==================== btn_debounce
btn_debounce/density.png
11 x 11 tiles, from white (low) to dark blue (high), 0 to 100% covered.
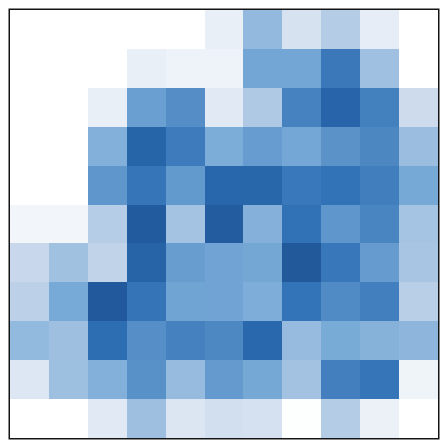

==> src/rtl/btn_debounce.sv <==
// Four-channel push-button debouncer with optional auto-repeat.
// Latency: a new stable BTN_RAW level appears on BTN_LEVEL STABLE_CNT+2 clocks after it is first sampled.
// Backpressure: none; outputs are free-running pulses and levels, and nothing upstream can be stalled.
//
// Ports:
//   CLK          single clock, all state updates on the rising edge
//   RST          synchronous active-high reset
//   BTN_RAW      raw asynchronous buttons {BTND, BTNU, BTNR, BTNL}
//   BTN_LEVEL    debounced level per button
//   BTN_PRESS    one-clock pulse per accepted press (and per auto-repeat when enabled)
//   BTN_RELEASE  one-clock pulse per accepted release
//
// Optional feature: define BTN_DEBOUNCE_AUTOREPEAT_EN to add a per-channel
// repeat timer. The timer re-pulses BTN_PRESS while a button is held.
// Without the macro, REPEAT_DLY and REPEAT_RATE are only range-checked.
module btn_debounce #(
  parameter int unsigned STABLE_CNT  = 1000000,
  parameter int unsigned REPEAT_DLY  = 50000000,
  parameter int unsigned REPEAT_RATE = 10000000
) (
  input  logic       CLK,
  input  logic       RST,
  input  logic [3:0] BTN_RAW,
  output logic [3:0] BTN_LEVEL,
  output logic [3:0] BTN_PRESS,
  output logic [3:0] BTN_RELEASE
);

  // The counter only ever reaches STABLE_CNT-1. It clears on the terminal count.
  localparam int unsigned   CW       = $clog2(STABLE_CNT + 1);
  localparam logic [CW-1:0] CNT_LAST = CW'(STABLE_CNT - 1);

  typedef enum logic [1:0] {
    IDLE_LO = 2'd0,
    WAIT_HI = 2'd1,
    IDLE_HI = 2'd2,
    WAIT_LO = 2'd3
  } st_t;

  // Elaboration-time range checks on the configuration.
  if (STABLE_CNT < 32'd1 || STABLE_CNT > 32'd16777215) begin : g_bad_stable_cnt
    $error("btn_debounce: STABLE_CNT must be in 1..2^24-1");
  end
  if (REPEAT_DLY < 32'd1 || REPEAT_DLY > 32'd268435455) begin : g_bad_repeat_dly
    $error("btn_debounce: REPEAT_DLY must be in 1..2^28-1");
  end
  if (REPEAT_RATE < 32'd1 || REPEAT_RATE > 32'd268435455) begin : g_bad_repeat_rate
    $error("btn_debounce: REPEAT_RATE must be in 1..2^28-1");
  end

  // Two-flop synchronizer. BTN_RAW is asynchronous, and nothing else may look at it.
  logic [3:0] s1;
  logic [3:0] s2;

  always_ff @(posedge CLK) begin
    if (RST) begin
      s1 <= 4'b0000;
      s2 <= 4'b0000;
    end else begin
      s1 <= BTN_RAW;
      s2 <= s1;
    end
  end

  for (genvar i = 0; i < 4; i++) begin : g_ch
    st_t           st;
    logic [CW-1:0] cnt;
    logic          lvl_q;
    logic          prs_q;
    logic          rel_q;
    logic          differ;

    // The synchronized input disagrees with the currently accepted level.
    assign differ = s2[i] ^ lvl_q;

`ifdef BTN_DEBOUNCE_AUTOREPEAT_EN
    localparam logic [27:0] DLY_LAST  = 28'(REPEAT_DLY - 1);
    localparam logic [27:0] RATE_LAST = 28'(REPEAT_RATE - 1);

    logic [27:0] rpt_tmr;
    // Set until the first repeat pulse is issued. Selects the initial delay
    // over the steady repeat rate.
    logic        rpt_first;
`endif

    always_ff @(posedge CLK) begin
      if (RST) begin
        st    <= IDLE_LO;
        cnt   <= '0;
        lvl_q <= 1'b0;
        prs_q <= 1'b0;
        rel_q <= 1'b0;
`ifdef BTN_DEBOUNCE_AUTOREPEAT_EN
        rpt_tmr   <= '0;
        rpt_first <= 1'b1;
`endif
      end else begin
        prs_q <= 1'b0;
        rel_q <= 1'b0;
`ifdef BTN_DEBOUNCE_AUTOREPEAT_EN
        // The timer only runs while sitting in IDLE_HI with the button still
        // held. Any other path through the FSM restarts it from scratch.
        rpt_tmr   <= '0;
        rpt_first <= 1'b1;
`endif
        case (st)
          IDLE_LO, IDLE_HI: begin
            if (differ) begin
              // The IDLE counter is 0. With STABLE_CNT=1 this first
              // differing sample is already the terminal one.
              if (cnt == CNT_LAST) begin
                st    <= lvl_q ? IDLE_LO : IDLE_HI;
                lvl_q <= ~lvl_q;
                prs_q <= ~lvl_q;
                rel_q <= lvl_q;
                cnt   <= '0;
              end else begin
                st  <= lvl_q ? WAIT_LO : WAIT_HI;
                cnt <= cnt + CW'(1);
              end
            end else begin
              cnt <= '0;
`ifdef BTN_DEBOUNCE_AUTOREPEAT_EN
              if (st == IDLE_HI) begin
                if (rpt_tmr == (rpt_first ? DLY_LAST : RATE_LAST)) begin
                  prs_q     <= 1'b1;
                  rpt_tmr   <= '0;
                  rpt_first <= 1'b0;
                end else begin
                  rpt_tmr   <= rpt_tmr + 28'd1;
                  rpt_first <= rpt_first;
                end
              end
`endif
            end
          end

          WAIT_HI, WAIT_LO: begin
            if (!differ) begin
              // A glitch returned to the accepted level. Drop it silently.
              st  <= lvl_q ? IDLE_HI : IDLE_LO;
              cnt <= '0;
            end else if (cnt == CNT_LAST) begin
              st    <= lvl_q ? IDLE_LO : IDLE_HI;
              lvl_q <= ~lvl_q;
              prs_q <= ~lvl_q;
              rel_q <= lvl_q;
              cnt   <= '0;
            end else begin
              cnt <= cnt + CW'(1);
            end
          end

          default: begin
            st  <= IDLE_LO;
            cnt <= '0;
          end
        endcase
      end
    end

    assign BTN_LEVEL[i]   = lvl_q;
    assign BTN_PRESS[i]   = prs_q;
    assign BTN_RELEASE[i] = rel_q;
  end

endmodule

==> config.mk <==
export PLATFORM = sky130hd
export DESIGN_NAME = btn_debounce
export DESIGN_NICKNAME = d
export VERILOG_FILES = /design/src/rtl/btn_debounce.sv
export SDC_FILE = /design/constraint.sdc
export NUM_CORES = 1
export LEC_CHECK = 0
export CAP_MARGIN = 40
export CORE_MARGIN = 2
export CORE_UTILIZATION = 40
export DETAILED_ROUTE_END_ITERATION = 8
export GPL_ROUTABILITY_DRIVEN = 0
export GPL_TIMING_DRIVEN = 0
export HOLD_SLACK_MARGIN = 0.1
export PLACE_DENSITY = 0.65
export SYNTH_ARGS = -nofsm -noshare
export SYNTH_HDL_FRONTEND = slang
export SYNTH_SLANG_ARGS = --single-unit
==> constraint.sdc <==
create_clock -name CLK -period 2.7 [get_ports CLK]
set_input_delay 0.27 -clock CLK [delete_from_list [all_inputs] [get_ports CLK]]
set_output_delay 0.27 -clock CLK [all_outputs]
set_load 0.01 [all_outputs]
==================== instruction_fetch
==> src/rtl/instruction_fetch.sv <==
// Fetch stage: reads the word at the current PC over a req/ack memory port,
// registers it with its address and offers it downstream on a valid/ready handshake.
module instruction_fetch #(
    parameter int DATA_W = 16,
    parameter int ADDR_W = 16
) (
    input  logic              clk,
    input  logic              reset,
    input  logic [ADDR_W-1:0] pc_in,
    output logic              pc_inc,
    input  logic              flush,
    output logic              mem_rd_req,
    output logic [ADDR_W-1:0] mem_addr,
    input  logic              mem_rd_ack,
    input  logic [DATA_W-1:0] mem_rd_data,
    output logic [DATA_W-1:0] instr,
    output logic [ADDR_W-1:0] instr_addr,
    output logic              instr_valid,
    input  logic              instr_ready
);

    typedef enum logic [1:0] {
        IDLE,
        REQ,
        DROP,
        HOLD
    } state_t;

    state_t            state;
    state_t            next_state;
    logic [ADDR_W-1:0] fetch_addr;

    always_ff @(posedge clk) begin
        if (reset) begin
            state      <= IDLE;
            fetch_addr <= '0;
            instr      <= '0;
            instr_addr <= '0;
        end else begin
            state <= next_state;
            case (state)
                IDLE: fetch_addr <= pc_in;
                REQ: begin
                    if (mem_rd_ack && !flush) begin
                        instr      <= mem_rd_data;
                        instr_addr <= fetch_addr;
                    end
                end
                HOLD: begin
                    if (instr_ready && !flush) begin
                        fetch_addr <= pc_in;
                    end
                end
                default: ;
            endcase
        end
    end

    always_comb begin
        next_state  = state;
        mem_rd_req  = 1'b0;
        instr_valid = 1'b0;
        pc_inc      = 1'b0;
        case (state)
            IDLE: begin
                if (!flush) begin
                    next_state = REQ;
                end
            end
            REQ: begin
                mem_rd_req = 1'b1;
                // Increment is suppressed under flush so PC load and increment never collide.
                pc_inc     = mem_rd_ack && !flush;
                if (mem_rd_ack) begin
                    next_state = flush ? IDLE : HOLD;
                end else if (flush) begin
                    next_state = DROP;
                end
            end
            DROP: begin
                // The outstanding request is never withdrawn; its data is simply discarded.
                mem_rd_req = 1'b1;
                if (mem_rd_ack) begin
                    next_state = IDLE;
                end
            end
            HOLD: begin
                instr_valid = 1'b1;
                if (flush) begin
                    next_state = IDLE;
                end else if (instr_ready) begin
                    next_state = REQ;
                end
            end
            default: next_state = IDLE;
        endcase
    end

    assign mem_addr = fetch_addr;

endmodule

==> config.mk <==
export PLATFORM = sky130hd
export DESIGN_NAME = instruction_fetch
export DESIGN_NICKNAME = d
export VERILOG_FILES = /design/src/rtl/instruction_fetch.sv
export SDC_FILE = /design/constraint.sdc
export NUM_CORES = 1
export LEC_CHECK = 0
export ABC_CLOCK_PERIOD_IN_PS = 2100
export CAP_MARGIN = 20
export CORE_UTILIZATION = 40
export CTS_CLUSTER_SIZE = 30
export DETAILED_ROUTE_END_ITERATION = 8
export PLACE_DENSITY = 0.78
export SLEW_MARGIN = 20
export SYNTH_ARGS = -nofsm -noshare
export SYNTH_HDL_FRONTEND = slang
export SYNTH_SLANG_ARGS = --single-unit
export TNS_END_PERCENT = 30
==> constraint.sdc <==
create_clock -name clk -period 2.1 [get_ports clk]
set_input_delay 0.63 -clock clk [delete_from_list [all_inputs] [get_ports clk]]
set_output_delay 0.63 -clock clk [all_outputs]
set_load 0.05 [all_outputs]
==================== shape_op_sequencer
===== src/rtl/shape_op_sequencer_pkg.sv =====
// Shared shape-processor definitions.
// Holds the CTRL SFR layout, the SHAPE / OPERATION encodings (including the
// KEEP codes), the response status codes and the legality helpers used when
// a command is resolved against the committed configuration.
package shape_op_sequencer_pkg;

    typedef enum logic [1:0] {
        SHAPE_CIRCLE    = 2'b00,
        SHAPE_RECTANGLE = 2'b01,
        SHAPE_TRIANGLE  = 2'b10,
        SHAPE_KEEP      = 2'b11
    } shape_e;

    typedef enum logic [4:0] {
        OP_PERIMETER      = 5'h00,
        OP_AREA           = 5'h01,
        OP_IS_SQUARE      = 5'h08,
        OP_IS_EQUILATERAL = 5'h10,
        OP_IS_ISOSCELES   = 5'h11,
        OP_KEEP           = 5'h1F
    } operation_e;

    typedef enum logic [1:0] {
        RSP_OK      = 2'd0,
        RSP_ILLEGAL = 2'd1,
        RSP_TIMEOUT = 2'd2
    } rsp_status_e;

    // CTRL SFR image: SHAPE in [17:16], OPERATION in [4:0], rest reserved.
    typedef struct packed {
        logic [13:0] rsvd_hi;
        logic [1:0]  shape;
        logic [10:0] rsvd_mid;
        logic [4:0]  operation;
    } ctrl_sfr_t;

    // Raw SHAPE field is a defined encoding (KEEP included).
    function automatic logic shape_is_legal(input logic [1:0] shape);
        case (shape)
            SHAPE_CIRCLE, SHAPE_RECTANGLE, SHAPE_TRIANGLE, SHAPE_KEEP: shape_is_legal = 1'b1;
            default: shape_is_legal = 1'b0;
        endcase
    endfunction

    // Raw OPERATION field is a defined encoding (KEEP included).
    function automatic logic op_is_legal(input logic [4:0] op);
        case (op)
            OP_PERIMETER, OP_AREA, OP_IS_SQUARE,
            OP_IS_EQUILATERAL, OP_IS_ISOSCELES, OP_KEEP: op_is_legal = 1'b1;
            default: op_is_legal = 1'b0;
        endcase
    endfunction

    // Resolved SHAPE/OPERATION pair is meaningful for the datapath.
    function automatic logic combo_is_legal(input logic [1:0] shape, input logic [4:0] op);
        case (op)
            OP_PERIMETER, OP_AREA:              combo_is_legal = 1'b1;
            OP_IS_SQUARE:                       combo_is_legal = (shape == SHAPE_RECTANGLE);
            OP_IS_EQUILATERAL, OP_IS_ISOSCELES: combo_is_legal = (shape == SHAPE_TRIANGLE);
            default:                            combo_is_legal = 1'b0;
        endcase
    endfunction

endpackage


===== src/rtl/shape_rr_arbiter.sv =====
// Round-robin one-hot arbiter.
// Ports: clk/rst (async active-high), en (arbitration allowed this cycle),
// req (request vector), grant (one-hot, combinational), grant_idx (index of
// the granted requester). The pointer moves past the winner on every grant.
module shape_rr_arbiter #(
    parameter int NUM_REQ = 2
) (
    input  logic                       clk,
    input  logic                       rst,
    input  logic                       en,
    input  logic [NUM_REQ-1:0]         req,
    output logic [NUM_REQ-1:0]         grant,
    output logic [$clog2(NUM_REQ)-1:0] grant_idx
);

    localparam int IDX_W = $clog2(NUM_REQ);

    logic [IDX_W-1:0] ptr_q, ptr_d;
    logic [IDX_W-1:0] cand_s;
    logic             found_s;

    // Scan from the pointer and take the first asserted request
    always_comb begin
        grant     = '0;
        grant_idx = '0;
        found_s   = 1'b0;
        cand_s    = '0;
        for (int k = 0; k < NUM_REQ; k++) begin
            cand_s = IDX_W'((int'(ptr_q) + k) % NUM_REQ);
            if (en && !found_s && req[cand_s]) begin
                found_s        = 1'b1;
                grant[cand_s]  = 1'b1;
                grant_idx      = cand_s;
            end
        end
    end

    // A grant is always an accept, so the pointer advances on any grant
    always_comb begin
        if (found_s) begin
            ptr_d = IDX_W'((int'(grant_idx) + 1) % NUM_REQ);
        end else begin
            ptr_d = ptr_q;
        end
    end

    // Pointer register
    always_ff @(posedge clk or posedge rst) begin
        if (rst) begin
            ptr_q <= '0;
        end else begin
            ptr_q <= ptr_d;
        end
    end

endmodule


===== src/rtl/shape_op_sequencer.sv =====
// Command sequencer in front of the shared shape-processor datapath.
// Ports: req_valid/req_data/req_ready - per-requester CTRL SFR writes;
// rsp_* - response (status, result, requester id) with valid/ready;
// dp_* - datapath start/done handshake with resolved SHAPE/OPERATION;
// cur_shape/cur_operation - committed configuration; busy - not IDLE.
// Optional feature: define SHAPE_SEQ_TIMEOUT_EN to enable the WAIT watchdog
// (TIMEOUT_CYCLES); without it WAIT waits for dp_done indefinitely.
module shape_op_sequencer
    import shape_op_sequencer_pkg::*;
#(
    parameter int NUM_REQ        = 2,
    parameter int RESULT_W       = 32,
    parameter int TIMEOUT_CYCLES = 1024
) (
    input  logic                       clk,
    input  logic                       rst,
    input  logic [NUM_REQ-1:0]         req_valid,
    input  logic [NUM_REQ*32-1:0]      req_data,
    output logic [NUM_REQ-1:0]         req_ready,
    output logic                       rsp_valid,
    output logic [$clog2(NUM_REQ)-1:0] rsp_id,
    output logic [1:0]                 rsp_status,
    output logic [RESULT_W-1:0]        rsp_result,
    input  logic                       rsp_ready,
    output logic                       dp_start,
    output logic [1:0]                 dp_shape,
    output logic [4:0]                 dp_operation,
    input  logic                       dp_done,
    input  logic [RESULT_W-1:0]        dp_result,
    output logic [1:0]                 cur_shape,
    output logic [4:0]                 cur_operation,
    output logic                       busy
);

    localparam int ID_W = $clog2(NUM_REQ);

    localparam logic [2:0] ST_IDLE    = 3'd0;
    localparam logic [2:0] ST_RESOLVE = 3'd1;
    localparam logic [2:0] ST_START   = 3'd2;
    localparam logic [2:0] ST_WAIT    = 3'd3;
    localparam logic [2:0] ST_RESP    = 3'd4;

    logic [2:0]          state_q, state_d;
    logic [1:0]          cmd_shape_q, cmd_shape_d;
    logic [4:0]          cmd_op_q, cmd_op_d;
    logic [ID_W-1:0]     req_id_q, req_id_d;
    logic                rsp_valid_q, rsp_valid_d;
    logic [ID_W-1:0]     rsp_id_q, rsp_id_d;
    logic [1:0]          rsp_status_q, rsp_status_d;
    logic [RESULT_W-1:0] rsp_result_q, rsp_result_d;
    logic                dp_start_q, dp_start_d;
    logic [1:0]          dp_shape_q, dp_shape_d;
    logic [4:0]          dp_op_q, dp_op_d;
    logic [1:0]          cur_shape_q, cur_shape_d;
    logic [4:0]          cur_op_q, cur_op_d;
    logic                busy_q, busy_d;

    logic [NUM_REQ-1:0]  grant_s;
    logic [ID_W-1:0]     grant_idx_s;
    logic                accept_s;
    logic [31:0]         cmd_raw_s;
    ctrl_sfr_t           cmd_sel_s;
    logic [1:0]          res_shape_s;
    logic [4:0]          res_op_s;
    logic                legal_s;
    logic                unused_rsvd_s;

`ifdef SHAPE_SEQ_TIMEOUT_EN
    localparam int WD_W = $clog2(TIMEOUT_CYCLES + 1);
    logic [WD_W-1:0] wd_cnt_q, wd_cnt_d;
`else
    logic unused_timeout_s;
    assign unused_timeout_s = (TIMEOUT_CYCLES > 0);
`endif

    shape_rr_arbiter #(
        .NUM_REQ (NUM_REQ)
    ) u_arb (
        .clk       (clk),
        .rst       (rst),
        .en        (state_q == ST_IDLE),
        .req       (req_valid),
        .grant     (grant_s),
        .grant_idx (grant_idx_s)
    );

    assign req_ready = grant_s;
    assign accept_s  = |grant_s;

    // Pick the granted requester's SFR image out of the flat bus
    always_comb begin
        cmd_raw_s = 32'h0;
        for (int i = 0; i < NUM_REQ; i++) begin
            cmd_raw_s = cmd_raw_s | (req_data[32*i +: 32] & {32{grant_s[i]}});
        end
    end

    assign cmd_sel_s     = cmd_raw_s;
    assign unused_rsvd_s = ^{cmd_sel_s.rsvd_hi, cmd_sel_s.rsvd_mid};

    // KEEP fields take the committed value; raw fields are checked before resolution
    always_comb begin
        res_shape_s = (cmd_shape_q == SHAPE_KEEP) ? cur_shape_q : cmd_shape_q;
        res_op_s    = (cmd_op_q == OP_KEEP) ? cur_op_q : cmd_op_q;
        legal_s     = shape_is_legal(cmd_shape_q) && op_is_legal(cmd_op_q) &&
                      combo_is_legal(res_shape_s, res_op_s);
    end

    // Sequencer FSM and next values of all registered outputs
    always_comb begin
        state_d      = state_q;
        cmd_shape_d  = cmd_shape_q;
        cmd_op_d     = cmd_op_q;
        req_id_d     = req_id_q;
        rsp_valid_d  = rsp_valid_q;
        rsp_id_d     = rsp_id_q;
        rsp_status_d = rsp_status_q;
        rsp_result_d = rsp_result_q;
        dp_start_d   = 1'b0;
        dp_shape_d   = dp_shape_q;
        dp_op_d      = dp_op_q;
        cur_shape_d  = cur_shape_q;
        cur_op_d     = cur_op_q;
`ifdef SHAPE_SEQ_TIMEOUT_EN
        wd_cnt_d     = wd_cnt_q;
`endif
        case (state_q)
            ST_IDLE: begin
                if (accept_s) begin
                    cmd_shape_d = cmd_sel_s.shape;
                    cmd_op_d    = cmd_sel_s.operation;
                    req_id_d    = grant_idx_s;
                    state_d     = ST_RESOLVE;
                end else begin
                    state_d = ST_IDLE;
                end
            end
            ST_RESOLVE: begin
                if (legal_s) begin
                    dp_start_d = 1'b1;
                    dp_shape_d = res_shape_s;
                    dp_op_d    = res_op_s;
                    state_d    = ST_START;
                end else begin
                    rsp_valid_d  = 1'b1;
                    rsp_id_d     = req_id_q;
                    rsp_status_d = RSP_ILLEGAL;
                    rsp_result_d = '0;
                    state_d      = ST_RESP;
                end
            end
            ST_START: begin
`ifdef SHAPE_SEQ_TIMEOUT_EN
                wd_cnt_d = '0;
`endif
                state_d = ST_WAIT;
            end
            ST_WAIT: begin
                // dp_done wins over a watchdog expiry in the same cycle
                if (dp_done) begin
                    rsp_valid_d  = 1'b1;
                    rsp_id_d     = req_id_q;
                    rsp_status_d = RSP_OK;
                    rsp_result_d = dp_result;
                    cur_shape_d  = dp_shape_q;
                    cur_op_d     = dp_op_q;
                    state_d      = ST_RESP;
`ifdef SHAPE_SEQ_TIMEOUT_EN
                end else if (wd_cnt_q == WD_W'(TIMEOUT_CYCLES - 1)) begin
                    // This is the TIMEOUT_CYCLES-th WAIT cycle without dp_done
                    rsp_valid_d  = 1'b1;
                    rsp_id_d     = req_id_q;
                    rsp_status_d = RSP_TIMEOUT;
                    rsp_result_d = '0;
                    state_d      = ST_RESP;
                end else begin
                    wd_cnt_d = wd_cnt_q + WD_W'(1);
                    state_d  = ST_WAIT;
                end
`else
                end else begin
                    state_d = ST_WAIT;
                end
`endif
            end
            ST_RESP: begin
                if (rsp_ready) begin
                    rsp_valid_d = 1'b0;
                    state_d     = ST_IDLE;
                end else begin
                    state_d = ST_RESP;
                end
            end
            default: begin
                state_d = ST_IDLE;
            end
        endcase
        busy_d = (state_d != ST_IDLE);
    end

    // State and output registers
    always_ff @(posedge clk or posedge rst) begin
        if (rst) begin
            state_q      <= ST_IDLE;
            cmd_shape_q  <= SHAPE_RECTANGLE;
            cmd_op_q     <= OP_PERIMETER;
            req_id_q     <= '0;
            rsp_valid_q  <= 1'b0;
            rsp_id_q     <= '0;
            rsp_status_q <= RSP_OK;
            rsp_result_q <= '0;
            dp_start_q   <= 1'b0;
            dp_shape_q   <= SHAPE_RECTANGLE;
            dp_op_q      <= OP_PERIMETER;
            cur_shape_q  <= SHAPE_RECTANGLE;
            cur_op_q     <= OP_PERIMETER;
            busy_q       <= 1'b0;
        end else begin
            state_q      <= state_d;
            cmd_shape_q  <= cmd_shape_d;
            cmd_op_q     <= cmd_op_d;
            req_id_q     <= req_id_d;
            rsp_valid_q  <= rsp_valid_d;
            rsp_id_q     <= rsp_id_d;
            rsp_status_q <= rsp_status_d;
            rsp_result_q <= rsp_result_d;
            dp_start_q   <= dp_start_d;
            dp_shape_q   <= dp_shape_d;
            dp_op_q      <= dp_op_d;
            cur_shape_q  <= cur_shape_d;
            cur_op_q     <= cur_op_d;
            busy_q       <= busy_d;
        end
    end

`ifdef SHAPE_SEQ_TIMEOUT_EN
    // Watchdog counter
    always_ff @(posedge clk or posedge rst) begin
        if (rst) begin
            wd_cnt_q <= '0;
        end else begin
            wd_cnt_q <= wd_cnt_d;
        end
    end
`endif

    assign rsp_valid     = rsp_valid_q;
    assign rsp_id        = rsp_id_q;
    assign rsp_status    = rsp_status_q;
    assign rsp_result    = rsp_result_q;
    assign dp_start      = dp_start_q;
    assign dp_shape      = dp_shape_q;
    assign dp_operation  = dp_op_q;
    assign cur_shape     = cur_shape_q;
    assign cur_operation = cur_op_q;
    assign busy          = busy_q;

endmodule


===== config.mk =====
export PLATFORM = sky130hd
export DESIGN_NAME = shape_op_sequencer
export DESIGN_NICKNAME = d
export VERILOG_FILES = /design/src/rtl/shape_op_sequencer_pkg.sv /design/src/rtl/shape_rr_arbiter.sv /design/src/rtl/shape_op_sequencer.sv
export SDC_FILE = /design/constraint.sdc
export NUM_CORES = 1
export LEC_CHECK = 0
export CORE_AREA = 4 4 94 96
export CTS_BUF_LIST = sky130_fd_sc_hd__clkbuf_4 sky130_fd_sc_hd__clkbuf_8 sky130_fd_sc_hd__clkbuf_16
export CTS_CLUSTER_DIAMETER = 100
export CTS_CLUSTER_SIZE = 20
export DETAILED_ROUTE_END_ITERATION = 8
export DIE_AREA = 0 0 98 100
export GPL_TIMING_DRIVEN = 0
export PLACE_DENSITY = 0.78
export SLEW_MARGIN = 40
export SYNTH_ARGS = -nofsm -noshare
export SYNTH_HDL_FRONTEND = slang
export SYNTH_SLANG_ARGS = --single-unit
export TNS_END_PERCENT = 10

===== constraint.sdc =====
create_clock -name clk -period 2 [get_ports clk]
set_clock_uncertainty 0.1 [all_clocks]
set_input_delay 0.2 -clock clk [delete_from_list [all_inputs] [get_ports clk]]
set_output_delay 0.2 -clock clk [all_outputs]
set_load 0.03 [all_outputs]

instruction_fetch/met2.png
Bar = 20 um.
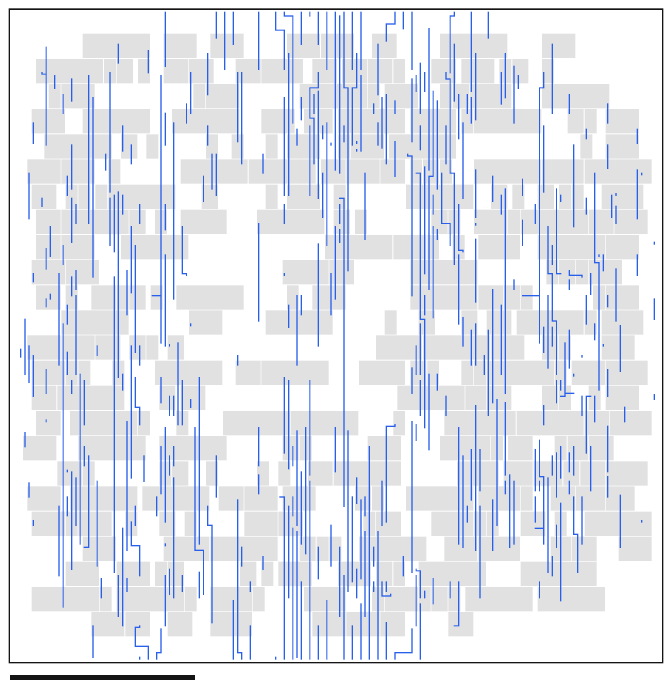
- main direction: vertical
- wire length on this layer: 2,200 um
- nets with wire on the layer: 279
- longest straight run: 33.3 um
- share of all routed wire: 50%

==> run notes, instruction_fetch <==
run metrics: Post-synth EDFFs 0, Port Buffers 87, commonest cells after routing, fill and taps aside nand2_1 (66), dfxtp_1 (49), clkdlybuf4s50_1 (39), chip area 4970 um^2, gr usage total 18.4%, fraction of registers with async set/reset 0%, met3 Use GR 4.62%, origin of the worst setup path instr[0], outcome finished with violations, Critical Path Max Stage Delay 810 ps, CP required 1470 ps, combinational power share 28.6%, final critical-path share of the clock period 98.2%, critical path type flip-flop to primary output, DRC violations left 14, most used routing layer met2, Post-Syn Area 1880 um^2, routed wire length 4400 um, fmax 485 MHz, largest net degree at the start of global routing 33, post-CTS resize count 1, power density cells 765 nW/um^2, aoi share 10.9%, Initial DRC Count 74, FF-to-FF path depth 5, post-synthesis register bit count 50, final hold vios 0, setup repair after global routing missed its margin no, Slew headroom 65.2%, MUX area fraction 10.3%, WHS 453 ps, max layer used met4, GR Util met1 20.6%, Synth logic family simple AND/OR/NAND/NOR gates, gpl congestion 0.742, worst-path fanout max 2, post-route ant nets 0, net switching power 0.690 mW, Num CTS Buffers 5, Peak VDD IR 471 uV, global-route wire length before repair 7180 um, worst reg2reg path endpoint mem_addr[0], xor+xnor area frac 0%, max cap viols 0, WL/cell 12.4 um, met2 WL 2200 um, CP endpoint kind primary output, Worst R2R Start state[0], failing checks design-rule violations, Clock net power 0.534 mW, total grt overflow 0, max-slew violations 0, Int Pwr 1.52 mW, wl on met1 1850 um, Top delay family on crit path buffers and inverters, clk buf depth 2, core area 4440 um^2, Power Total 2.21 mW, H-tree levels 2, YS warnings 0, R2R Setup Slk 500 ps
instruction_fetch: synthesized netlist by cell type (2+ instances only):
library cell  number
nand2_1           67
dfxtp_1           50
a21oi_1           32
mux2i_1           17
nor2_1            17
buf_2              6
clkbuf_1           6
ha_1               5
inv_1              3
a221oi_1           2
nor2b_1            2
instruction_fetch: final cells by class:
type | count | area (um^2)
timing repair buffer | 95 | 920
fill | 396 | 1560
tap | 52 | 65.1
sequential | 50 | 1000
multi-input combinational | 148 | 802
inverter | 4 | 15.0
clock buffer | 6 | 82.6
instruction_fetch: through the flow:
| step | setup WS, ps | cell area, um^2 |
|---|---|---|
| final | 38.8 | 2890 |
| after detailed placement | -70.7 | 2760 |
| after floorplan | 156 | 1880 |
| after CTS | 3.52 | 2850 |
| after global routing | 4.23 | 2890 |
| after global placement | -58.8 | 2760 |
instruction_fetch: worst min-delay path by stage:
stage               from        end  slack [ps]  cells after the start
2_1_floorplan   state[1]   state[1]         480                      2
3_3_place_gp   instr[10]  instr[10]         440                      2
3_5_place_dp    instr[2]   instr[2]         450                      2
4_1_cts         instr[2]   instr[2]         460                      2
5_1_grt         instr[2]   instr[2]         470                      2
6_report        instr[1]   instr[1]         450                      2
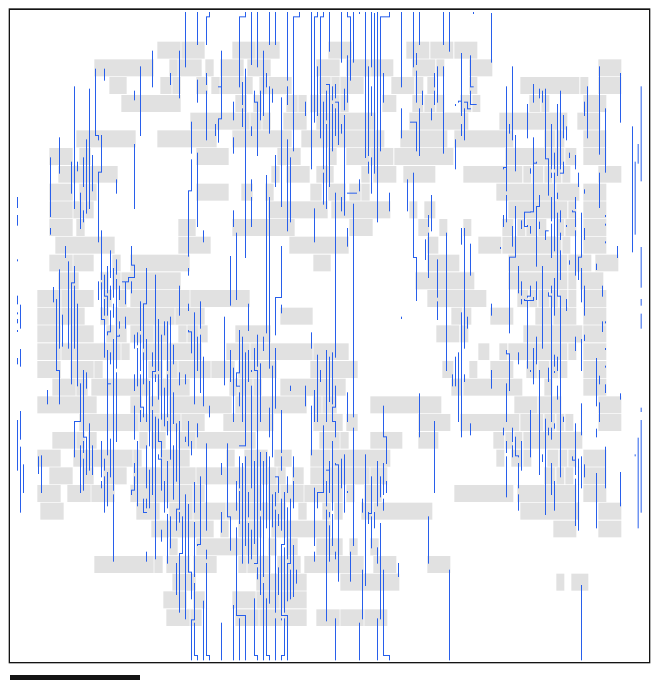
shape_op_sequencer/met2.png
Bar = 20 um.
- main direction: vertical
- wire length on this layer: 3,670 um
- share of all routed wire: 51%
- nets with wire on the layer: 378

==> run notes, shape_op_sequencer <==
run metrics: post-synthesis register bit count 63, DIE WIDTH 98 um, hold_buf cts 0, outcome finished, final reports clean, post-route setup slack 86.1 ps, Logic Gate Count 174, Post-Syn Area 2640 um^2, Peak VDD IR 740 uV, yosys stat chip area 2640 um^2, gr usage total 15.2%, DRT Pass-1 Iters 4, # fillers 752, worst-path cell chain nand4_2, o21ai_1, a31oi_4, nor4_4, buf_12, mux2_4, met2 GRT Util 25.2%, total grt overflow 0, Worst R2R Start cmd_op_q[4], flop share of the area 38.3%, CP endpoint kind flip-flop, Vert. Die Dim 100 um, Sum Neg Setup Slack 0 ps, YS warnings 0
[shape_op_sequencer: per-layer routing]
layer	routed length, um	share of wire (%)	up-vias
li1	-	-	1127
met1	3120	43	1165
met2	3670	50	95
met3	399	5.5	10
met4	78	1.1	0
met5	0	0	-
[shape_op_sequencer: per-stage QoR]
step	hold slack, ps	cells	total power, mW
after floorplan	217	269	3.78
after global placement	363	478	4.88
after detailed placement	370	479	4.97
after CTS	71.4	493	6.15
after global routing	77.0	493	6.60
final	75.9	493	6.20
[shape_op_sequencer: where the power goes]
| group | switching, mW | leakage, nW | total, mW | internal, mW |
|---|---|---|---|---|
| clock network | 0.484 | 0.105 | 1.13 | 0.641 |
| registers | 0.403 | 0.823 | 2.17 | 1.77 |
| logic | 1.69 | 0.832 | 2.90 | 1.21 |
| total | 2.58 | 1.76 | 6.20 | 3.62 |
[shape_op_sequencer: registers in the layout, indices dropped and copies added (netlist names)]
register	count
busy	1
cmd_op_q	5
cmd_shape_q	2
cur_operation	5
cur_shape	2
dp_operation	5
dp_shape	2
dp_start	1
req_id_q	1
rsp_id	1
rsp_result	32
rsp_status	1
rsp_valid	1
state_q	3
u_arb.ptr_q	1
btn_debounce/final_congestion.png
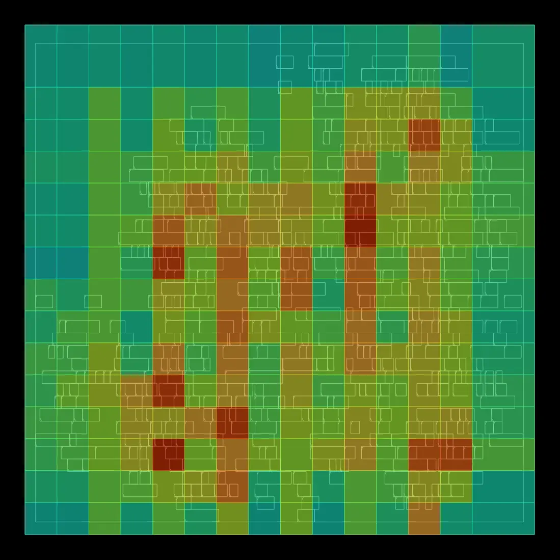
met2 GRT Util: 24.2%
most used routing layer: met2
gr usage total: 14.7%
met3 Use GR: 3.64%

Notes on btn_debounce/density.png above:
- fullest tile: 83%
- nearly empty tiles: 17%
- tiles over 75% full: 9.1%
- emptiest ninth of the die: upper left
- mean over tiles: 40%

==> run notes, btn_debounce <==
run metrics: max-slew violations 0, outcome finished, final reports clean, # fillers 1,051, final setup violating endpoints 0, H-tree levels 3, post-CTS resize count 0, largest class logic gates, layout cell share with drive strength beyond 1 8.29%, yosys stat chip area 4500 um^2, Worst path depth 6, xor+xnor area frac 9.54%, worst reg2reg path endpoint g_ch[3].cnt[18], MUX area fraction 0%, Worst R2R Start g_ch[3].cnt[0], Logic Gate Count 359, DIE WIDTH 110 um, Largest type area fraction 44.5%, mean area per synthesized cell 8.80 um^2, Yosys top cell by area dfxtp_1, chip area 12,100 um^2, cell total in the yosys stat output 511, global-route wire length before repair 14,300 um, hold depth 1, Critical Path Max Stage Delay 510 ps, fin crit period 2150 ps, origin of the worst setup path g_ch[3].cnt[0], Layout Area Growth over Synthesis 11.6%, Core Rows 38, Post-Syn Area 4500 um^2, setup repair after global routing missed its margin no, worst hold start s1[1], Top delay family on crit path simple AND/OR/NAND/NOR gates, WP data arrival 2460 ps, Logic cell area 2230 um^2, hold_buf cts 0, Placement Cell Area 4840 um^2
btn_debounce: state kept, by name (all words and copies together) (netlist names):
| signal | flops |
|---|---|
| g_ch.cnt | 80 |
| g_ch.lvl_q | 4 |
| g_ch.prs_q | 4 |
| g_ch.rel_q | 4 |
| s1 | 4 |
| s2 | 4 |
btn_debounce: worst register-to-register path, cell delays in order (launching register included):
cell and delay (ps):
dfxtp_1 400, ha_1 250, nand2_1 140, or4_1 510
buf_2 170, or4_4 490, a21oi_2 130
btn_debounce: layer usage:
metal  wire length [um]  share of wire [%]
met5                  0                  0
met4                101                1.2
met3                255                3.1
met2               3760                 46
met1               4100                 50
btn_debounce: report_power, final:
part,switching [mW],internal (mW),leakage (nW),total [mW]
Combinational,0.0201,0.0161,0.710,0.0362
Clock,0.499,0.381,0.0807,0.880
Sequential,0.00373,1.48,0.807,1.48
btn_debounce: stage by stage:
stage / util, % / setup WS (ps) / power (mW) / cells
floorplan: - / 717 / 1.54 / 511
global placement: 44.5 / 585 / 1.56 / 668
detailed placement: 44.5 / 559 / 1.56 / 668
CTS: 46.1 / 532 / 2.44 / 683
global route: 46.1 / 411 / 2.50 / 683
finish: 46.1 / 547 / 2.40 / 683

==> notes/layouts.md <==
Pictures saved along the way, in no particular order.

Met1 routing.
Bar = 20 um.
panel A
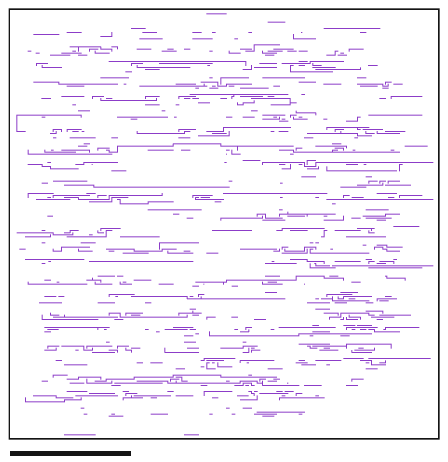
panel B
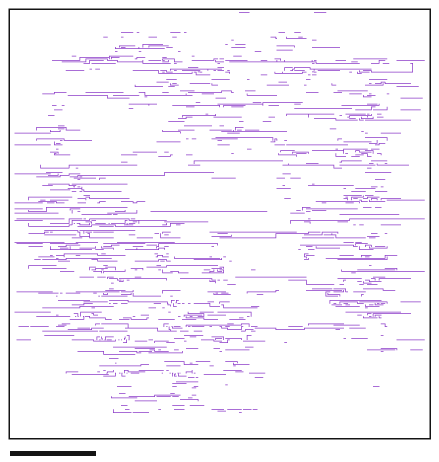
panel C
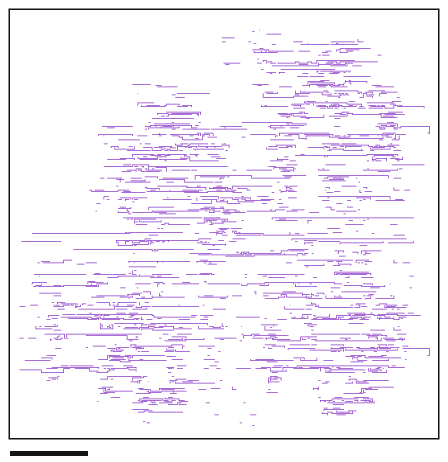
shape_op_sequencer -> panel B
instruction_fetch -> panel A
btn_debounce -> panel C
- smallest die: panel A
- largest die: panel C

Key to panel A:
- main direction: horizontal
- nets with wire on the layer: 290
- longest straight run: 22.5 um
- wire length on this layer: 1,850 um
- share of all routed wire: 42%


==================== bcd_scan_counter
bcd_scan_counter/density.png
10 x 6 tiles, from white (low) to dark blue (high), 0 to 100% covered.
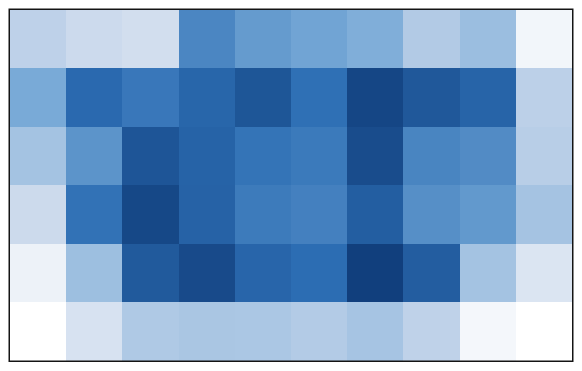

### config.mk
export PLATFORM = sky130hd
export DESIGN_NAME = bcd_scan_counter
export DESIGN_NICKNAME = d
export VERILOG_FILES = /design/src/rtl/bcd_scan_counter_pkg.sv /design/src/rtl/bcd_scan_counter_digit_cell.sv /design/src/rtl/bcd_scan_counter.sv
export SDC_FILE = /design/constraint.sdc
export NUM_CORES = 1
export LEC_CHECK = 0
export ABC_AREA = 1
export CORE_ASPECT_RATIO = 0.6
export CORE_MARGIN = 3
export CORE_UTILIZATION = 48
export DETAILED_ROUTE_END_ITERATION = 10
export GPL_ROUTABILITY_DRIVEN = 0
export PLACE_DENSITY_LB_ADDON = 0.25
export SLEW_MARGIN = 15
export SYNTH_ARGS = -nofsm -noshare
export SYNTH_HDL_FRONTEND = slang
export SYNTH_HIERARCHICAL = 1
export SYNTH_SLANG_ARGS = --single-unit
export TNS_END_PERCENT = 1
### constraint.sdc
create_clock -name clk -period 2.1 [get_ports clk]
set_input_delay 0.42 -clock clk [delete_from_list [all_inputs] [get_ports clk]]
set_output_delay 0.42 -clock clk [all_outputs]
set_load 0.02 [all_outputs]
### src/rtl/bcd_scan_counter_pkg.sv
// Shared BCD definitions for every block that produces decimal digits.
// Nibbles above 9 are sanitized to 0 so that downstream 7-seg decoders only ever see 0-9.
package bcd_scan_counter_pkg;

  typedef logic [3:0] bcd_digit_t;

  localparam bcd_digit_t BCD_MAX = 4'd9;

  function automatic bcd_digit_t bcd_sanitize(input logic [3:0] nibble);
    return (nibble > BCD_MAX) ? 4'd0 : nibble;
  endfunction

endpackage

### src/rtl/bcd_scan_counter_digit_cell.sv
// One BCD digit of the counter chain: load, increment or decrement,
// with a ripple carry/borrow passed to the next digit.
module bcd_digit_cell
  import bcd_scan_counter_pkg::*;
(
  input  logic       clk,
  input  logic       reset_n,
  input  logic       up_dn,
  input  logic       load,
  input  logic [3:0] load_nib,
  input  logic       cin,
  output logic [3:0] digit,
  output logic       cout
);

  bcd_digit_t digit_q, digit_d;

  // cin already carries "all lower digits are at their wrap value and a step is requested".
  assign cout  = cin & (up_dn ? (digit_q == BCD_MAX) : (digit_q == 4'd0));
  assign digit = digit_q;

  always_comb begin
    digit_d = digit_q;
    if (load) begin
      digit_d = bcd_sanitize(load_nib);
    end else if (cin) begin
      if (up_dn) digit_d = (digit_q == BCD_MAX) ? 4'd0 : digit_q + 4'd1;
      else       digit_d = (digit_q == 4'd0) ? BCD_MAX : digit_q - 4'd1;
    end
  end

  always_ff @(posedge clk or negedge reset_n) begin
    if (!reset_n) digit_q <= 4'd0;
    else          digit_q <= digit_d;
  end

endmodule

### src/rtl/bcd_scan_counter.sv
// Multi-digit BCD up/down counter with a time-multiplexed one-hot digit scan
// feeding a single shared 7-seg decoder nibble.
module bcd_scan_counter
  import bcd_scan_counter_pkg::*;
#(
  parameter int unsigned NDIG     = 4,
  parameter int unsigned SCAN_DIV = 1000
) (
  input  logic              clk,
  input  logic              reset_n,
  input  logic              count_en,
  input  logic              up_dn,
  input  logic              load,
  input  logic [4*NDIG-1:0] load_val,
  output logic [4*NDIG-1:0] value,
  output logic [3:0]        digit_bcd,
  output logic [NDIG-1:0]   digit_sel,
  output logic              carry,
  output logic              load_err
);

  localparam int unsigned IW = $clog2(NDIG);
  localparam int unsigned PW = $clog2(SCAN_DIV);

  logic [NDIG:0]   cy;
  logic [PW-1:0]   presc_q, presc_d;
  logic [IW-1:0]   idx_q, idx_d;
  logic [NDIG-1:0] sel_q, sel_d;
  logic [3:0]      bcd_q, bcd_d;
  logic            carry_q, load_err_q, bad_nib;

  // Load takes priority: a count request in the same cycle never enters the chain.
  assign cy[0] = count_en & ~load;

  for (genvar g = 0; g < NDIG; g++) begin : g_digit
    bcd_digit_cell u_cell (
      .clk      (clk),
      .reset_n  (reset_n),
      .up_dn    (up_dn),
      .load     (load),
      .load_nib (load_val[4*g +: 4]),
      .cin      (cy[g]),
      .digit    (value[4*g +: 4]),
      .cout     (cy[g+1])
    );
  end

  always_comb begin
    bad_nib = 1'b0;
    for (int i = 0; i < NDIG; i++) begin
      if (load_val[4*i +: 4] > BCD_MAX) bad_nib = 1'b1;
    end
  end

  always_comb begin
    presc_d = presc_q + PW'(1);
    idx_d   = idx_q;
    if (presc_q == PW'(SCAN_DIV - 1)) begin
      presc_d = '0;
      idx_d   = (idx_q == IW'(NDIG - 1)) ? '0 : idx_q + IW'(1);
    end
  end

  // Select and nibble are both derived from the next index so they switch on the same edge.
  always_comb begin
    sel_d = '0;
    bcd_d = 4'd0;
    for (int i = 0; i < NDIG; i++) begin
      if (idx_d == IW'(i)) begin
        sel_d[i] = 1'b1;
        bcd_d    = value[4*i +: 4];
      end
    end
  end

  always_ff @(posedge clk or negedge reset_n) begin
    if (!reset_n) begin
      presc_q    <= '0;
      idx_q      <= '0;
      sel_q      <= NDIG'(1);
      bcd_q      <= 4'd0;
      carry_q    <= 1'b0;
      load_err_q <= 1'b0;
    end else begin
      presc_q    <= presc_d;
      idx_q      <= idx_d;
      sel_q      <= sel_d;
      bcd_q      <= bcd_d;
      carry_q    <= cy[NDIG];
      load_err_q <= load & bad_nib;
    end
  end

  assign digit_sel = sel_q;
  assign digit_bcd = bcd_q;
  assign carry     = carry_q;
  assign load_err  = load_err_q;

endmodule

==================== rmii_rx_byte_assembler
## src/rtl/rmii_rx_byte_assembler.sv

```systemverilog
// ---------------------------------------------------------------------------
// rmii_rx_byte_assembler : RMII dibit oversampler -> 9-bit {last, byte} stream
// Option macro: RMII_RX_ERROR_ABORT_EN (RX_ER aborts the frame).  Rev 1.0
// ---------------------------------------------------------------------------
`default_nettype none

module rmii_rx_byte_assembler #(
  parameter int SAMPLES_PER_DIBIT_FAST = 2,
  parameter int SAMPLES_PER_DIBIT_SLOW = 20,
  parameter int SPEED_THRESHOLD        = 200
) (
  input  logic       clock,
  input  logic       reset_n,
  input  logic [1:0] data,
  input  logic       data_enable,
  input  logic       data_error,
  output logic [1:0] speed_code,
  output logic [8:0] packaged_data,
  output logic       packaged_data_valid
);

  localparam int PH_W  = ($clog2(SAMPLES_PER_DIBIT_SLOW) > 0) ? $clog2(SAMPLES_PER_DIBIT_SLOW) : 1;
  localparam int LEN_W = $clog2(SPEED_THRESHOLD + 1);

  localparam logic [PH_W-1:0]  C_FAST_LAST = PH_W'(SAMPLES_PER_DIBIT_FAST - 1);
  localparam logic [PH_W-1:0]  C_SLOW_LAST = PH_W'(SAMPLES_PER_DIBIT_SLOW - 1);
  localparam logic [PH_W-1:0]  C_FAST_HALF = PH_W'(SAMPLES_PER_DIBIT_FAST / 2);
  localparam logic [PH_W-1:0]  C_SLOW_HALF = PH_W'(SAMPLES_PER_DIBIT_SLOW / 2);
  localparam logic [LEN_W-1:0] C_THRESH    = LEN_W'(SPEED_THRESHOLD);

  typedef enum logic [1:0] {
    S_IDLE     = 2'd0,
    S_PREAMBLE = 2'd1,
    S_DATA     = 2'd2,
    S_DRAIN    = 2'd3
  } state_t;

  state_t           state_q, state_d;
  logic [LEN_W-1:0] len_q, len_d;
  logic [PH_W-1:0]  phase_q, phase_d;
  logic             fast_q, fast_d;
  logic             skip_q, skip_d;
  logic [1:0]       dcnt_q, dcnt_d;
  logic [5:0]       shreg_q, shreg_d;
  logic [7:0]       pend_q, pend_d;
  logic             pend_valid_q, pend_valid_d;
  logic [1:0]       speed_q, speed_d;
  logic [8:0]       pdata_q, pdata_d;
  logic             pvalid_q, pvalid_d;

  logic [PH_W-1:0]  w_last_ph;
  logic [PH_W-1:0]  w_half_ph;
  logic             w_sample;
  logic             w_sfd_fast;
  logic [PH_W-1:0]  w_sfd_last;

`ifndef RMII_RX_ERROR_ABORT_EN
  logic unused_data_error;
  assign unused_data_error = data_error;
`endif

  assign w_last_ph  = fast_q ? C_FAST_LAST : C_SLOW_LAST;
  assign w_half_ph  = fast_q ? C_FAST_HALF : C_SLOW_HALF;
  assign w_sample   = (state_q == S_DATA) && (phase_q == w_half_ph);
  assign w_sfd_fast = (len_q < C_THRESH);
  assign w_sfd_last = w_sfd_fast ? C_FAST_LAST : C_SLOW_LAST;

  always_comb begin
    state_d      = state_q;
    len_d        = len_q;
    phase_d      = phase_q;
    fast_d       = fast_q;
    skip_d       = skip_q;
    dcnt_d       = dcnt_q;
    shreg_d      = shreg_q;
    pend_d       = pend_q;
    pend_valid_d = pend_valid_q;
    speed_d      = speed_q;
    pdata_d      = pdata_q;
    pvalid_d     = 1'b0;

    case (state_q)
      S_IDLE: begin
        if (data_enable) begin
          state_d      = S_PREAMBLE;
          len_d        = '0;
          pend_valid_d = 1'b0;
        end
      end

      S_PREAMBLE: begin
        if (len_q < C_THRESH) len_d = len_q + 1'b1;
        if (!data_enable) begin
          state_d = S_IDLE;
        end
`ifdef RMII_RX_ERROR_ABORT_EN
        else if (data_error) begin
          state_d = S_DRAIN;
        end
`endif
        else if (data == 2'b11) begin
          // This clock is phase 0 of the SFD dibit; the next clock is phase 1.
          state_d = S_DATA;
          fast_d  = w_sfd_fast;
          speed_d = w_sfd_fast ? 2'b10 : 2'b01;
          phase_d = (w_sfd_last == '0) ? '0 : PH_W'(1);
          skip_d  = 1'b1;
          dcnt_d  = 2'd0;
        end
      end

      S_DATA: begin
        phase_d = (phase_q == w_last_ph) ? '0 : phase_q + 1'b1;
        if (w_sample) begin
`ifdef RMII_RX_ERROR_ABORT_EN
          if (data_error) begin
            pend_valid_d = 1'b0;
            state_d      = S_DRAIN;
          end else
`endif
          if (!data_enable) begin
            if (pend_valid_q) begin
              pdata_d  = {1'b1, pend_q};
              pvalid_d = 1'b1;
            end
            pend_valid_d = 1'b0;
            state_d      = S_IDLE;
          end else if (skip_q) begin
            skip_d = 1'b0;
          end else begin
            shreg_d = {data, shreg_q[5:2]};
            dcnt_d  = dcnt_q + 2'd1;
            if (dcnt_q == 2'd3) begin
              // A byte is only known not to be last once its successor completes.
              if (pend_valid_q) begin
                pdata_d  = {1'b0, pend_q};
                pvalid_d = 1'b1;
              end
              pend_d       = {data, shreg_q};
              pend_valid_d = 1'b1;
            end
          end
        end
      end

      S_DRAIN: begin
        if (!data_enable) state_d = S_IDLE;
      end

      default: state_d = S_IDLE;
    endcase
  end

  always_ff @(posedge clock or negedge reset_n) begin
    if (!reset_n) begin
      state_q      <= S_IDLE;
      len_q        <= '0;
      phase_q      <= '0;
      fast_q       <= 1'b0;
      skip_q       <= 1'b0;
      dcnt_q       <= 2'd0;
      shreg_q      <= '0;
      pend_q       <= '0;
      pend_valid_q <= 1'b0;
      speed_q      <= 2'b00;
      pdata_q      <= '0;
      pvalid_q     <= 1'b0;
    end else begin
      state_q      <= state_d;
      len_q        <= len_d;
      phase_q      <= phase_d;
      fast_q       <= fast_d;
      skip_q       <= skip_d;
      dcnt_q       <= dcnt_d;
      shreg_q      <= shreg_d;
      pend_q       <= pend_d;
      pend_valid_q <= pend_valid_d;
      speed_q      <= speed_d;
      pdata_q      <= pdata_d;
      pvalid_q     <= pvalid_d;
    end
  end

  assign speed_code          = speed_q;
  assign packaged_data       = pdata_q;
  assign packaged_data_valid = pvalid_q;

endmodule

`default_nettype wire

```

## config.mk

```make
export PLATFORM = sky130hd
export DESIGN_NAME = rmii_rx_byte_assembler
export DESIGN_NICKNAME = d
export VERILOG_FILES = /design/src/rtl/rmii_rx_byte_assembler.sv
export SDC_FILE = /design/constraint.sdc
export NUM_CORES = 1
export LEC_CHECK = 0
export ABC_AREA = 1
export CORE_MARGIN = 2
export CORE_UTILIZATION = 64
export CTS_BUF_LIST = sky130_fd_sc_hd__clkbuf_8
export DETAILED_ROUTE_END_ITERATION = 8
export PLACE_DENSITY_LB_ADDON = 0.2
export SLEW_MARGIN = 20
export SYNTH_ARGS = -nofsm -noshare
export SYNTH_HDL_FRONTEND = slang
export SYNTH_SLANG_ARGS = --single-unit
```

## constraint.sdc

```tcl
create_clock -name clock -period 4.5 [get_ports clock]
set_clock_uncertainty 0.2 [all_clocks]
set_input_delay 0.45 -clock clock [delete_from_list [all_inputs] [get_ports clock]]
set_output_delay 0.45 -clock clock [all_outputs]
set_load 0.02 [all_outputs]
```

==================== dsm_seq_ctrl
===== src/rtl/dsm_seq_ctrl_pkg.sv =====
// Shared constants for the delta-sigma sequencer: widths, timing,
// LFSR polynomial and FSM state encodings.
package dsm_seq_ctrl_pkg;

   localparam int DSM_T_BITS    = 15;
   localparam int DSM_FLUSH_CYC = 4;

   localparam logic [15:0] DSM_LFSR_SEED = 16'hACE1;
   // Fibonacci taps x^16+x^14+x^13+x^11 on a right-shifting register
   localparam logic [15:0] DSM_LFSR_TAPS = 16'h002D;

   typedef logic [1:0] dsm_state_t;

   localparam dsm_state_t ST_IDLE    = 2'd0;
   localparam dsm_state_t ST_FLUSH   = 2'd1;
   localparam dsm_state_t ST_RUN     = 2'd2;
   localparam dsm_state_t ST_RECOVER = 2'd3;

endpackage


===== src/rtl/dsm_seq_ctrl_fifo.sv =====
// Synchronous sample buffer with full/empty flags and a flush that
// empties it in one clock.
module sample_fifo #(
   parameter int W     = 15,
   parameter int DEPTH = 4
) (
   input  logic         clock,
   input  logic         reset,
   input  logic         flush,
   input  logic         push,
   input  logic [W-1:0] wdata,
   input  logic         pop,
   output logic [W-1:0] rdata,
   output logic         full,
   output logic         empty
);

   localparam int AW = (DEPTH > 1) ? $clog2(DEPTH) : 1;

   logic [W-1:0]  mem [DEPTH];
   logic [AW-1:0] wr_ptr;
   logic [AW-1:0] rd_ptr;
   logic [AW:0]   count;
   logic          push_ok;
   logic          pop_ok;

   assign full    = (count == (AW+1)'(DEPTH));
   assign empty   = (count == '0);
   assign push_ok = push && !full && !flush;
   assign pop_ok  = pop && !empty && !flush;
   assign rdata   = mem[rd_ptr];

   always_ff @(posedge clock) begin
      if (push_ok) mem[wr_ptr] <= wdata;
   end

   always_ff @(posedge clock) begin
      if (reset || flush) begin
         wr_ptr <= '0;
         rd_ptr <= '0;
         count  <= '0;
      end else begin
         if (push_ok) wr_ptr <= wr_ptr + 1'b1;
         if (pop_ok)  rd_ptr <= rd_ptr + 1'b1;
         if (push_ok && !pop_ok)
            count <= count + 1'b1;
         else if (pop_ok && !push_ok)
            count <= count - 1'b1;
      end
   end

endmodule


===== src/rtl/dsm_seq_ctrl.sv =====
// Sequencer feeding a delta-sigma modulator: buffered samples paced by
// the oversampling ratio, dither generation and overload recovery.
module dsm_seq_ctrl
   import dsm_seq_ctrl_pkg::*;
#(
   parameter int T_BITS     = DSM_T_BITS,
   parameter int FIFO_DEPTH = 4,
   parameter int FLUSH_CYC  = DSM_FLUSH_CYC
) (
   input  logic              clock,
   input  logic              reset,
   input  logic              enable,
   input  logic [7:0]        osr,
   input  logic              dith_en,
   input  logic [7:0]        ovl_limit,
   input  logic              s_valid,
   output logic              s_ready,
   input  logic [T_BITS-1:0] s_data,
   input  logic [1:0]        pwm,
   output logic              dsm_reset,
   output logic [T_BITS-1:0] dsm_vin,
   output logic [T_BITS-6:0] dsm_dith,
   output logic              underrun,
   output logic [7:0]        overload_cnt,
   output logic [1:0]        state
);

   localparam logic [7:0] FLUSH_LAST = 8'(FLUSH_CYC - 1);

   dsm_state_t        state_nxt;
   logic [7:0]        osr_eff;
   logic [7:0]        tick_cnt;
   logic [7:0]        flush_cnt;
   logic [7:0]        run_cnt;
   logic [7:0]        run_nxt;
   logic [1:0]        pwm_prev;
   logic [15:0]       lfsr;
   logic              flush_done;
   logic              tick;
   logic              ovl_hit;
   logic              tick_ev;
   logic              fifo_push;
   logic              fifo_pop;
   logic              fifo_full;
   logic              fifo_empty;
   logic [T_BITS-1:0] fifo_head;

   assign osr_eff    = (osr == 8'd0) ? 8'd1 : osr;
   assign flush_done = (flush_cnt == FLUSH_LAST);
   assign tick       = (state == ST_RUN) && (tick_cnt >= osr_eff - 8'd1);
   assign ovl_hit    = (state == ST_RUN) && (ovl_limit != 8'd0)
                     && (run_cnt == ovl_limit);
   // disable outranks overload, which outranks the sample tick
   assign tick_ev    = enable && tick && !ovl_hit;
   assign fifo_pop   = tick_ev && !fifo_empty;
   assign fifo_push  = s_valid && s_ready;
   assign s_ready    = !fifo_full && (state != ST_IDLE);

   always_comb begin
      if (pwm == 2'b00 || pwm != pwm_prev)
         run_nxt = 8'd0;
      else if (run_cnt == 8'hFF)
         run_nxt = 8'hFF;
      else
         run_nxt = run_cnt + 8'd1;
   end

   always_comb begin
      state_nxt = state;
      case (state)
         ST_IDLE:    if (enable)     state_nxt = ST_FLUSH;
         ST_FLUSH:   if (flush_done) state_nxt = ST_RUN;
         ST_RUN:     if (ovl_hit)    state_nxt = ST_RECOVER;
         ST_RECOVER: if (flush_done) state_nxt = ST_RUN;
         default:                    state_nxt = ST_IDLE;
      endcase
      if (!enable) state_nxt = ST_IDLE;
   end

   sample_fifo #(
      .W     (T_BITS),
      .DEPTH (FIFO_DEPTH)
   ) u_fifo (
      .clock (clock),
      .reset (reset),
      .flush (!enable),
      .push  (fifo_push),
      .wdata (s_data),
      .pop   (fifo_pop),
      .rdata (fifo_head),
      .full  (fifo_full),
      .empty (fifo_empty)
   );

   always_ff @(posedge clock) begin
      if (reset) begin
         state        <= ST_IDLE;
         flush_cnt    <= 8'd0;
         tick_cnt     <= 8'd0;
         run_cnt      <= 8'd0;
         pwm_prev     <= 2'b00;
         overload_cnt <= 8'd0;
         lfsr         <= DSM_LFSR_SEED;
         dsm_reset    <= 1'b1;
         dsm_vin      <= '0;
         dsm_dith     <= '0;
         underrun     <= 1'b0;
      end else begin
         state    <= state_nxt;
         pwm_prev <= pwm;

         if ((state == ST_FLUSH || state == ST_RECOVER) && state_nxt == state)
            flush_cnt <= flush_cnt + 8'd1;
         else
            flush_cnt <= 8'd0;

         if (state != ST_RUN || state_nxt != ST_RUN || tick)
            tick_cnt <= 8'd0;
         else
            tick_cnt <= tick_cnt + 8'd1;

         run_cnt <= (!enable || ovl_hit) ? 8'd0 : run_nxt;

         if (enable && ovl_hit && overload_cnt != 8'hFF)
            overload_cnt <= overload_cnt + 8'd1;

         if (dith_en)
            lfsr <= {^(lfsr & DSM_LFSR_TAPS), lfsr[15:1]};

         dsm_reset <= (state_nxt != ST_RUN);

         if (state_nxt == ST_IDLE || state_nxt == ST_FLUSH)
            dsm_vin <= '0;
         else if (fifo_pop)
            dsm_vin <= fifo_head;
         else if (tick_ev)
            dsm_vin <= '0;

         underrun <= tick_ev && fifo_empty;

         if (dith_en && state_nxt == ST_RUN)
            dsm_dith <= lfsr[T_BITS-6:0];
         else
            dsm_dith <= '0;
      end
   end

endmodule


===== config.mk =====
export PLATFORM = sky130hd
export DESIGN_NAME = dsm_seq_ctrl
export DESIGN_NICKNAME = d
export VERILOG_FILES = /design/src/rtl/dsm_seq_ctrl_pkg.sv /design/src/rtl/dsm_seq_ctrl_fifo.sv /design/src/rtl/dsm_seq_ctrl.sv
export SDC_FILE = /design/constraint.sdc
export NUM_CORES = 1
export LEC_CHECK = 0
export ABC_AREA = 1
export CORE_MARGIN = 1
export CORE_UTILIZATION = 45
export CTS_BUF_LIST = sky130_fd_sc_hd__clkbuf_8
export DETAILED_ROUTE_END_ITERATION = 7
export PLACE_DENSITY = 0.66
export SLEW_MARGIN = 20
export SYNTH_ARGS = -nofsm -noshare
export SYNTH_HDL_FRONTEND = slang
export SYNTH_HIERARCHICAL = 1
export SYNTH_SLANG_ARGS = --single-unit

===== constraint.sdc =====
create_clock -name clock -period 11.2 [get_ports clock]
set_input_delay 2.24 -clock clock [delete_from_list [all_inputs] [get_ports clock]]
set_output_delay 2.24 -clock clock [all_outputs]
set_load 0.02 [all_outputs]


==> gallery <==
Met2 routing.
Bar = 20 um.
(a)
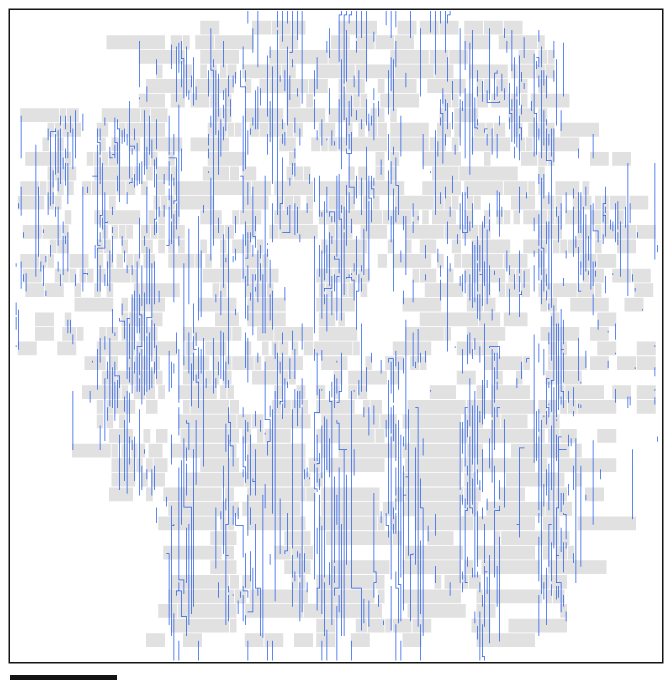
(b)
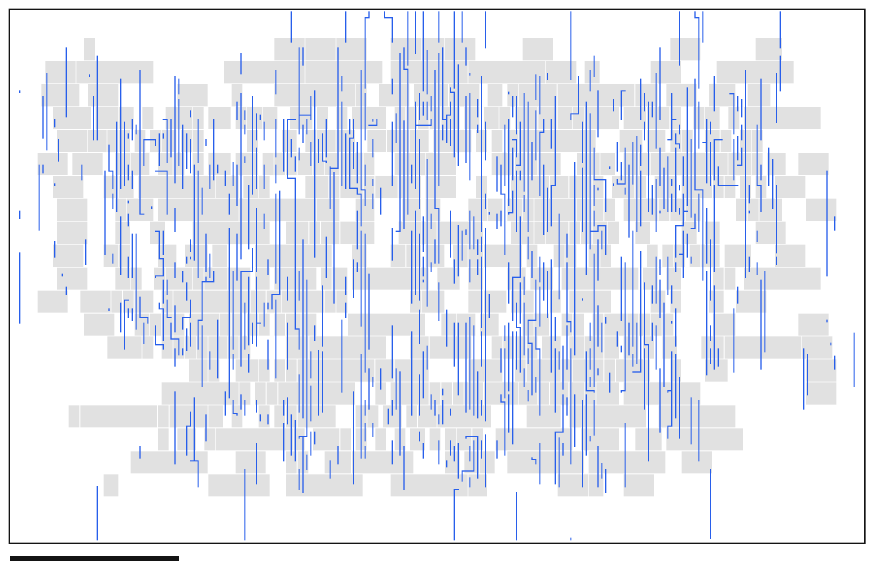
(c)
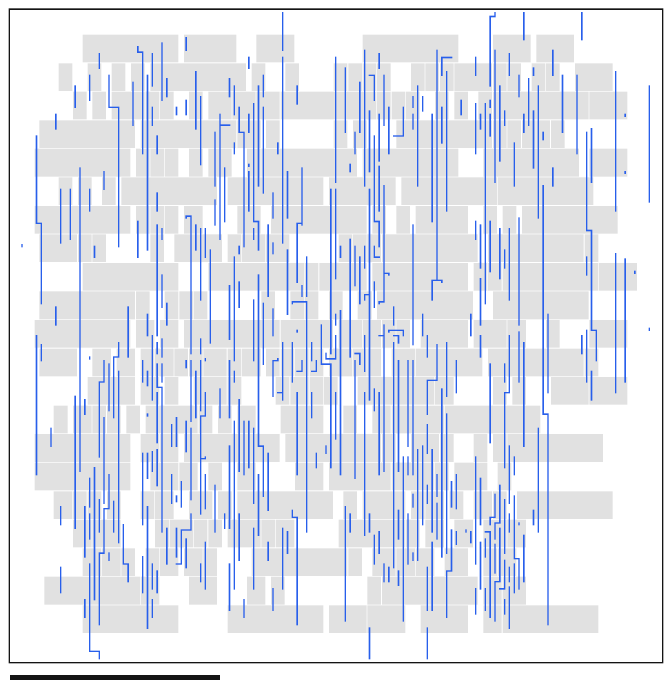
Of these, largest die: (a)
Of these, smallest die: (c)
| picture | from |
|---|---|
| (a) | dsm_seq_ctrl |
| (b) | bcd_scan_counter |
| (c) | rmii_rx_byte_assembler |

Key to (c):
- wire length on this layer: 1,870 um
- main direction: vertical
- nets with wire on the layer: 227

rmii_rx_byte_assembler/density.png
6 x 6 tiles, from white (low) to dark blue (high), 0 to 100% covered.
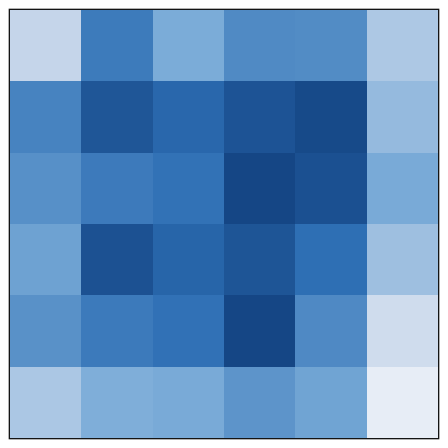
- fullest tile: 91%
- tiles over 75% full: 28%
- densest ninth of the die: center

rmii_rx_byte_assembler/met1.png
Bar = 20 um.
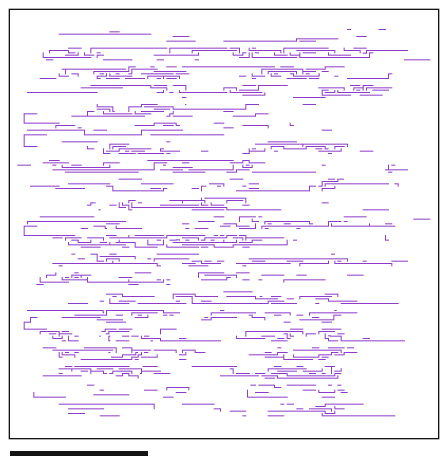
- nets with wire on the layer: 249
- wire length on this layer: 1,810 um
- longest straight run: 15.2 um
- main direction: horizontal
- share of all routed wire: 47%

==> run notes, rmii_rx_byte_assembler <==
run metrics: outcome finished, final reports clean, max reg flops 9, worst reg2reg path endpoint packaged_data[5], number of vias per cell 5.37, met3 Use GR 5.62%, total grt overflow 0, fraction of registers with async set/reset 100%, post-CTS setup buffers 0, Slew headroom 35.7%, Post-Synthesis Cells 250, CP required 3850 ps, post-route ant nets 0, layout cell share with drive strength beyond 1 11.4%, post-route cell area 2450 um^2, pre-CTS setup slack 2340 ps, chip area 3860 um^2, CP max stage cell clkdlybuf4s50_1, H-tree levels 2, Clock net power 0.243 mW, Placement Cell Area 2370 um^2, Comb/total area 38.4%, largest net degree at the start of global routing 46, CP endpoint kind primary output, Sum Neg Setup Slack 0 ps, Synth logic family simple AND/OR/NAND/NOR gates, Post-synth EDFFs 0, Top delay family on crit path buffers and inverters, post-CTS resize count 0, critical path type flip-flop to primary output, initial antenna violation count 0, Vert. Die Dim 62.2 um, final setup violating endpoints 0, fmax 514 MHz, number of clock buffers in the layout 5, final critical-path share of the clock period 43.2%, Netlist cell types 28, Synth top cell by count nand2_1, # fillers 259, Num CTS Buffers 5, Seq/Total Area, Yosys 52.0%, setup repair after global routing missed its margin no, Post-Syn Area 2160 um^2, Inst Count DP 310, Seq. cell area 1130 um^2, n_taps 46, WHS 99.2 ps, gpl congestion 0.862, clk slew on worst S/H paths 80 ps, dpl hpwl 2800 um, Logic cell area 942 um^2, R2R Setup Slk 2630 ps, Signal buffers 16, CP Launch Type flip-flop, wl on met1 1810 um, Core Rows 21, tally of OpenROAD warnings 27, core area 3280 um^2, Top Ports 18, Power Total 1.13 mW, largest class registers
rmii_rx_byte_assembler: cell usage in the layout (no fill, tap or decap), drive strengths merged:
cell and instances:
nor3 2, clkbuf 5, nand3 21, clkinvlp 2, clkinv 3, o21bai 2
xor2 3, nand4 14, o22ai 1, buf 1, clkdlybuf4s50 15, nand2 104
o21ai 15, nor3b 1, ha 3, dfrtp 45, nor2 12, o211ai 1
a21oi 4, inv 18
rmii_rx_byte_assembler: worst max path at each step:
stage	startpoint	to	slack, ps	cells past startpoint
floorplan	phase_q[2]	pend_q[0]	3020	6
global placement	data_enable	packaged_data[1]	2380	8
detailed placement	data_enable	packaged_data[5]	2340	8
CTS	speed_code[1]	speed_code[1]	2540	1
global route	dcnt_q[0]	packaged_data[5]	2450	7
finish	speed_code[1]	speed_code[1]	2560	1
rmii_rx_byte_assembler: worst reg2reg max path, delay by kind of cell, from the launching register on:
| family | cells | cell delay, ps |
|---|---|---|
| adder cells (fa/ha/maj) | 1 | 390 |
| buffers and inverters | 1 | 120 |
| flip-flops | 1 | 380 |
| AND/OR/NAND/NOR | 5 | 710 |
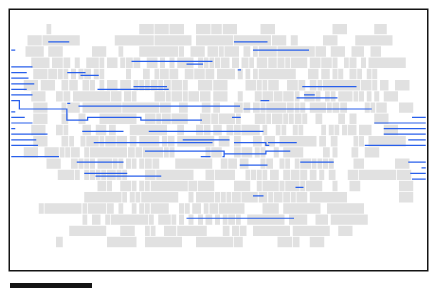
bcd_scan_counter/met3.png
Bar = 20 um.
- share of all routed wire: 8.0%
- wire length on this layer: 577 um
- main direction: horizontal
- longest straight run: 38.9 um

## Picture notes: bcd_scan_counter/density.png
- nearly empty tiles: 3.3%
- densest ninth of the die: center
- fullest tile: 94%
- tiles over 75% full: 30%
- mean over tiles: 53%

==> run notes, bcd_scan_counter <==
run metrics: flop share of the area 27.4%, cell total in the yosys stat output 355, Logic Gate Count 262, routed wire length 7220 um, Core Rows 20, Int Pwr 1.36 mW, Post-synth top cells nand2_1 (86), inv_1 (38), nand3_1 (38), Clock net power 0.493 mW, CTS root buffer clkbuf_8, WL/cell 14.3 um, Critical Path Max Stage Delay 460 ps, Yosys top cell by area dfrtp_1, # fillers 428, Placement Cell Area 3330 um^2, critical path type flip-flop to flip-flop, number of diodes 0, Top Ports 47, yosys stat chip area 2610 um^2, Cell area leaders dfrtp_1 (35%), nand2_1 (12%), nand3_1 (7.3%), clk buf depth 2, outcome finished, final reports clean, WP data arrival 2260 ps, DRT Pass-1 Iters 4, final hold vios 0, chip area 6390 um^2, CP Launch Type flip-flop, post-synthesis register bit count 38, P_comb 0.768 mW, DRC violations left 0, leakage 1.68 nW, n_taps 66, Post-Synthesis Cells 355, post-CTS setup buffers 7
-- bcd_scan_counter: routing by layer --
layer	wire (um)	track usage (%)
met1	3630	37.4
met2	2960	31.2
met3	577	5.53
met4	43	4.15
met5	0	0
-- bcd_scan_counter: cells in the final DEF, fill, tap and decap left out, drive strengths merged, types with 3 or more instances in the layout --
master,netlist,layout
clkdlybuf4s50,0,42
a211oi,4,4
clkbuf,0,6
o21a,4,4
o211ai,12,12
nand2,98,98
xor2,3,3
inv,47,47
nand4,12,12
a31oi,4,4
buf,4,34
nor2,43,43
nand3,43,43
clkinv,4,6
dfrtp,37,37
a21oi,15,15
o21ai,17,17
-- bcd_scan_counter: cells by family (layout without fill, tap and decap cells) --
logic type               Yosys count  in the layout  synth area share (%)
adder cells (fa/ha/maj)            2              2                 0.958
AND/OR/NAND/NOR                  200            200                  38.8
AND-OR/OR-AND                     57             57                  13.8
XOR/XNOR                           3              3                  1.01
flip-flops                        38             38                  36.5
buffers and inverters             55            138                  9.06
-- bcd_scan_counter: critical path: cells and delay by family (launching register included) --
kind                   cells  cell delay, ps
and+or+nand+nor            4             300
buffers and inverters      4             360
DFF                        1             460
AOI/OAI and AO/OA          5             840
dsm_seq_ctrl/met1.png
Bar = 20 um.
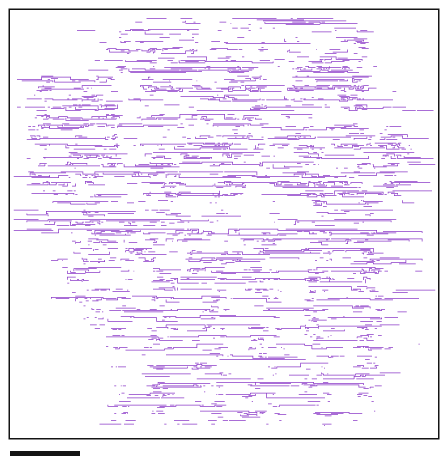
- nets with wire on the layer: 764
- share of all routed wire: 47%
- longest straight run: 37.7 um
- wire length on this layer: 6,130 um
- main direction: horizontal

==> run notes, dsm_seq_ctrl <==
run metrics: max-slew violations 0, fmax 174 MHz, gr usage total 19.2%, crit path to u_fifo/count[2], Port Buffers 75, post-CTS resize count 0, critical path type primary input to flip-flop, Int Pwr 0.847 mW, Seq/Total Area, Yosys 55.3%, fraction of registers with async set/reset 0%, chip area 14,800 um^2, yosys stat chip area 6440 um^2, max layer used met4, Top power group registers, Synth top cell by count nor2_1, number of vias per cell 4.98, WP data arrival 6100 ps, clk buf depth 2, outcome finished, final reports clean, Clock net power 0.446 mW, Vert. Die Dim 122 um, Adder Area Share 3.81%, final critical-path share of the clock period 51.4%, combinational power share 4.9%
dsm_seq_ctrl: layout by cell type, fill, tap and decap left out, types with 16 or more instances in the layout:
cell	netlist	layout
edfxtp_1	60	60
dfxtp_1	88	88
ha_1	18	18
inv_1	67	69
o22ai_1	16	16
nand2_1	101	101
a21oi_1	37	37
nand3_1	42	42
o21ai_1	20	20
clkbuf_8	0	20
clkdlybuf4s50_1	0	75
nor2_1	107	106
dsm_seq_ctrl: state kept, by name, indices dropped and copies added (netlist names), named ones only:
signal,cells
state,2
tick_cnt,8
dsm_vin,15
pwm_prev,2
overload_cnt,8
dsm_reset,1
u_fifo/mem,60
flush_cnt,8
lfsr,16
u_fifo/count,3
run_cnt,8
u_fifo/wr_ptr,2
u_fifo/rd_ptr,2
dsm_dith,10
underrun,1
dsm_seq_ctrl: tightest hold or removal path, stage by stage, from the launching register on:
cell,delay (ps)
dfxtp_1,320
inv_1,60
nor2_1,40
dsm_seq_ctrl: cell type report:
type                    instances  area, um^2
clock inverters                12         160
clock buffers                  20         275
flip-flops and latches        148        3560
well taps                     180         225
multi-input cells             448        2450
inverters                      75         284
repair buffers                 80         788
fillers                      1230        6180

==================== trap_ctrl_flat
trap_ctrl_flat/final_congestion.png
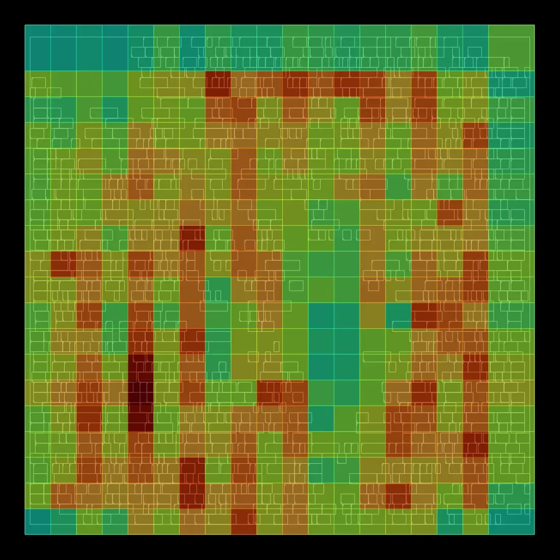

`src/rtl/trap_ctrl_if.sv`:
```
// Pipeline/CSR-side signal bundle for trap_ctrl.
// The slave modport belongs to the trap controller; the master modport belongs to the pipeline/CSR file.
interface trap_ctrl_if #(
  parameter int unsigned XLEN     = 32,
  parameter int unsigned PC_WIDTH = 32,
  parameter int unsigned NUM_LIRQ = 16
);
  logic                csr_mstatus_mie_i;
  logic                csr_mstatus_mpie_i;
  logic [XLEN-1:0]     csr_mie_i;
  logic [XLEN-1:0]     csr_mtvec_i;
  logic [XLEN-1:0]     csr_mepc_i;
  logic                int_soft_i;
  logic                int_timer_i;
  logic                int_exter_i;
  logic [NUM_LIRQ-1:0] int_local_i;
  logic                wb_valid_i;
  logic [PC_WIDTH-1:0] wb_pc_i;
  logic                wb_excp_i;
  logic [4:0]          wb_excp_code_i;
  logic [XLEN-1:0]     wb_excp_tval_i;
  logic                wb_mret_i;
  logic                csr_mcause_wen_o;
  logic                csr_mepc_wen_o;
  logic                csr_mtval_wen_o;
  logic                csr_mstatus_wen_o;
  logic [XLEN-1:0]     csr_mcause_o;
  logic [XLEN-1:0]     csr_mepc_o;
  logic [XLEN-1:0]     csr_mtval_o;
  logic                csr_mstatus_mie_o;
  logic                csr_mstatus_mpie_o;
  logic                trap_stall_o;
  logic                trap_flush_o;
  logic [PC_WIDTH-1:0] trap_flush_pc_o;

  modport master (
    output csr_mstatus_mie_i, csr_mstatus_mpie_i, csr_mie_i, csr_mtvec_i, csr_mepc_i,
    output int_soft_i, int_timer_i, int_exter_i, int_local_i,
    output wb_valid_i, wb_pc_i, wb_excp_i, wb_excp_code_i, wb_excp_tval_i, wb_mret_i,
    input  csr_mcause_wen_o, csr_mepc_wen_o, csr_mtval_wen_o, csr_mstatus_wen_o,
    input  csr_mcause_o, csr_mepc_o, csr_mtval_o, csr_mstatus_mie_o, csr_mstatus_mpie_o,
    input  trap_stall_o, trap_flush_o, trap_flush_pc_o
  );

  modport slave (
    input  csr_mstatus_mie_i, csr_mstatus_mpie_i, csr_mie_i, csr_mtvec_i, csr_mepc_i,
    input  int_soft_i, int_timer_i, int_exter_i, int_local_i,
    input  wb_valid_i, wb_pc_i, wb_excp_i, wb_excp_code_i, wb_excp_tval_i, wb_mret_i,
    output csr_mcause_wen_o, csr_mepc_wen_o, csr_mtval_wen_o, csr_mstatus_wen_o,
    output csr_mcause_o, csr_mepc_o, csr_mtval_o, csr_mstatus_mie_o, csr_mstatus_mpie_o,
    output trap_stall_o, trap_flush_o, trap_flush_pc_o
  );
endinterface

```
`src/rtl/trap_ctrl.sv`:
```
// Registered machine-mode trap sequencer: decides at a writeback retirement, then spends one
// cycle writing CSRs (COMMIT) and one cycle redirecting fetch (REDIRECT).
module trap_ctrl #(
  parameter int unsigned XLEN        = 32,
  parameter int unsigned PC_WIDTH    = 32,
  parameter int unsigned NUM_LIRQ    = 16,
  parameter bit          VECTORED_EN = 1'b1
) (
  input logic         clk_i,
  input logic         rst_n_i,
  trap_ctrl_if.slave  tc_if
);

  localparam logic [1:0] ST_IDLE     = 2'd0;
  localparam logic [1:0] ST_COMMIT   = 2'd1;
  localparam logic [1:0] ST_REDIRECT = 2'd2;

  logic [1:0]          r_state;
  logic                r_pend_ext, r_pend_soft, r_pend_tmr;
  logic [NUM_LIRQ-1:0] r_pend_loc;
  logic                r_is_mret;
  logic [XLEN-1:0]     r_cause, r_mepc, r_mtval;
  logic                r_mie_new, r_mpie_new;
  logic [PC_WIDTH-1:0] r_flush_pc;

  logic [4:0]          w_irq_code;
  logic                w_irq_any, w_irq_elig, w_vec_en, w_commit, w_trap_wen, w_redirect;
  logic [PC_WIDTH-1:0] w_base, w_pc4, w_int_target;
  logic                w_unused;

  // Last assignment wins, so the loop and the checks run from lowest to highest priority.
  always_comb begin
    w_irq_code = 5'd0;
    for (int i = int'(NUM_LIRQ) - 1; i >= 0; i--) begin
      if (r_pend_loc[i]) w_irq_code = 5'(16 + i);
    end
    if (r_pend_tmr)  w_irq_code = 5'd7;
    if (r_pend_soft) w_irq_code = 5'd3;
    if (r_pend_ext)  w_irq_code = 5'd11;
  end

  assign w_irq_any    = r_pend_ext | r_pend_soft | r_pend_tmr | (|r_pend_loc);
  assign w_irq_elig   = w_irq_any & tc_if.csr_mstatus_mie_i;
  assign w_vec_en     = VECTORED_EN && (tc_if.csr_mtvec_i[1:0] == 2'b01);
  assign w_base       = {tc_if.csr_mtvec_i[PC_WIDTH-1:2], 2'b00};
  assign w_pc4        = tc_if.wb_pc_i + PC_WIDTH'(4);
  assign w_int_target = w_vec_en ? w_base + PC_WIDTH'({w_irq_code, 2'b00}) : w_base;
  assign w_unused     = ^{tc_if.csr_mie_i, tc_if.csr_mtvec_i, tc_if.csr_mepc_i};

  always_ff @(posedge clk_i) begin
    if (!rst_n_i) begin
      r_state     <= ST_IDLE;
      r_pend_ext  <= 1'b0;
      r_pend_soft <= 1'b0;
      r_pend_tmr  <= 1'b0;
      r_pend_loc  <= '0;
      r_is_mret   <= 1'b0;
      r_cause     <= '0;
      r_mepc      <= '0;
      r_mtval     <= '0;
      r_mie_new   <= 1'b0;
      r_mpie_new  <= 1'b0;
      r_flush_pc  <= '0;
    end else begin
      r_pend_ext  <= tc_if.int_exter_i & tc_if.csr_mie_i[11];
      r_pend_soft <= tc_if.int_soft_i  & tc_if.csr_mie_i[3];
      r_pend_tmr  <= tc_if.int_timer_i & tc_if.csr_mie_i[7];
      r_pend_loc  <= tc_if.int_local_i & tc_if.csr_mie_i[16 +: NUM_LIRQ];
      unique case (r_state)
        ST_IDLE: begin
          if (tc_if.wb_valid_i) begin
            if (tc_if.wb_mret_i) begin
              r_state    <= ST_COMMIT;
              r_is_mret  <= 1'b1;
              r_mie_new  <= tc_if.csr_mstatus_mpie_i;
              r_mpie_new <= 1'b1;
              r_flush_pc <= tc_if.csr_mepc_i[PC_WIDTH-1:0];
            end else if (tc_if.wb_excp_i) begin
              r_state    <= ST_COMMIT;
              r_is_mret  <= 1'b0;
              r_cause    <= XLEN'(tc_if.wb_excp_code_i);
              r_mepc     <= XLEN'(tc_if.wb_pc_i);
              r_mtval    <= tc_if.wb_excp_tval_i;
              r_mie_new  <= 1'b0;
              r_mpie_new <= tc_if.csr_mstatus_mie_i;
              r_flush_pc <= w_base;
            end else if (w_irq_elig) begin
              // The retiring instruction completes, so the interrupt returns past it.
              r_state    <= ST_COMMIT;
              r_is_mret  <= 1'b0;
              r_cause    <= {1'b1, (XLEN-1)'(w_irq_code)};
              r_mepc     <= XLEN'(w_pc4);
              r_mtval    <= '0;
              r_mie_new  <= 1'b0;
              r_mpie_new <= tc_if.csr_mstatus_mie_i;
              r_flush_pc <= w_int_target;
            end
          end
        end
        ST_COMMIT:   r_state <= ST_REDIRECT;
        ST_REDIRECT: r_state <= ST_IDLE;
        default:     r_state <= ST_IDLE;
      endcase
    end
  end

  assign w_commit   = (r_state == ST_COMMIT);
  assign w_redirect = (r_state == ST_REDIRECT);
  assign w_trap_wen = w_commit & ~r_is_mret;

  assign tc_if.csr_mcause_wen_o   = w_trap_wen;
  assign tc_if.csr_mepc_wen_o     = w_trap_wen;
  assign tc_if.csr_mtval_wen_o    = w_trap_wen;
  assign tc_if.csr_mstatus_wen_o  = w_commit;
  assign tc_if.csr_mcause_o       = w_trap_wen ? r_cause : '0;
  assign tc_if.csr_mepc_o         = w_trap_wen ? r_mepc  : '0;
  assign tc_if.csr_mtval_o        = w_trap_wen ? r_mtval : '0;
  assign tc_if.csr_mstatus_mie_o  = w_commit & r_mie_new;
  assign tc_if.csr_mstatus_mpie_o = w_commit & r_mpie_new;
  assign tc_if.trap_stall_o       = w_commit | w_redirect;
  assign tc_if.trap_flush_o       = w_redirect;
  assign tc_if.trap_flush_pc_o    = w_redirect ? r_flush_pc : '0;

endmodule

```
`src/flat_wrapper.sv`:
```
// flat-port wrapper written by rule: the top's interface ports become plain ports
module trap_ctrl_flat 
#(
  parameter int unsigned XLEN        = 32,
  parameter int unsigned PC_WIDTH    = 32,
  parameter int unsigned NUM_LIRQ    = 16,
  parameter bit          VECTORED_EN = 1'b1
)
  (clk_i, rst_n_i, tc_if_csr_mstatus_mie_i, tc_if_csr_mstatus_mpie_i, tc_if_csr_mie_i, tc_if_csr_mtvec_i, tc_if_csr_mepc_i, tc_if_int_soft_i, tc_if_int_timer_i, tc_if_int_exter_i, tc_if_int_local_i, tc_if_wb_valid_i, tc_if_wb_pc_i, tc_if_wb_excp_i, tc_if_wb_excp_code_i, tc_if_wb_excp_tval_i, tc_if_wb_mret_i, tc_if_csr_mcause_wen_o, tc_if_csr_mepc_wen_o, tc_if_csr_mtval_wen_o, tc_if_csr_mstatus_wen_o, tc_if_csr_mcause_o, tc_if_csr_mepc_o, tc_if_csr_mtval_o, tc_if_csr_mstatus_mie_o, tc_if_csr_mstatus_mpie_o, tc_if_trap_stall_o, tc_if_trap_flush_o, tc_if_trap_flush_pc_o);
  trap_ctrl_if #(.XLEN(XLEN), .PC_WIDTH(PC_WIDTH), .NUM_LIRQ(NUM_LIRQ)) tc_if_i ();
  input logic clk_i;
  input logic rst_n_i;
  input wire logic [$bits(tc_if_i.csr_mstatus_mie_i)-1:0] tc_if_csr_mstatus_mie_i;
  input wire logic [$bits(tc_if_i.csr_mstatus_mpie_i)-1:0] tc_if_csr_mstatus_mpie_i;
  input wire logic [$bits(tc_if_i.csr_mie_i)-1:0] tc_if_csr_mie_i;
  input wire logic [$bits(tc_if_i.csr_mtvec_i)-1:0] tc_if_csr_mtvec_i;
  input wire logic [$bits(tc_if_i.csr_mepc_i)-1:0] tc_if_csr_mepc_i;
  input wire logic [$bits(tc_if_i.int_soft_i)-1:0] tc_if_int_soft_i;
  input wire logic [$bits(tc_if_i.int_timer_i)-1:0] tc_if_int_timer_i;
  input wire logic [$bits(tc_if_i.int_exter_i)-1:0] tc_if_int_exter_i;
  input wire logic [$bits(tc_if_i.int_local_i)-1:0] tc_if_int_local_i;
  input wire logic [$bits(tc_if_i.wb_valid_i)-1:0] tc_if_wb_valid_i;
  input wire logic [$bits(tc_if_i.wb_pc_i)-1:0] tc_if_wb_pc_i;
  input wire logic [$bits(tc_if_i.wb_excp_i)-1:0] tc_if_wb_excp_i;
  input wire logic [$bits(tc_if_i.wb_excp_code_i)-1:0] tc_if_wb_excp_code_i;
  input wire logic [$bits(tc_if_i.wb_excp_tval_i)-1:0] tc_if_wb_excp_tval_i;
  input wire logic [$bits(tc_if_i.wb_mret_i)-1:0] tc_if_wb_mret_i;
  output wire logic [$bits(tc_if_i.csr_mcause_wen_o)-1:0] tc_if_csr_mcause_wen_o;
  output wire logic [$bits(tc_if_i.csr_mepc_wen_o)-1:0] tc_if_csr_mepc_wen_o;
  output wire logic [$bits(tc_if_i.csr_mtval_wen_o)-1:0] tc_if_csr_mtval_wen_o;
  output wire logic [$bits(tc_if_i.csr_mstatus_wen_o)-1:0] tc_if_csr_mstatus_wen_o;
  output wire logic [$bits(tc_if_i.csr_mcause_o)-1:0] tc_if_csr_mcause_o;
  output wire logic [$bits(tc_if_i.csr_mepc_o)-1:0] tc_if_csr_mepc_o;
  output wire logic [$bits(tc_if_i.csr_mtval_o)-1:0] tc_if_csr_mtval_o;
  output wire logic [$bits(tc_if_i.csr_mstatus_mie_o)-1:0] tc_if_csr_mstatus_mie_o;
  output wire logic [$bits(tc_if_i.csr_mstatus_mpie_o)-1:0] tc_if_csr_mstatus_mpie_o;
  output wire logic [$bits(tc_if_i.trap_stall_o)-1:0] tc_if_trap_stall_o;
  output wire logic [$bits(tc_if_i.trap_flush_o)-1:0] tc_if_trap_flush_o;
  output wire logic [$bits(tc_if_i.trap_flush_pc_o)-1:0] tc_if_trap_flush_pc_o;
  assign tc_if_i.csr_mstatus_mie_i = tc_if_csr_mstatus_mie_i;
  assign tc_if_i.csr_mstatus_mpie_i = tc_if_csr_mstatus_mpie_i;
  assign tc_if_i.csr_mie_i = tc_if_csr_mie_i;
  assign tc_if_i.csr_mtvec_i = tc_if_csr_mtvec_i;
  assign tc_if_i.csr_mepc_i = tc_if_csr_mepc_i;
  assign tc_if_i.int_soft_i = tc_if_int_soft_i;
  assign tc_if_i.int_timer_i = tc_if_int_timer_i;
  assign tc_if_i.int_exter_i = tc_if_int_exter_i;
  assign tc_if_i.int_local_i = tc_if_int_local_i;
  assign tc_if_i.wb_valid_i = tc_if_wb_valid_i;
  assign tc_if_i.wb_pc_i = tc_if_wb_pc_i;
  assign tc_if_i.wb_excp_i = tc_if_wb_excp_i;
  assign tc_if_i.wb_excp_code_i = tc_if_wb_excp_code_i;
  assign tc_if_i.wb_excp_tval_i = tc_if_wb_excp_tval_i;
  assign tc_if_i.wb_mret_i = tc_if_wb_mret_i;
  assign tc_if_csr_mcause_wen_o = tc_if_i.csr_mcause_wen_o;
  assign tc_if_csr_mepc_wen_o = tc_if_i.csr_mepc_wen_o;
  assign tc_if_csr_mtval_wen_o = tc_if_i.csr_mtval_wen_o;
  assign tc_if_csr_mstatus_wen_o = tc_if_i.csr_mstatus_wen_o;
  assign tc_if_csr_mcause_o = tc_if_i.csr_mcause_o;
  assign tc_if_csr_mepc_o = tc_if_i.csr_mepc_o;
  assign tc_if_csr_mtval_o = tc_if_i.csr_mtval_o;
  assign tc_if_csr_mstatus_mie_o = tc_if_i.csr_mstatus_mie_o;
  assign tc_if_csr_mstatus_mpie_o = tc_if_i.csr_mstatus_mpie_o;
  assign tc_if_trap_stall_o = tc_if_i.trap_stall_o;
  assign tc_if_trap_flush_o = tc_if_i.trap_flush_o;
  assign tc_if_trap_flush_pc_o = tc_if_i.trap_flush_pc_o;
  trap_ctrl #(.XLEN(XLEN), .PC_WIDTH(PC_WIDTH), .NUM_LIRQ(NUM_LIRQ), .VECTORED_EN(VECTORED_EN)) u_core (.clk_i(clk_i), .rst_n_i(rst_n_i), .tc_if(tc_if_i));
endmodule
```
`config.mk`:
```
export PLATFORM = sky130hd
export DESIGN_NAME = trap_ctrl_flat
export DESIGN_NICKNAME = d
export VERILOG_FILES = /design/src/rtl/trap_ctrl_if.sv /design/src/rtl/trap_ctrl.sv /design/src/flat_wrapper.sv
export SDC_FILE = /design/constraint.sdc
export NUM_CORES = 1
export LEC_CHECK = 0
export CAP_MARGIN = 20
export CORE_UTILIZATION = 40
export DETAILED_ROUTE_END_ITERATION = 6
export PLACE_DENSITY = 0.81
export SLEW_MARGIN = 20
export SYNTH_ARGS = -nofsm -noshare
export SYNTH_HDL_FRONTEND = slang
export SYNTH_SLANG_ARGS = --single-unit
```
`constraint.sdc`:
```
create_clock -name clk_i -period 8.05 [get_ports clk_i]
set_clock_uncertainty 0.05 [all_clocks]
set_input_delay 1.61 -clock clk_i [delete_from_list [all_inputs] [get_ports clk_i]]
set_output_delay 1.61 -clock clk_i [all_outputs]
set_load 0.05 [all_outputs]
```
==================== counter_sequencer_flat
$ cat src/rtl/counter_seq_pkg.sv
// Shared types for the counter sequencer: command opcodes, FSM states, run modes.
package counter_seq_pkg;

  localparam int unsigned DEFAULT_WIDTH = 4;
  localparam int unsigned LOOP_CNT_W    = 8;

  typedef enum logic [1:0] {
    OP_CLEAR    = 2'b00,
    OP_LOAD     = 2'b01,
    OP_RUN_ONCE = 2'b10,
    OP_RUN_LOOP = 2'b11
  } cmd_op_e;

  typedef enum logic [1:0] {
    ST_IDLE  = 2'b00,
    ST_RUN   = 2'b01,
    ST_PAUSE = 2'b10
  } state_e;

  typedef enum logic {
    MODE_ONCE = 1'b0,
    MODE_LOOP = 1'b1
  } mode_e;

endpackage

$ cat src/rtl/counter_seq_if.sv
// Command channel (valid/ready + opcode/data) between host and counter sequencer.
interface counter_seq_if #(
  parameter int unsigned WIDTH = 4
);
  logic             cmd_valid;
  logic             cmd_ready;
  logic [1:0]       cmd_op;
  logic [WIDTH-1:0] cmd_data;

  modport master (output cmd_valid, cmd_op, cmd_data, input  cmd_ready);
  modport slave  (input  cmd_valid, cmd_op, cmd_data, output cmd_ready);
endinterface

$ cat src/rtl/counter_seq_reg.sv
// Counter datapath register with complementary output; priority clr > ld > en.
module counter_seq_reg #(
  parameter int unsigned WIDTH = 4
) (
  input  logic             clk,
  input  logic             rst,
  input  logic             clr,
  input  logic             ld,
  input  logic             en,
  input  logic [WIDTH-1:0] d,
  output logic [WIDTH-1:0] q,
  output logic [WIDTH-1:0] qbar
);

  logic [WIDTH-1:0] q_next;

  always_comb begin
    q_next = q;
    if (clr)     q_next = '0;
    else if (ld) q_next = d;
    else if (en) q_next = q + WIDTH'(1);
  end

  // qbar is kept as its own register so both outputs come straight from flops
  always_ff @(posedge clk or posedge rst) begin
    if (rst) begin
      q    <= '0;
      qbar <= '1;
    end else begin
      q    <= q_next;
      qbar <= ~q_next;
    end
  end

endmodule

$ cat src/rtl/counter_sequencer.sv
// Command-driven sequencer for a WIDTH-bit up-counter with one-shot/loop runs,
// pause and stop. Optional LOOP terminal-event counter: COUNTER_SEQ_LOOP_CNT_EN.
module counter_sequencer
  import counter_seq_pkg::*;
#(
  parameter int unsigned WIDTH = DEFAULT_WIDTH
) (
  input  logic                  clk,
  input  logic                  rst,
  counter_seq_if.slave          cmd,
  input  logic                  pause,
  input  logic                  stop,
  output logic [WIDTH-1:0]      q,
  output logic [WIDTH-1:0]      qbar,
  output logic                  busy,
`ifdef COUNTER_SEQ_LOOP_CNT_EN
  output logic [LOOP_CNT_W-1:0] loop_cnt,
`endif
  output logic                  done
);

  state_e           state, state_next;
  mode_e            mode, mode_next;
  logic [WIDTH-1:0] tc, tc_next;
  logic             done_next;
  logic             reg_clr, reg_ld, reg_en;
  cmd_op_e          op;

  assign op = cmd_op_e'(cmd.cmd_op);

  counter_seq_reg #(.WIDTH(WIDTH)) u_reg (
    .clk  (clk),
    .rst  (rst),
    .clr  (reg_clr),
    .ld   (reg_ld),
    .en   (reg_en),
    .d    (cmd.cmd_data),
    .q    (q),
    .qbar (qbar)
  );

  always_ff @(posedge clk or posedge rst) begin
    if (rst) begin
      state         <= ST_IDLE;
      mode          <= MODE_ONCE;
      tc            <= '1;
      done          <= 1'b0;
      busy          <= 1'b0;
      cmd.cmd_ready <= 1'b1;
    end else begin
      state         <= state_next;
      mode          <= mode_next;
      tc            <= tc_next;
      done          <= done_next;
      busy          <= (state_next != ST_IDLE);
      cmd.cmd_ready <= (state_next == ST_IDLE);
    end
  end

  // Next state and datapath controls; stop > pause > terminal count > increment
  always_comb begin
    state_next = state;
    mode_next  = mode;
    tc_next    = tc;
    done_next  = 1'b0;
    reg_clr    = 1'b0;
    reg_ld     = 1'b0;
    reg_en     = 1'b0;
    case (state)
      ST_IDLE: begin
        if (cmd.cmd_valid) begin
          case (op)
            OP_CLEAR: reg_clr = 1'b1;
            OP_LOAD:  reg_ld  = 1'b1;
            OP_RUN_ONCE, OP_RUN_LOOP: begin
              tc_next    = cmd.cmd_data;
              mode_next  = (op == OP_RUN_LOOP) ? MODE_LOOP : MODE_ONCE;
              state_next = ST_RUN;
            end
            default: ;
          endcase
        end
      end
      ST_RUN: begin
        if (stop) begin
          state_next = ST_IDLE;
        end else if (pause) begin
          state_next = ST_PAUSE;
        end else if (q == tc) begin
          done_next = 1'b1;
          if (mode == MODE_LOOP) reg_clr    = 1'b1;
          else                   state_next = ST_IDLE;
        end else begin
          reg_en = 1'b1;
        end
      end
      ST_PAUSE: begin
        if (stop)        state_next = ST_IDLE;
        else if (!pause) state_next = ST_RUN;
      end
      default: state_next = ST_IDLE;
    endcase
  end

`ifdef COUNTER_SEQ_LOOP_CNT_EN
  logic loop_evt, loop_clr;

  assign loop_evt = done_next && (mode == MODE_LOOP);
  assign loop_clr = (state == ST_IDLE) && cmd.cmd_valid && (op == OP_CLEAR);

  // Saturating count of LOOP-mode terminal events
  always_ff @(posedge clk or posedge rst) begin
    if (rst) begin
      loop_cnt <= '0;
    end else if (loop_clr) begin
      loop_cnt <= '0;
    end else if (loop_evt && (loop_cnt != '1)) begin
      loop_cnt <= loop_cnt + LOOP_CNT_W'(1);
    end
  end
`endif

endmodule

$ cat src/flat_wrapper.sv
// flat-port wrapper written by rule: the top's interface ports become plain ports
module counter_sequencer_flat import counter_seq_pkg::*;
#(
  parameter int unsigned WIDTH = DEFAULT_WIDTH
)
  (clk, rst, pause, stop, q, qbar, busy, done, cmd_cmd_valid, cmd_cmd_op, cmd_cmd_data, cmd_cmd_ready);
  counter_seq_if #(.WIDTH(WIDTH)) cmd_i ();
  input  logic clk;
  input  logic rst;
  input  logic pause;
  input  logic stop;
  output logic [WIDTH-1:0] q;
  output logic [WIDTH-1:0] qbar;
  output logic busy;
  output logic done;
  input wire logic [$bits(cmd_i.cmd_valid)-1:0] cmd_cmd_valid;
  input wire logic [$bits(cmd_i.cmd_op)-1:0] cmd_cmd_op;
  input wire logic [$bits(cmd_i.cmd_data)-1:0] cmd_cmd_data;
  output wire logic [$bits(cmd_i.cmd_ready)-1:0] cmd_cmd_ready;
  assign cmd_i.cmd_valid = cmd_cmd_valid;
  assign cmd_i.cmd_op = cmd_cmd_op;
  assign cmd_i.cmd_data = cmd_cmd_data;
  assign cmd_cmd_ready = cmd_i.cmd_ready;
  counter_sequencer #(.WIDTH(WIDTH)) u_core (.clk(clk), .rst(rst), .cmd(cmd_i), .pause(pause), .stop(stop), .q(q), .qbar(qbar), .busy(busy), .done(done));
endmodule
$ cat config.mk
export PLATFORM = sky130hd
export DESIGN_NAME = counter_sequencer_flat
export DESIGN_NICKNAME = d
export VERILOG_FILES = /design/src/rtl/counter_seq_pkg.sv /design/src/rtl/counter_seq_if.sv /design/src/rtl/counter_seq_reg.sv /design/src/rtl/counter_sequencer.sv /design/src/flat_wrapper.sv
export SDC_FILE = /design/constraint.sdc
export NUM_CORES = 1
export LEC_CHECK = 0
export CORE_MARGIN = 5
export CORE_UTILIZATION = 35
export CTS_BUF_LIST = sky130_fd_sc_hd__clkbuf_8
export CTS_CLUSTER_DIAMETER = 80
export DETAILED_ROUTE_END_ITERATION = 8
export RECOVER_POWER = 25
export SYNTH_ARGS = -nofsm -noshare
export SYNTH_HDL_FRONTEND = slang
export SYNTH_SLANG_ARGS = --single-unit
$ cat constraint.sdc
create_clock -name clk -period 1.66 [get_ports clk]
set_input_delay 0.249 -clock clk [delete_from_list [all_inputs] [get_ports clk]]
set_output_delay 0.249 -clock clk [all_outputs]
set_load 0.05 [all_outputs]
==================== hazard_unit
<file path="config.mk">
export PLATFORM = sky130hd
export DESIGN_NAME = hazard_unit
export DESIGN_NICKNAME = d
export VERILOG_FILES = /design/src/rtl/hazard_unit.sv
export SDC_FILE = /design/constraint.sdc
export NUM_CORES = 1
export LEC_CHECK = 0
export CAP_MARGIN = 20
export CORE_MARGIN = 1
export CORE_UTILIZATION = 43
export CTS_CLUSTER_DIAMETER = 40
export DETAILED_ROUTE_END_ITERATION = 8
export PLACE_DENSITY = 0.86
export SLEW_MARGIN = 20
export SYNTH_ARGS = -nofsm -noshare
export SYNTH_HDL_FRONTEND = slang
export SYNTH_SLANG_ARGS = --single-unit
</file>
<file path="constraint.sdc">
create_clock -name i_CLK -period 2.4 [get_ports i_CLK]
set_clock_uncertainty 0.05 [all_clocks]
set_input_delay 0.36 -clock i_CLK [delete_from_list [all_inputs] [get_ports i_CLK]]
set_output_delay 0.36 -clock i_CLK [all_outputs]
set_load 0.01 [all_outputs]
</file>
<file path="src/rtl/hazard_unit.sv">
// Pipeline hazard controller: operand forwarding, load-use/branch/MULT-DIV
// stall detection, and a busy tracker for the multi-cycle MULT/DIV unit.
module hazard_unit #(
  parameter int RF_ADDR_WIDTH = 5,
  parameter int MULT_LAT      = 4,
  parameter int DIV_LAT       = 32,
  parameter int CNT_WIDTH     = 6
) (
  input  logic                     i_CLK,
  input  logic                     i_RST,
  input  logic [RF_ADDR_WIDTH-1:0] i_RsD,
  input  logic [RF_ADDR_WIDTH-1:0] i_RtD,
  input  logic [RF_ADDR_WIDTH-1:0] i_RsE,
  input  logic [RF_ADDR_WIDTH-1:0] i_RtE,
  input  logic [RF_ADDR_WIDTH-1:0] i_WriteRegE,
  input  logic [RF_ADDR_WIDTH-1:0] i_WriteRegM,
  input  logic [RF_ADDR_WIDTH-1:0] i_WriteRegW,
  input  logic                     i_RegWriteE,
  input  logic                     i_RegWriteM,
  input  logic                     i_RegWriteW,
  input  logic                     i_MemtoRegE,
  input  logic                     i_MemtoRegM,
  input  logic                     i_BranchD,
  input  logic                     i_MDStartD,
  input  logic                     i_MDReadD,
  input  logic                     i_MDStartE,
  input  logic                     i_MDIsDivE,
  input  logic                     i_MDAbort,
  output logic [2:0]               o_ForwardAE,
  output logic [2:0]               o_ForwardBE,
  output logic                     o_ForwardAD,
  output logic                     o_ForwardBD,
  output logic                     o_StallF,
  output logic                     o_StallD,
  output logic                     o_FlushE,
  output logic                     o_MDBusy,
  output logic                     o_MDDone,
  output logic                     o_MDProtoErr
);

  typedef enum logic {
    MD_IDLE,
    MD_BUSY
  } md_state_t;

  localparam logic [CNT_WIDTH-1:0] MULT_LOAD = CNT_WIDTH'(MULT_LAT - 2);
  localparam logic [CNT_WIDTH-1:0] DIV_LOAD  = CNT_WIDTH'(DIV_LAT - 2);
  localparam logic [RF_ADDR_WIDTH-1:0] REG_ZERO = '0;

  md_state_t              state, next_state;
  logic [CNT_WIDTH-1:0]   cnt, next_cnt;
  logic                   md_done, next_done;
  logic                   proto_err, next_err;

  logic lw_stall, br_stall, md_stall, stall;
  logic e_hits_d, m_hits_d;

  // Execute-stage forwarding: memory stage is newer, so it wins over writeback
  always_comb begin
    o_ForwardAE = 3'd0;
    if (i_RegWriteM && (i_WriteRegM != REG_ZERO) && (i_WriteRegM == i_RsE))
      o_ForwardAE = 3'd2;
    else if (i_RegWriteW && (i_WriteRegW != REG_ZERO) && (i_WriteRegW == i_RsE))
      o_ForwardAE = 3'd1;

    o_ForwardBE = 3'd0;
    if (i_RegWriteM && (i_WriteRegM != REG_ZERO) && (i_WriteRegM == i_RtE))
      o_ForwardBE = 3'd2;
    else if (i_RegWriteW && (i_WriteRegW != REG_ZERO) && (i_WriteRegW == i_RtE))
      o_ForwardBE = 3'd1;
  end

  assign o_ForwardAD = i_RegWriteM && (i_WriteRegM != REG_ZERO) && (i_WriteRegM == i_RsD);
  assign o_ForwardBD = i_RegWriteM && (i_WriteRegM != REG_ZERO) && (i_WriteRegM == i_RtD);

  assign e_hits_d = i_RegWriteE && (i_WriteRegE != REG_ZERO) &&
                    ((i_WriteRegE == i_RsD) || (i_WriteRegE == i_RtD));
  assign m_hits_d = i_MemtoRegM && (i_WriteRegM != REG_ZERO) &&
                    ((i_WriteRegM == i_RsD) || (i_WriteRegM == i_RtD));

  assign lw_stall = i_MemtoRegE && ((i_RtE == i_RsD) || (i_RtE == i_RtD));
  assign br_stall = i_BranchD && (e_hits_d || m_hits_d);
  assign md_stall = (o_MDBusy || i_MDStartE) && (i_MDReadD || i_MDStartD);
  assign stall    = lw_stall || br_stall || md_stall;

  assign o_StallF = stall;
  assign o_StallD = stall;
  assign o_FlushE = stall;

  always_ff @(posedge i_CLK or posedge i_RST) begin
    if (i_RST) begin
      state     <= MD_IDLE;
      cnt       <= '0;
      md_done   <= 1'b0;
      proto_err <= 1'b0;
    end else begin
      state     <= next_state;
      cnt       <= next_cnt;
      md_done   <= next_done;
      proto_err <= next_err;
    end
  end

  // A start while busy (including the final busy cycle) never reloads the
  // counter; the running operation simply continues and the error is latched.
  always_comb begin
    next_state = state;
    next_cnt   = cnt;
    next_done  = 1'b0;
    next_err   = proto_err;
    case (state)
      MD_IDLE: begin
        if (i_MDAbort) begin
          next_cnt = '0;
        end else if (i_MDStartE) begin
          next_state = MD_BUSY;
          next_cnt   = i_MDIsDivE ? DIV_LOAD : MULT_LOAD;
        end
      end
      MD_BUSY: begin
        if (i_MDAbort) begin
          next_state = MD_IDLE;
          next_cnt   = '0;
        end else begin
          if (i_MDStartE)
            next_err = 1'b1;
          if (cnt == '0) begin
            next_state = MD_IDLE;
            next_done  = 1'b1;
          end else begin
            next_cnt = cnt - 1'b1;
          end
        end
      end
      default: begin
        next_state = MD_IDLE;
        next_cnt   = '0;
      end
    endcase
  end

  assign o_MDBusy     = (state == MD_BUSY);
  assign o_MDDone     = md_done;
  assign o_MDProtoErr = proto_err;

endmodule

</file>
hazard_unit/met3.png
Bar = 20 um.
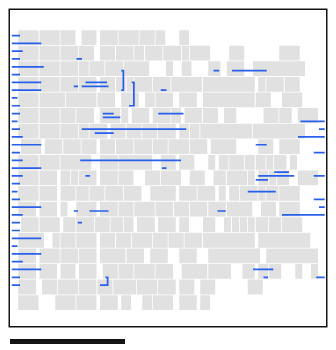
- main direction: horizontal
- longest straight run: 17.9 um

==> run notes, hazard_unit <==
run metrics: outcome finished, final reports clean, Placement Cell Area 2040 um^2, post-route setup slack 52.5 ps, number of diodes 0, post-route ant nets 0, max reg flops 6, main flop type dfrtp_1, hold_buf cts 0, max cap viols 0, clock share of power 17.3%, # nets final 288, final critical-path share of the clock period 97.8%, Initial Util 47.3%, Post-Syn Area 1210 um^2, Yosys top cell by area xnor2_1, setup repair after global routing missed its margin yes, fraction of registers with async set/reset 100%, Comb/total area 46.2%, flop share of the area 10.8%, pre-CTS setup slack -478 ps, clk buf depth 2
[hazard_unit: layout by cell type, fill, tap and decap left out, drive strengths merged, types with 2 or more instances in the layout]
cell type,n
conb,2
inv,5
nand2b,2
nand3,9
and3,2
o2111ai,3
clkdlybuf4s50,40
ha,2
dlygate4sd2,12
or4,4
nor3,7
nor4,5
clkbuf,4
dlymetal6s2s,2
o21ai,3
a21oi,4
dfrtp,9
xnor2,28
nand2,6
buf,40
nor2,8
a211oi,2
nor2b,3
xor2,22
or3,2
nand4,2
[hazard_unit: worst paths after layout]
check,slack [ps],end,depth (start not counted)
max,50,o_ForwardBE[1],7
min,300,cnt[3],2
max reg2reg,850,cnt[1],6
min reg2reg,420,o_MDProtoErr,1
max in group asynchronous,1750,cnt[1],2
min in group i_CLK,420,o_MDProtoErr,1
[hazard_unit: cells by family (layout without fill, tap and decap cells)]
kind of cell               after synthesis  in the layout  share of synthesized area, %
AOI/OAI and AO/OA                       17             17                          9.90
xor gates and xnor gates                50             50                          36.1
adders and majority gates                2              2                          2.06
buffers and inverters                   15            103                          6.91
DFF                                      9              9                          18.6
muxes                                    1              1                         0.928
other                                    1              2                         0.309
and+or+nand+nor                         53             53                          25.3
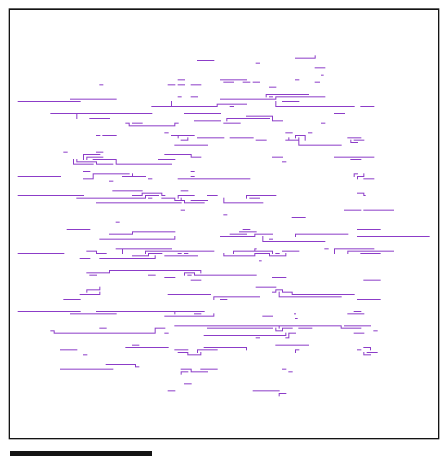
counter_sequencer_flat/met1.png
Bar = 20 um.
- nets with wire on the layer: 103
- wire length on this layer: 761 um
- longest straight run: 23.5 um
- share of all routed wire: 41%
- main direction: horizontal

==> run notes, counter_sequencer_flat <==
run metrics: sequential share of power 33.9%, failing checks negative setup slack, TritonCTS clock tree done, Late-Pin Clk Latency 250 ps, Logic Gate Count 46, Syn Nets 81, WP data arrival 1920 ps, Placement Cell Area 1280 um^2, vias in the first global route 688, outcome finished with violations, WHS 581 ps, final setup violating endpoints 9, setup repair after global routing missed its margin yes, hold_buf cts 0, largest net degree at the start of global routing 19, DRT Pass-1 Iters 2, Top Ports 22, worst-path fanout max 3, # fillers 219, Post-Syn Area 887 um^2, crit path to u_core.u_reg.qbar[2], Seq/Total Area, Yosys 52.0%, invs w/o clock 3, routed wire length 1840 um, leakage 0.577 nW, max-slew violations 0, combinational power share 50.3%, gpl congestion 0.676, FF-to-FF path depth 5, Seq. cell area 468 um^2, layout cell share with drive strength beyond 1 57.7%, hold depth 2, Hold Path Sink u_core.state[0], Core Rows 18, fmax 573 MHz, Critical path buffers and inverters 0, Peak VDD IR 1040 uV, post-route setup slack -83.9 ps, H-tree levels 1, Critical Path Max Stage Delay 550 ps, clk sink count 18, CP endpoint kind flip-flop, Flops 18, DRC violations left 0, WL/cell 13.7 um, Comb/total area 33.9%, P_comb 1.11 mW, post-synthesis register bit count 18
==> counter_sequencer_flat: cell families after synthesis <==
kind of cell / Yosys count / synth area share [%]
AND/OR/NAND/NOR: 22 / 17.1
flip-flops: 18 / 52.0
AND-OR/OR-AND: 9 / 11.1
XOR/XNOR: 8 / 8.75
multiplexers: 6 / 7.47
buffers and inverters: 5 / 2.12
adder cells (fa/ha/maj): 1 / 1.41
==> counter_sequencer_flat: routing by layer <==
metal | GRT usage (%) | part of all wire (%) | up-vias
li1 | - | - | 313
met1 | 13.4 | 41 | 322
met2 | 21.0 | 53 | 15
met3 | 3.19 | 6.0 | 0
met4 | 4.75 | 0 | 0
met5 | 0 | 0 | -
==> counter_sequencer_flat: repair_timing <==
item                                    4_1_cts  5_1_grt
setup buffers                                 0        1
pin swaps                                     5        2
resized                                       3        3
endpoints found under the setup margin        9       10
==> counter_sequencer_flat: through the flow <==
| step | utilization, % | instances |
|---|---|---|
| 3_3_place_gp | 52.0 | 129 |
| 5_1_grt | 55.7 | 134 |
| 2_1_floorplan | - | 69 |
| 3_5_place_dp | 52.0 | 129 |
| 6_report | 55.7 | 134 |
| 4_1_cts | 55.2 | 133 |
trap_ctrl_flat/met3.png
Bar = 50 um.
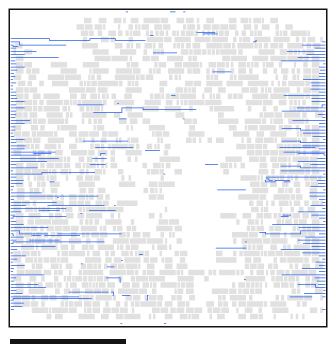
- longest straight run: 39.3 um
- wire length on this layer: 1,760 um
- main direction: horizontal

trap_ctrl_flat/met1.png
Bar = 50 um.
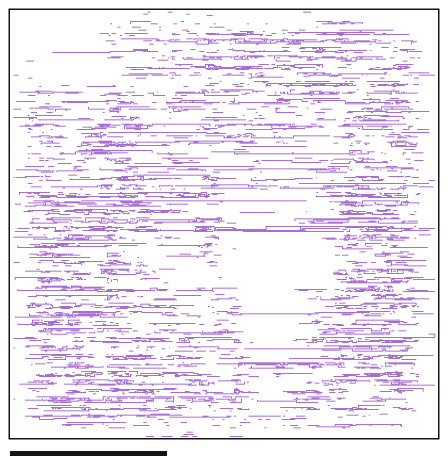
- main direction: horizontal
- longest straight run: 54.7 um

## Picture notes: trap_ctrl_flat/final_congestion.png
most used routing layer: met2
met2 GRT Util: 42.0%
gr usage total: 24.2%
met3 Use GR: 6.19%

==> run notes, trap_ctrl_flat <==
run metrics: outcome finished, final reports clean, clk sink count 126, # nets final 1,354, CP Launch Type flip-flop, WHS 396 ps, Initial DRC Count 316, routed vias 7,247, Netlist cell types 61, Post-Syn Area 7240 um^2, Seq. cell area 2520 um^2, Yosys top cell by area dfxtp_1, fmax 224 MHz, total grt overflow 0, Sw Share 30.8%, Synth top cell by count dfxtp_1, cell total in the yosys stat output 905, Initial Util 41.4%, Port Buffers 287, layout cell share with drive strength beyond 1 6.78%, fraction of area in non-clock buffers 27.6%, invs w/o clock 18, number of vias per cell 5.21, combinational power share 22.1%, CP endpoint kind primary output, number of diodes 1, power density cells 172 nW/um^2, Slew headroom 32.6%, routed wire length 22,800 um, Layout Area Growth over Synthesis 46.5%, Clock buf/inv share 5.35%, mean area per synthesized cell 8.00 um^2, DRT Pass-1 Iters 5, P_comb 0.402 mW, WP data arrival 2810 ps, setup repair after global routing missed its margin no, post-CTS resize count 0, xor+xnor area frac 6.54%, dominant logic cell type in the layout clkdlybuf4s50_1, net switching power 0.560 mW, Top Registers u_core.r_flush_pc (32), u_core.r_mepc (32), u_core.r_mtval (32), yosys simple share 30.4%, Post-synth EDFFs 0, final critical-path share of the clock period 55.6%, CP required 6390 ps, Hold Path Class flip-flop to flip-flop, H-tree levels 4, Largest type area fraction 34.9%, n_taps 225, clk slew on worst S/H paths 60 ps, Logic Gate Count 695, Logic cell area 4240 um^2, Cell area leaders dfxtp_1 (35%), and2_1 (9.0%), nand3_1 (5.2%), Flops 126, Int Pwr 1.26 mW, DIE WIDTH 137 um, global-route wire length before repair 34,900 um, fraction of registers with async set/reset 0%
[trap_ctrl_flat: worst register-to-register path, cell delays in order, from the launching register on]
cell and delay (ps):
dfxtp_1 380, inv_1 50, a21oi_1 140, nor2_1 50, or3_1 310, o21ai_0 380, ha_1 280, inv_1 60
fa_1 370, nor2b_1 220, o31a_1 360, o21a_1 240, nand4_1 130, xor2_1 200, o221ai_1 120
[trap_ctrl_flat: path summary, 6_finish.rpt]
kind	start	end	slack, ps	depth (start not counted)
worst max register to register	u_core.r_pend_loc[5]	u_core.r_flush_pc[26]	4540	14
worst min-delay path	u_core.r_mtval[19]	u_core.r_mtval[19]	400	2
worst max-delay path	u_core.r_state[1]	tc_if_csr_mcause_o[31]	3580	6
worst min register to register	u_core.r_mtval[19]	u_core.r_mtval[19]	400	2
[trap_ctrl_flat: per-stage QoR]
stage / cells / utilization, % / setup WS (ps)
after floorplan: 930 / - / 3970
after global placement: 1359 / 57.4 / 3920
after detailed placement: 1359 / 57.4 / 3860
after CTS: 1391 / 60.7 / 3560
after global routing: 1391 / 60.7 / 3450
final: 1392 / 60.7 / 3580

## Gallery

Met2 routing.
image #1
Bar = 50 um.
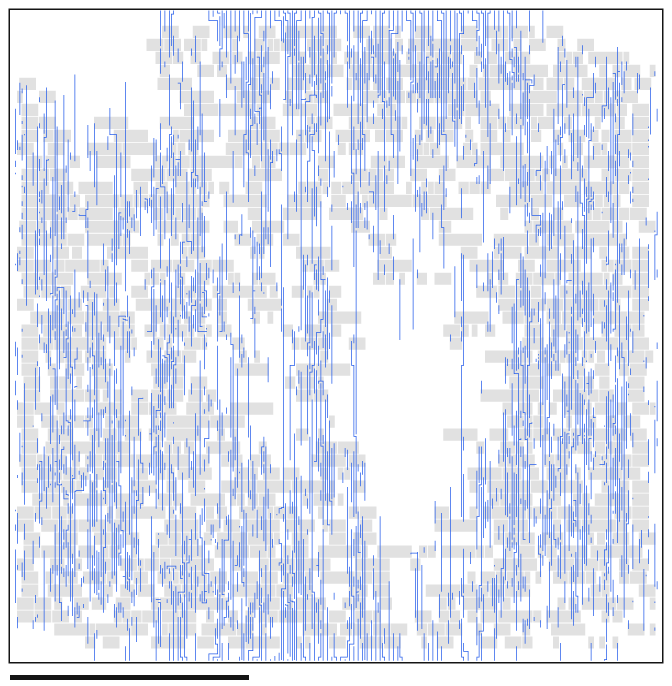
image #2
Bar = 20 um.
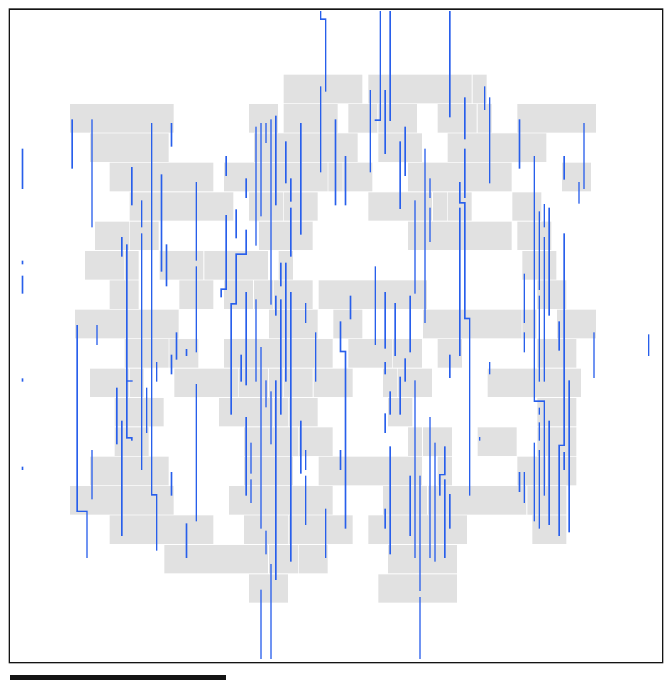
image #3
Bar = 20 um.
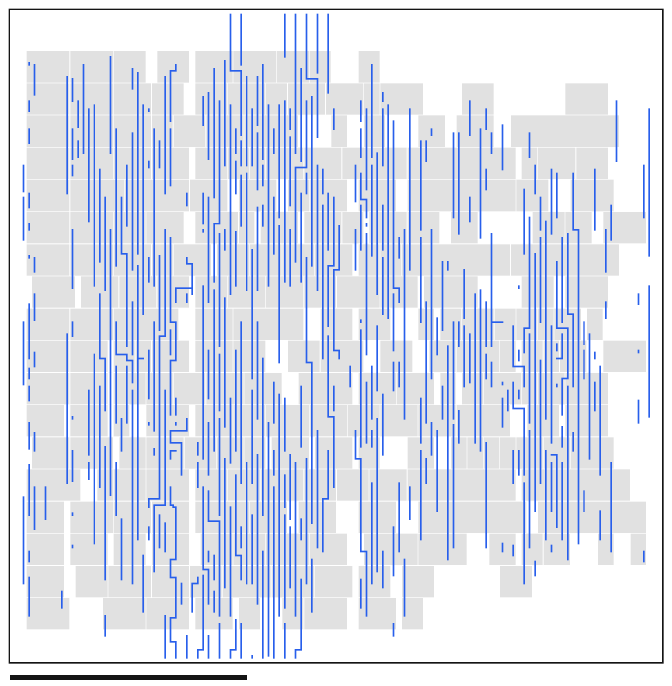
image #2: counter_sequencer_flat
image #3: hazard_unit
image #1: trap_ctrl_flat


==================== njesia_pc
**src/rtl/pc_pkg.sv**
```systemverilog
// pc_pkg: shared fetch-FSM state encoding and default reset/trap addresses for njesia_pc.
package pc_pkg;
  typedef enum logic [1:0] {NIS = 2'b00, KERKO = 2'b01, MBAJ = 2'b10} state_t;
  localparam logic [23:0] DEF_RESET_ADDR = 24'h000000;
  localparam logic [23:0] DEF_TRAP_ADDR  = 24'h000010;
endpackage

```
**src/rtl/zgjedhja_pc.sv**
```systemverilog
// zgjedhja_pc: next-PC priority select, jump over (branch over PC+1), from two 2:1 selectors.
module mux2 #(
  parameter int WIDTH = 24
) (
  input  logic             i_sel,
  input  logic [WIDTH-1:0] i_d0,
  input  logic [WIDTH-1:0] i_d1,
  output logic [WIDTH-1:0] o_y
);
  assign o_y = i_sel ? i_d1 : i_d0;
endmodule

module zgjedhja_pc #(
  parameter int WIDTH = 24
) (
  input  logic             i_kerce,
  input  logic [WIDTH-1:0] i_adresa_kercimit,
  input  logic             i_dega,
  input  logic [WIDTH-1:0] i_adresa_deges,
  input  logic [WIDTH-1:0] i_pc_plus1,
  output logic [WIDTH-1:0] o_pc_next
);
  logic [WIDTH-1:0] w_branch;
  mux2 #(.WIDTH(WIDTH)) u_dega  (.i_sel(i_dega),  .i_d0(i_pc_plus1), .i_d1(i_adresa_deges),    .o_y(w_branch));
  mux2 #(.WIDTH(WIDTH)) u_kerce (.i_sel(i_kerce), .i_d0(w_branch),   .i_d1(i_adresa_kercimit), .o_y(o_pc_next));
endmodule

```
**src/rtl/njesia_pc.sv**
```systemverilog
// njesia_pc: program counter and instruction fetch FSM (NIS -> KERKO -> MBAJ).
// Optional PC_TRAP_EN macro redirects out-of-range next-PC to TRAP_ADDR and sets sticky Gabim.
module njesia_pc
  import pc_pkg::*;
#(
  parameter int               WIDTH      = 24,
  parameter logic [WIDTH-1:0] RESET_ADDR = WIDTH'(DEF_RESET_ADDR),
  parameter logic [WIDTH-1:0] TRAP_ADDR  = WIDTH'(DEF_TRAP_ADDR),
  parameter int               MEM_DEPTH  = 4096
) (
  input  logic             Clock,
  input  logic             Reset_n,
  input  logic             Vazhdo,
  input  logic             Stall,
  input  logic             Dega,
  input  logic [WIDTH-1:0] AdresaDeges,
  input  logic             Kerce,
  input  logic [WIDTH-1:0] AdresaKercimit,
  output logic             Kerko,
  input  logic             Gati,
  input  logic [WIDTH-1:0] TeDhenat,
  output logic [WIDTH-1:0] PC,
  output logic [WIDTH-1:0] PCplus1,
  output logic [WIDTH-1:0] Instruksioni,
  output logic             Valid,
  output logic             Gabim
);
`ifdef PC_TRAP_EN
  localparam bit TRAP_EN = 1'b1;
`else
  localparam bit TRAP_EN = 1'b0;
`endif
  state_t           r_state, w_next;
  logic [WIDTH-1:0] r_pc, r_instr, w_sel, w_pc_next;
  logic             r_gabim, w_adv, w_trap;
  assign PC           = r_pc;
  assign PCplus1      = r_pc + WIDTH'(1);
  assign Instruksioni = r_instr;
  assign Gabim        = TRAP_EN & r_gabim;
  assign w_adv        = (r_state == MBAJ) && Vazhdo && !Stall;
  zgjedhja_pc #(.WIDTH(WIDTH)) u_zgjedhja (
    .i_kerce          (Kerce),
    .i_adresa_kercimit(AdresaKercimit),
    .i_dega           (Dega),
    .i_adresa_deges   (AdresaDeges),
    .i_pc_plus1       (PCplus1),
    .o_pc_next        (w_sel)
  );
  assign w_trap    = TRAP_EN && (w_sel >= WIDTH'(MEM_DEPTH));
  assign w_pc_next = w_trap ? TRAP_ADDR : w_sel;
  always_comb begin
    w_next = r_state == NIS   ? KERKO :
             r_state == KERKO ? (Gati ? MBAJ : KERKO) :
             r_state == MBAJ  ? (w_adv ? KERKO : MBAJ) : NIS;
    Kerko  = r_state == KERKO;
    Valid  = r_state == MBAJ;
  end
  always_ff @(posedge Clock or negedge Reset_n) begin
    if (!Reset_n) begin
      r_state <= NIS;
      r_pc    <= RESET_ADDR;
      r_instr <= '0;
      r_gabim <= 1'b0;
    end else begin
      r_state <= w_next;
      if (w_adv) r_pc <= w_pc_next;
      if (w_adv && w_trap) r_gabim <= 1'b1;
      if (r_state == KERKO && Gati) r_instr <= TeDhenat;
    end
  end
endmodule

```
**config.mk**
```make
export PLATFORM = sky130hd
export DESIGN_NAME = njesia_pc
export DESIGN_NICKNAME = d
export VERILOG_FILES = /design/src/rtl/pc_pkg.sv /design/src/rtl/zgjedhja_pc.sv /design/src/rtl/njesia_pc.sv
export SDC_FILE = /design/constraint.sdc
export NUM_CORES = 1
export LEC_CHECK = 0
export CAP_MARGIN = 20
export CORE_MARGIN = 4
export CORE_UTILIZATION = 30
export CTS_CLUSTER_SIZE = 20
export DETAILED_ROUTE_END_ITERATION = 6
export GPL_TIMING_DRIVEN = 0
export HOLD_SLACK_MARGIN = 0.03
export PLACE_DENSITY = 0.65
export SYNTH_ARGS = -nofsm -noshare
export SYNTH_HDL_FRONTEND = slang
export SYNTH_SLANG_ARGS = --single-unit
```
**constraint.sdc**
```tcl
create_clock -name Clock -period 2.08 [get_ports Clock]
set_input_delay 0.312 -clock Clock [delete_from_list [all_inputs] [get_ports Clock]]
set_output_delay 0.312 -clock Clock [all_outputs]
set_load 0.05 [all_outputs]
```
==> run notes <==
run metrics: outcome finished with violations, Port Buffers 151, Final Non-Filler Cells 703, P_comb 6.75 mW, final critical-path share of the clock period 111%, Post-Syn Area 3210 um^2, Initial DRC Count 264, Comb/total area 37.4%, net switching power 5.01 mW, post-route setup slack -232 ps, Int Pwr 4.48 mW, initial antenna violation count 0, R2R Setup Slk 50 ps, failing checks negative setup slack, post-CTS resize count 179, largest class logic gates, final setup violating endpoints 18, CP endpoint kind primary output, number of clock buffers in the layout 5, critical path type flip-flop to primary output, post-CTS setup buffers 49, sequential share of power 21.3%, H-tree levels 2, Worst R2R Start PC[0], Critical Path Max Stage Delay 470 ps, worst reg2reg path endpoint PC[18], number of vias per cell 5.29, layout cell share with drive strength beyond 1 37.9%, Flop+latch power 2.02 mW, pre-CTS setup slack -801 ps
[registers in the layout (all words and copies together), names as in the netlist]
| signal | count |
|---|---|
| PC | 24 |
| r_state | 2 |
| Instruksioni | 24 |
[metrics by stage]
step	hold slack, ps	instance area, um^2	TNS (ps)
global placement	487	5260	-66410
CTS	516	5970	-2560
global route	536	6190	-4490
floorplan	16.4	3570	-1050
detailed placement	337	5270	-14200
finish	512	6190	-3000
[routing by layer]
| metal | global-route usage [%] | vias to the layer above | share of wire, % |
|---|---|---|---|
| li1 | - | 1719 | - |
| met1 | 24.3 | 1748 | 37 |
| met2 | 33.7 | 213 | 47 |
| met3 | 8.21 | 39 | 12 |
| met4 | 7.30 | 0 | 3.1 |
| met5 | 0 | - | 0 |
[synthesized netlist by cell type (6+ instances only)]
master / n
xnor2_1: 15
clkbuf_1: 14
nand2_1: 22
mux2_2: 25
a21oi_1: 18
nor2_1: 21
nor2b_1: 6
nand3_1: 10
dfrtp_1: 50
o21ai_0: 14
nor3_1: 9
buf_2: 7
a31oi_1: 7
nand2b_1: 7
o22ai_1: 9
inv_1: 12
njesia_pc/met1.png
Bar = 20 um.
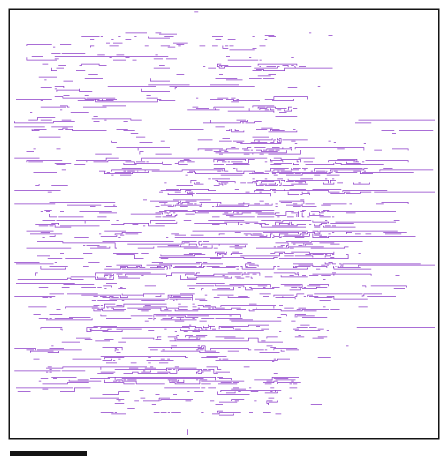
- nets with wire on the layer: 557
- main direction: horizontal
- longest straight run: 32.7 um
- share of all routed wire: 37%
- wire length on this layer: 4,900 um



==> gallery <==
Routing congestion map.
shot_01.png
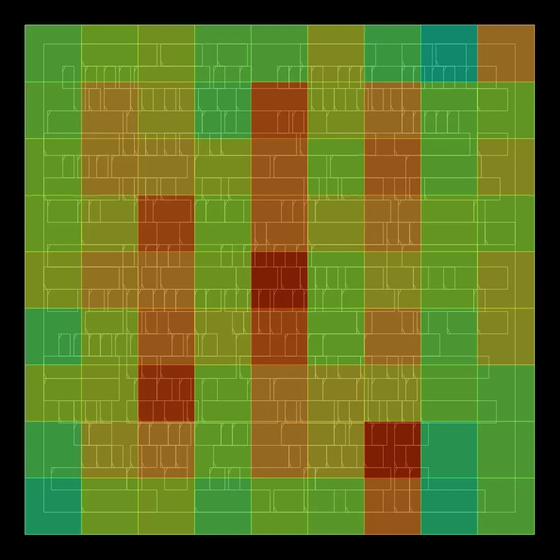
shot_02.png
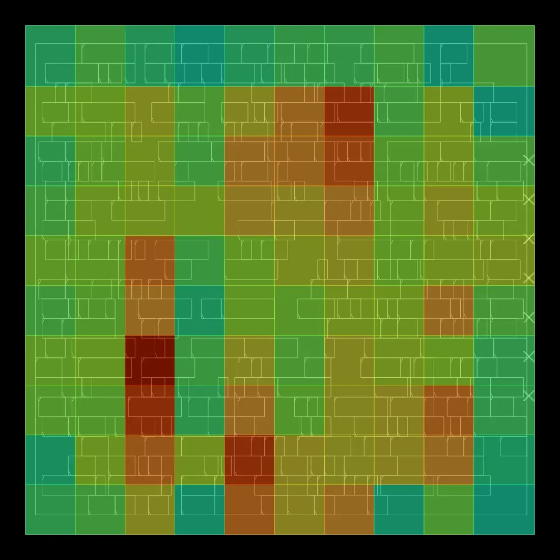
shot_03.png
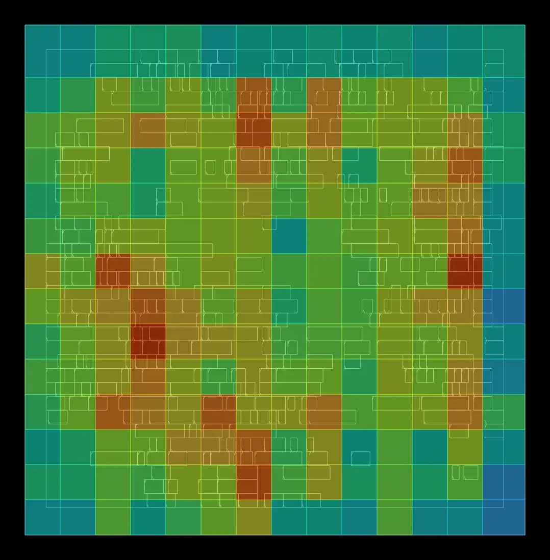
shot_04.png
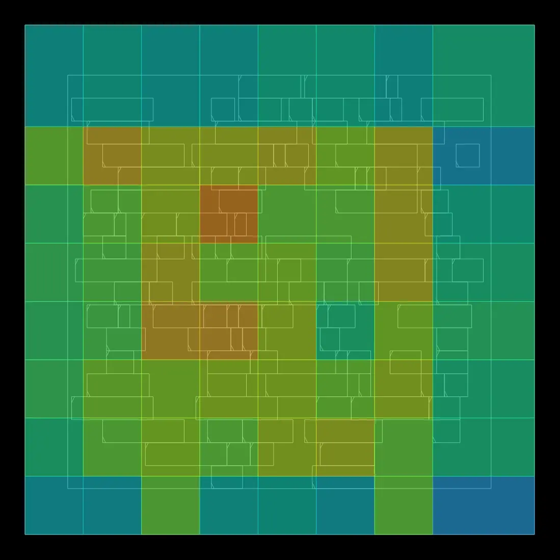
shot_05.png
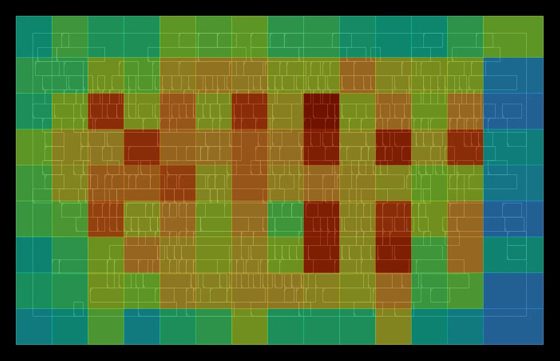
shot_06.png
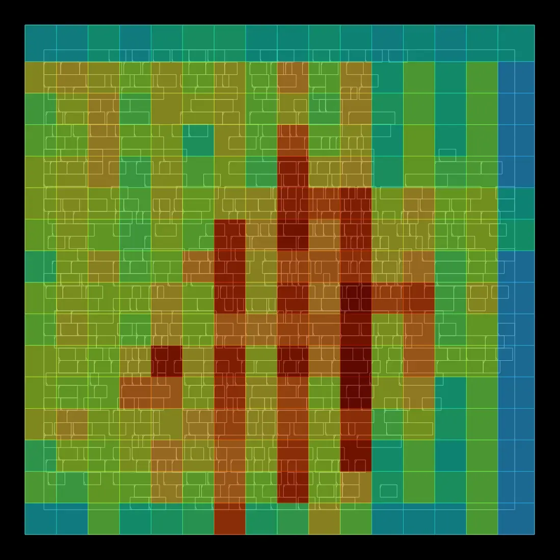
Of these, lowest track usage: shot_04.png
Of these, most wire per cell: shot_06.png
| from | picture |
|---|---|
| rmii_rx_byte_assembler | shot_01.png |
| instruction_fetch | shot_02.png |
| bcd_scan_counter | shot_05.png |
| njesia_pc | shot_06.png |
| counter_sequencer_flat | shot_04.png |
| shape_op_sequencer | shot_03.png |


==> notes/layouts.md <==
Pictures saved along the way, in no particular order.

Signal wires on met4.
Plate I
Bar = 50 um.
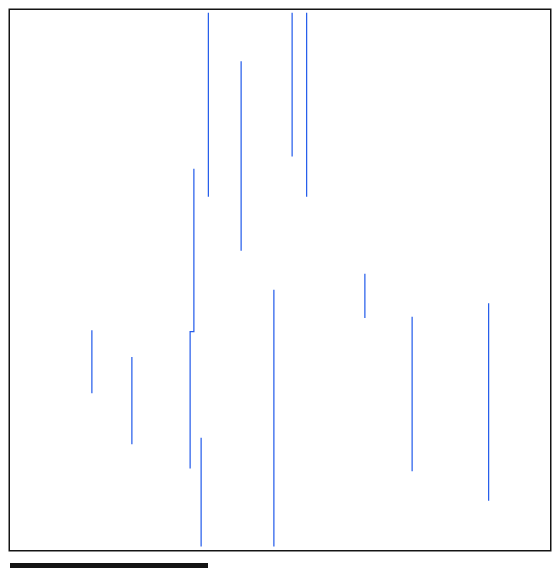
Plate II
Bar = 20 um.
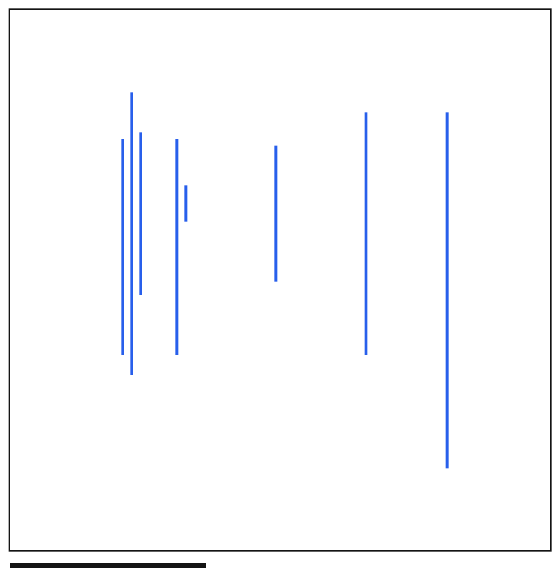
Plate III
Bar = 20 um.
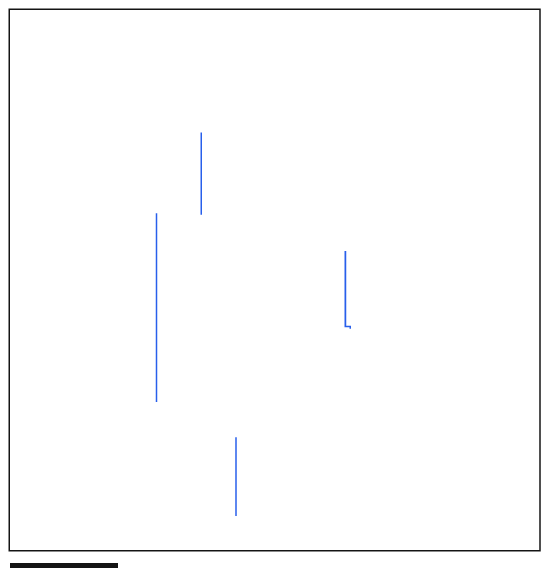
Plate IV
Bar = 20 um.
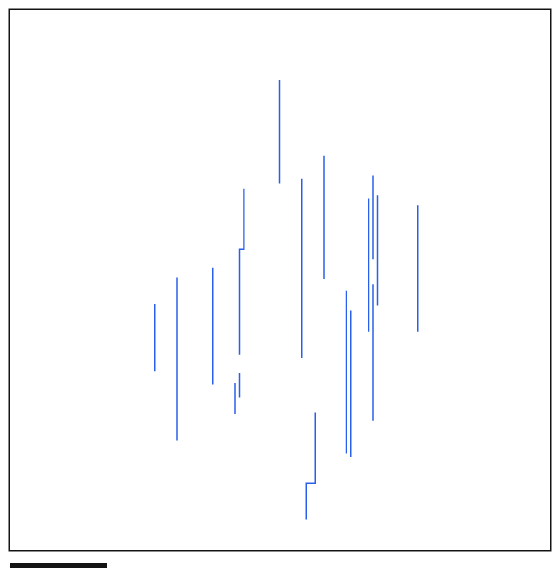
- largest die: Plate I
- smallest die: Plate II
- hazard_unit = Plate II
- shape_op_sequencer = Plate III
- njesia_pc = Plate IV
- trap_ctrl_flat = Plate I

Key to Plate III:
- share of all routed wire: 1.1%
- main direction: vertical
- nets with wire on the layer: 3

No activity file was given, so power comes from the tool's default toggle rates.
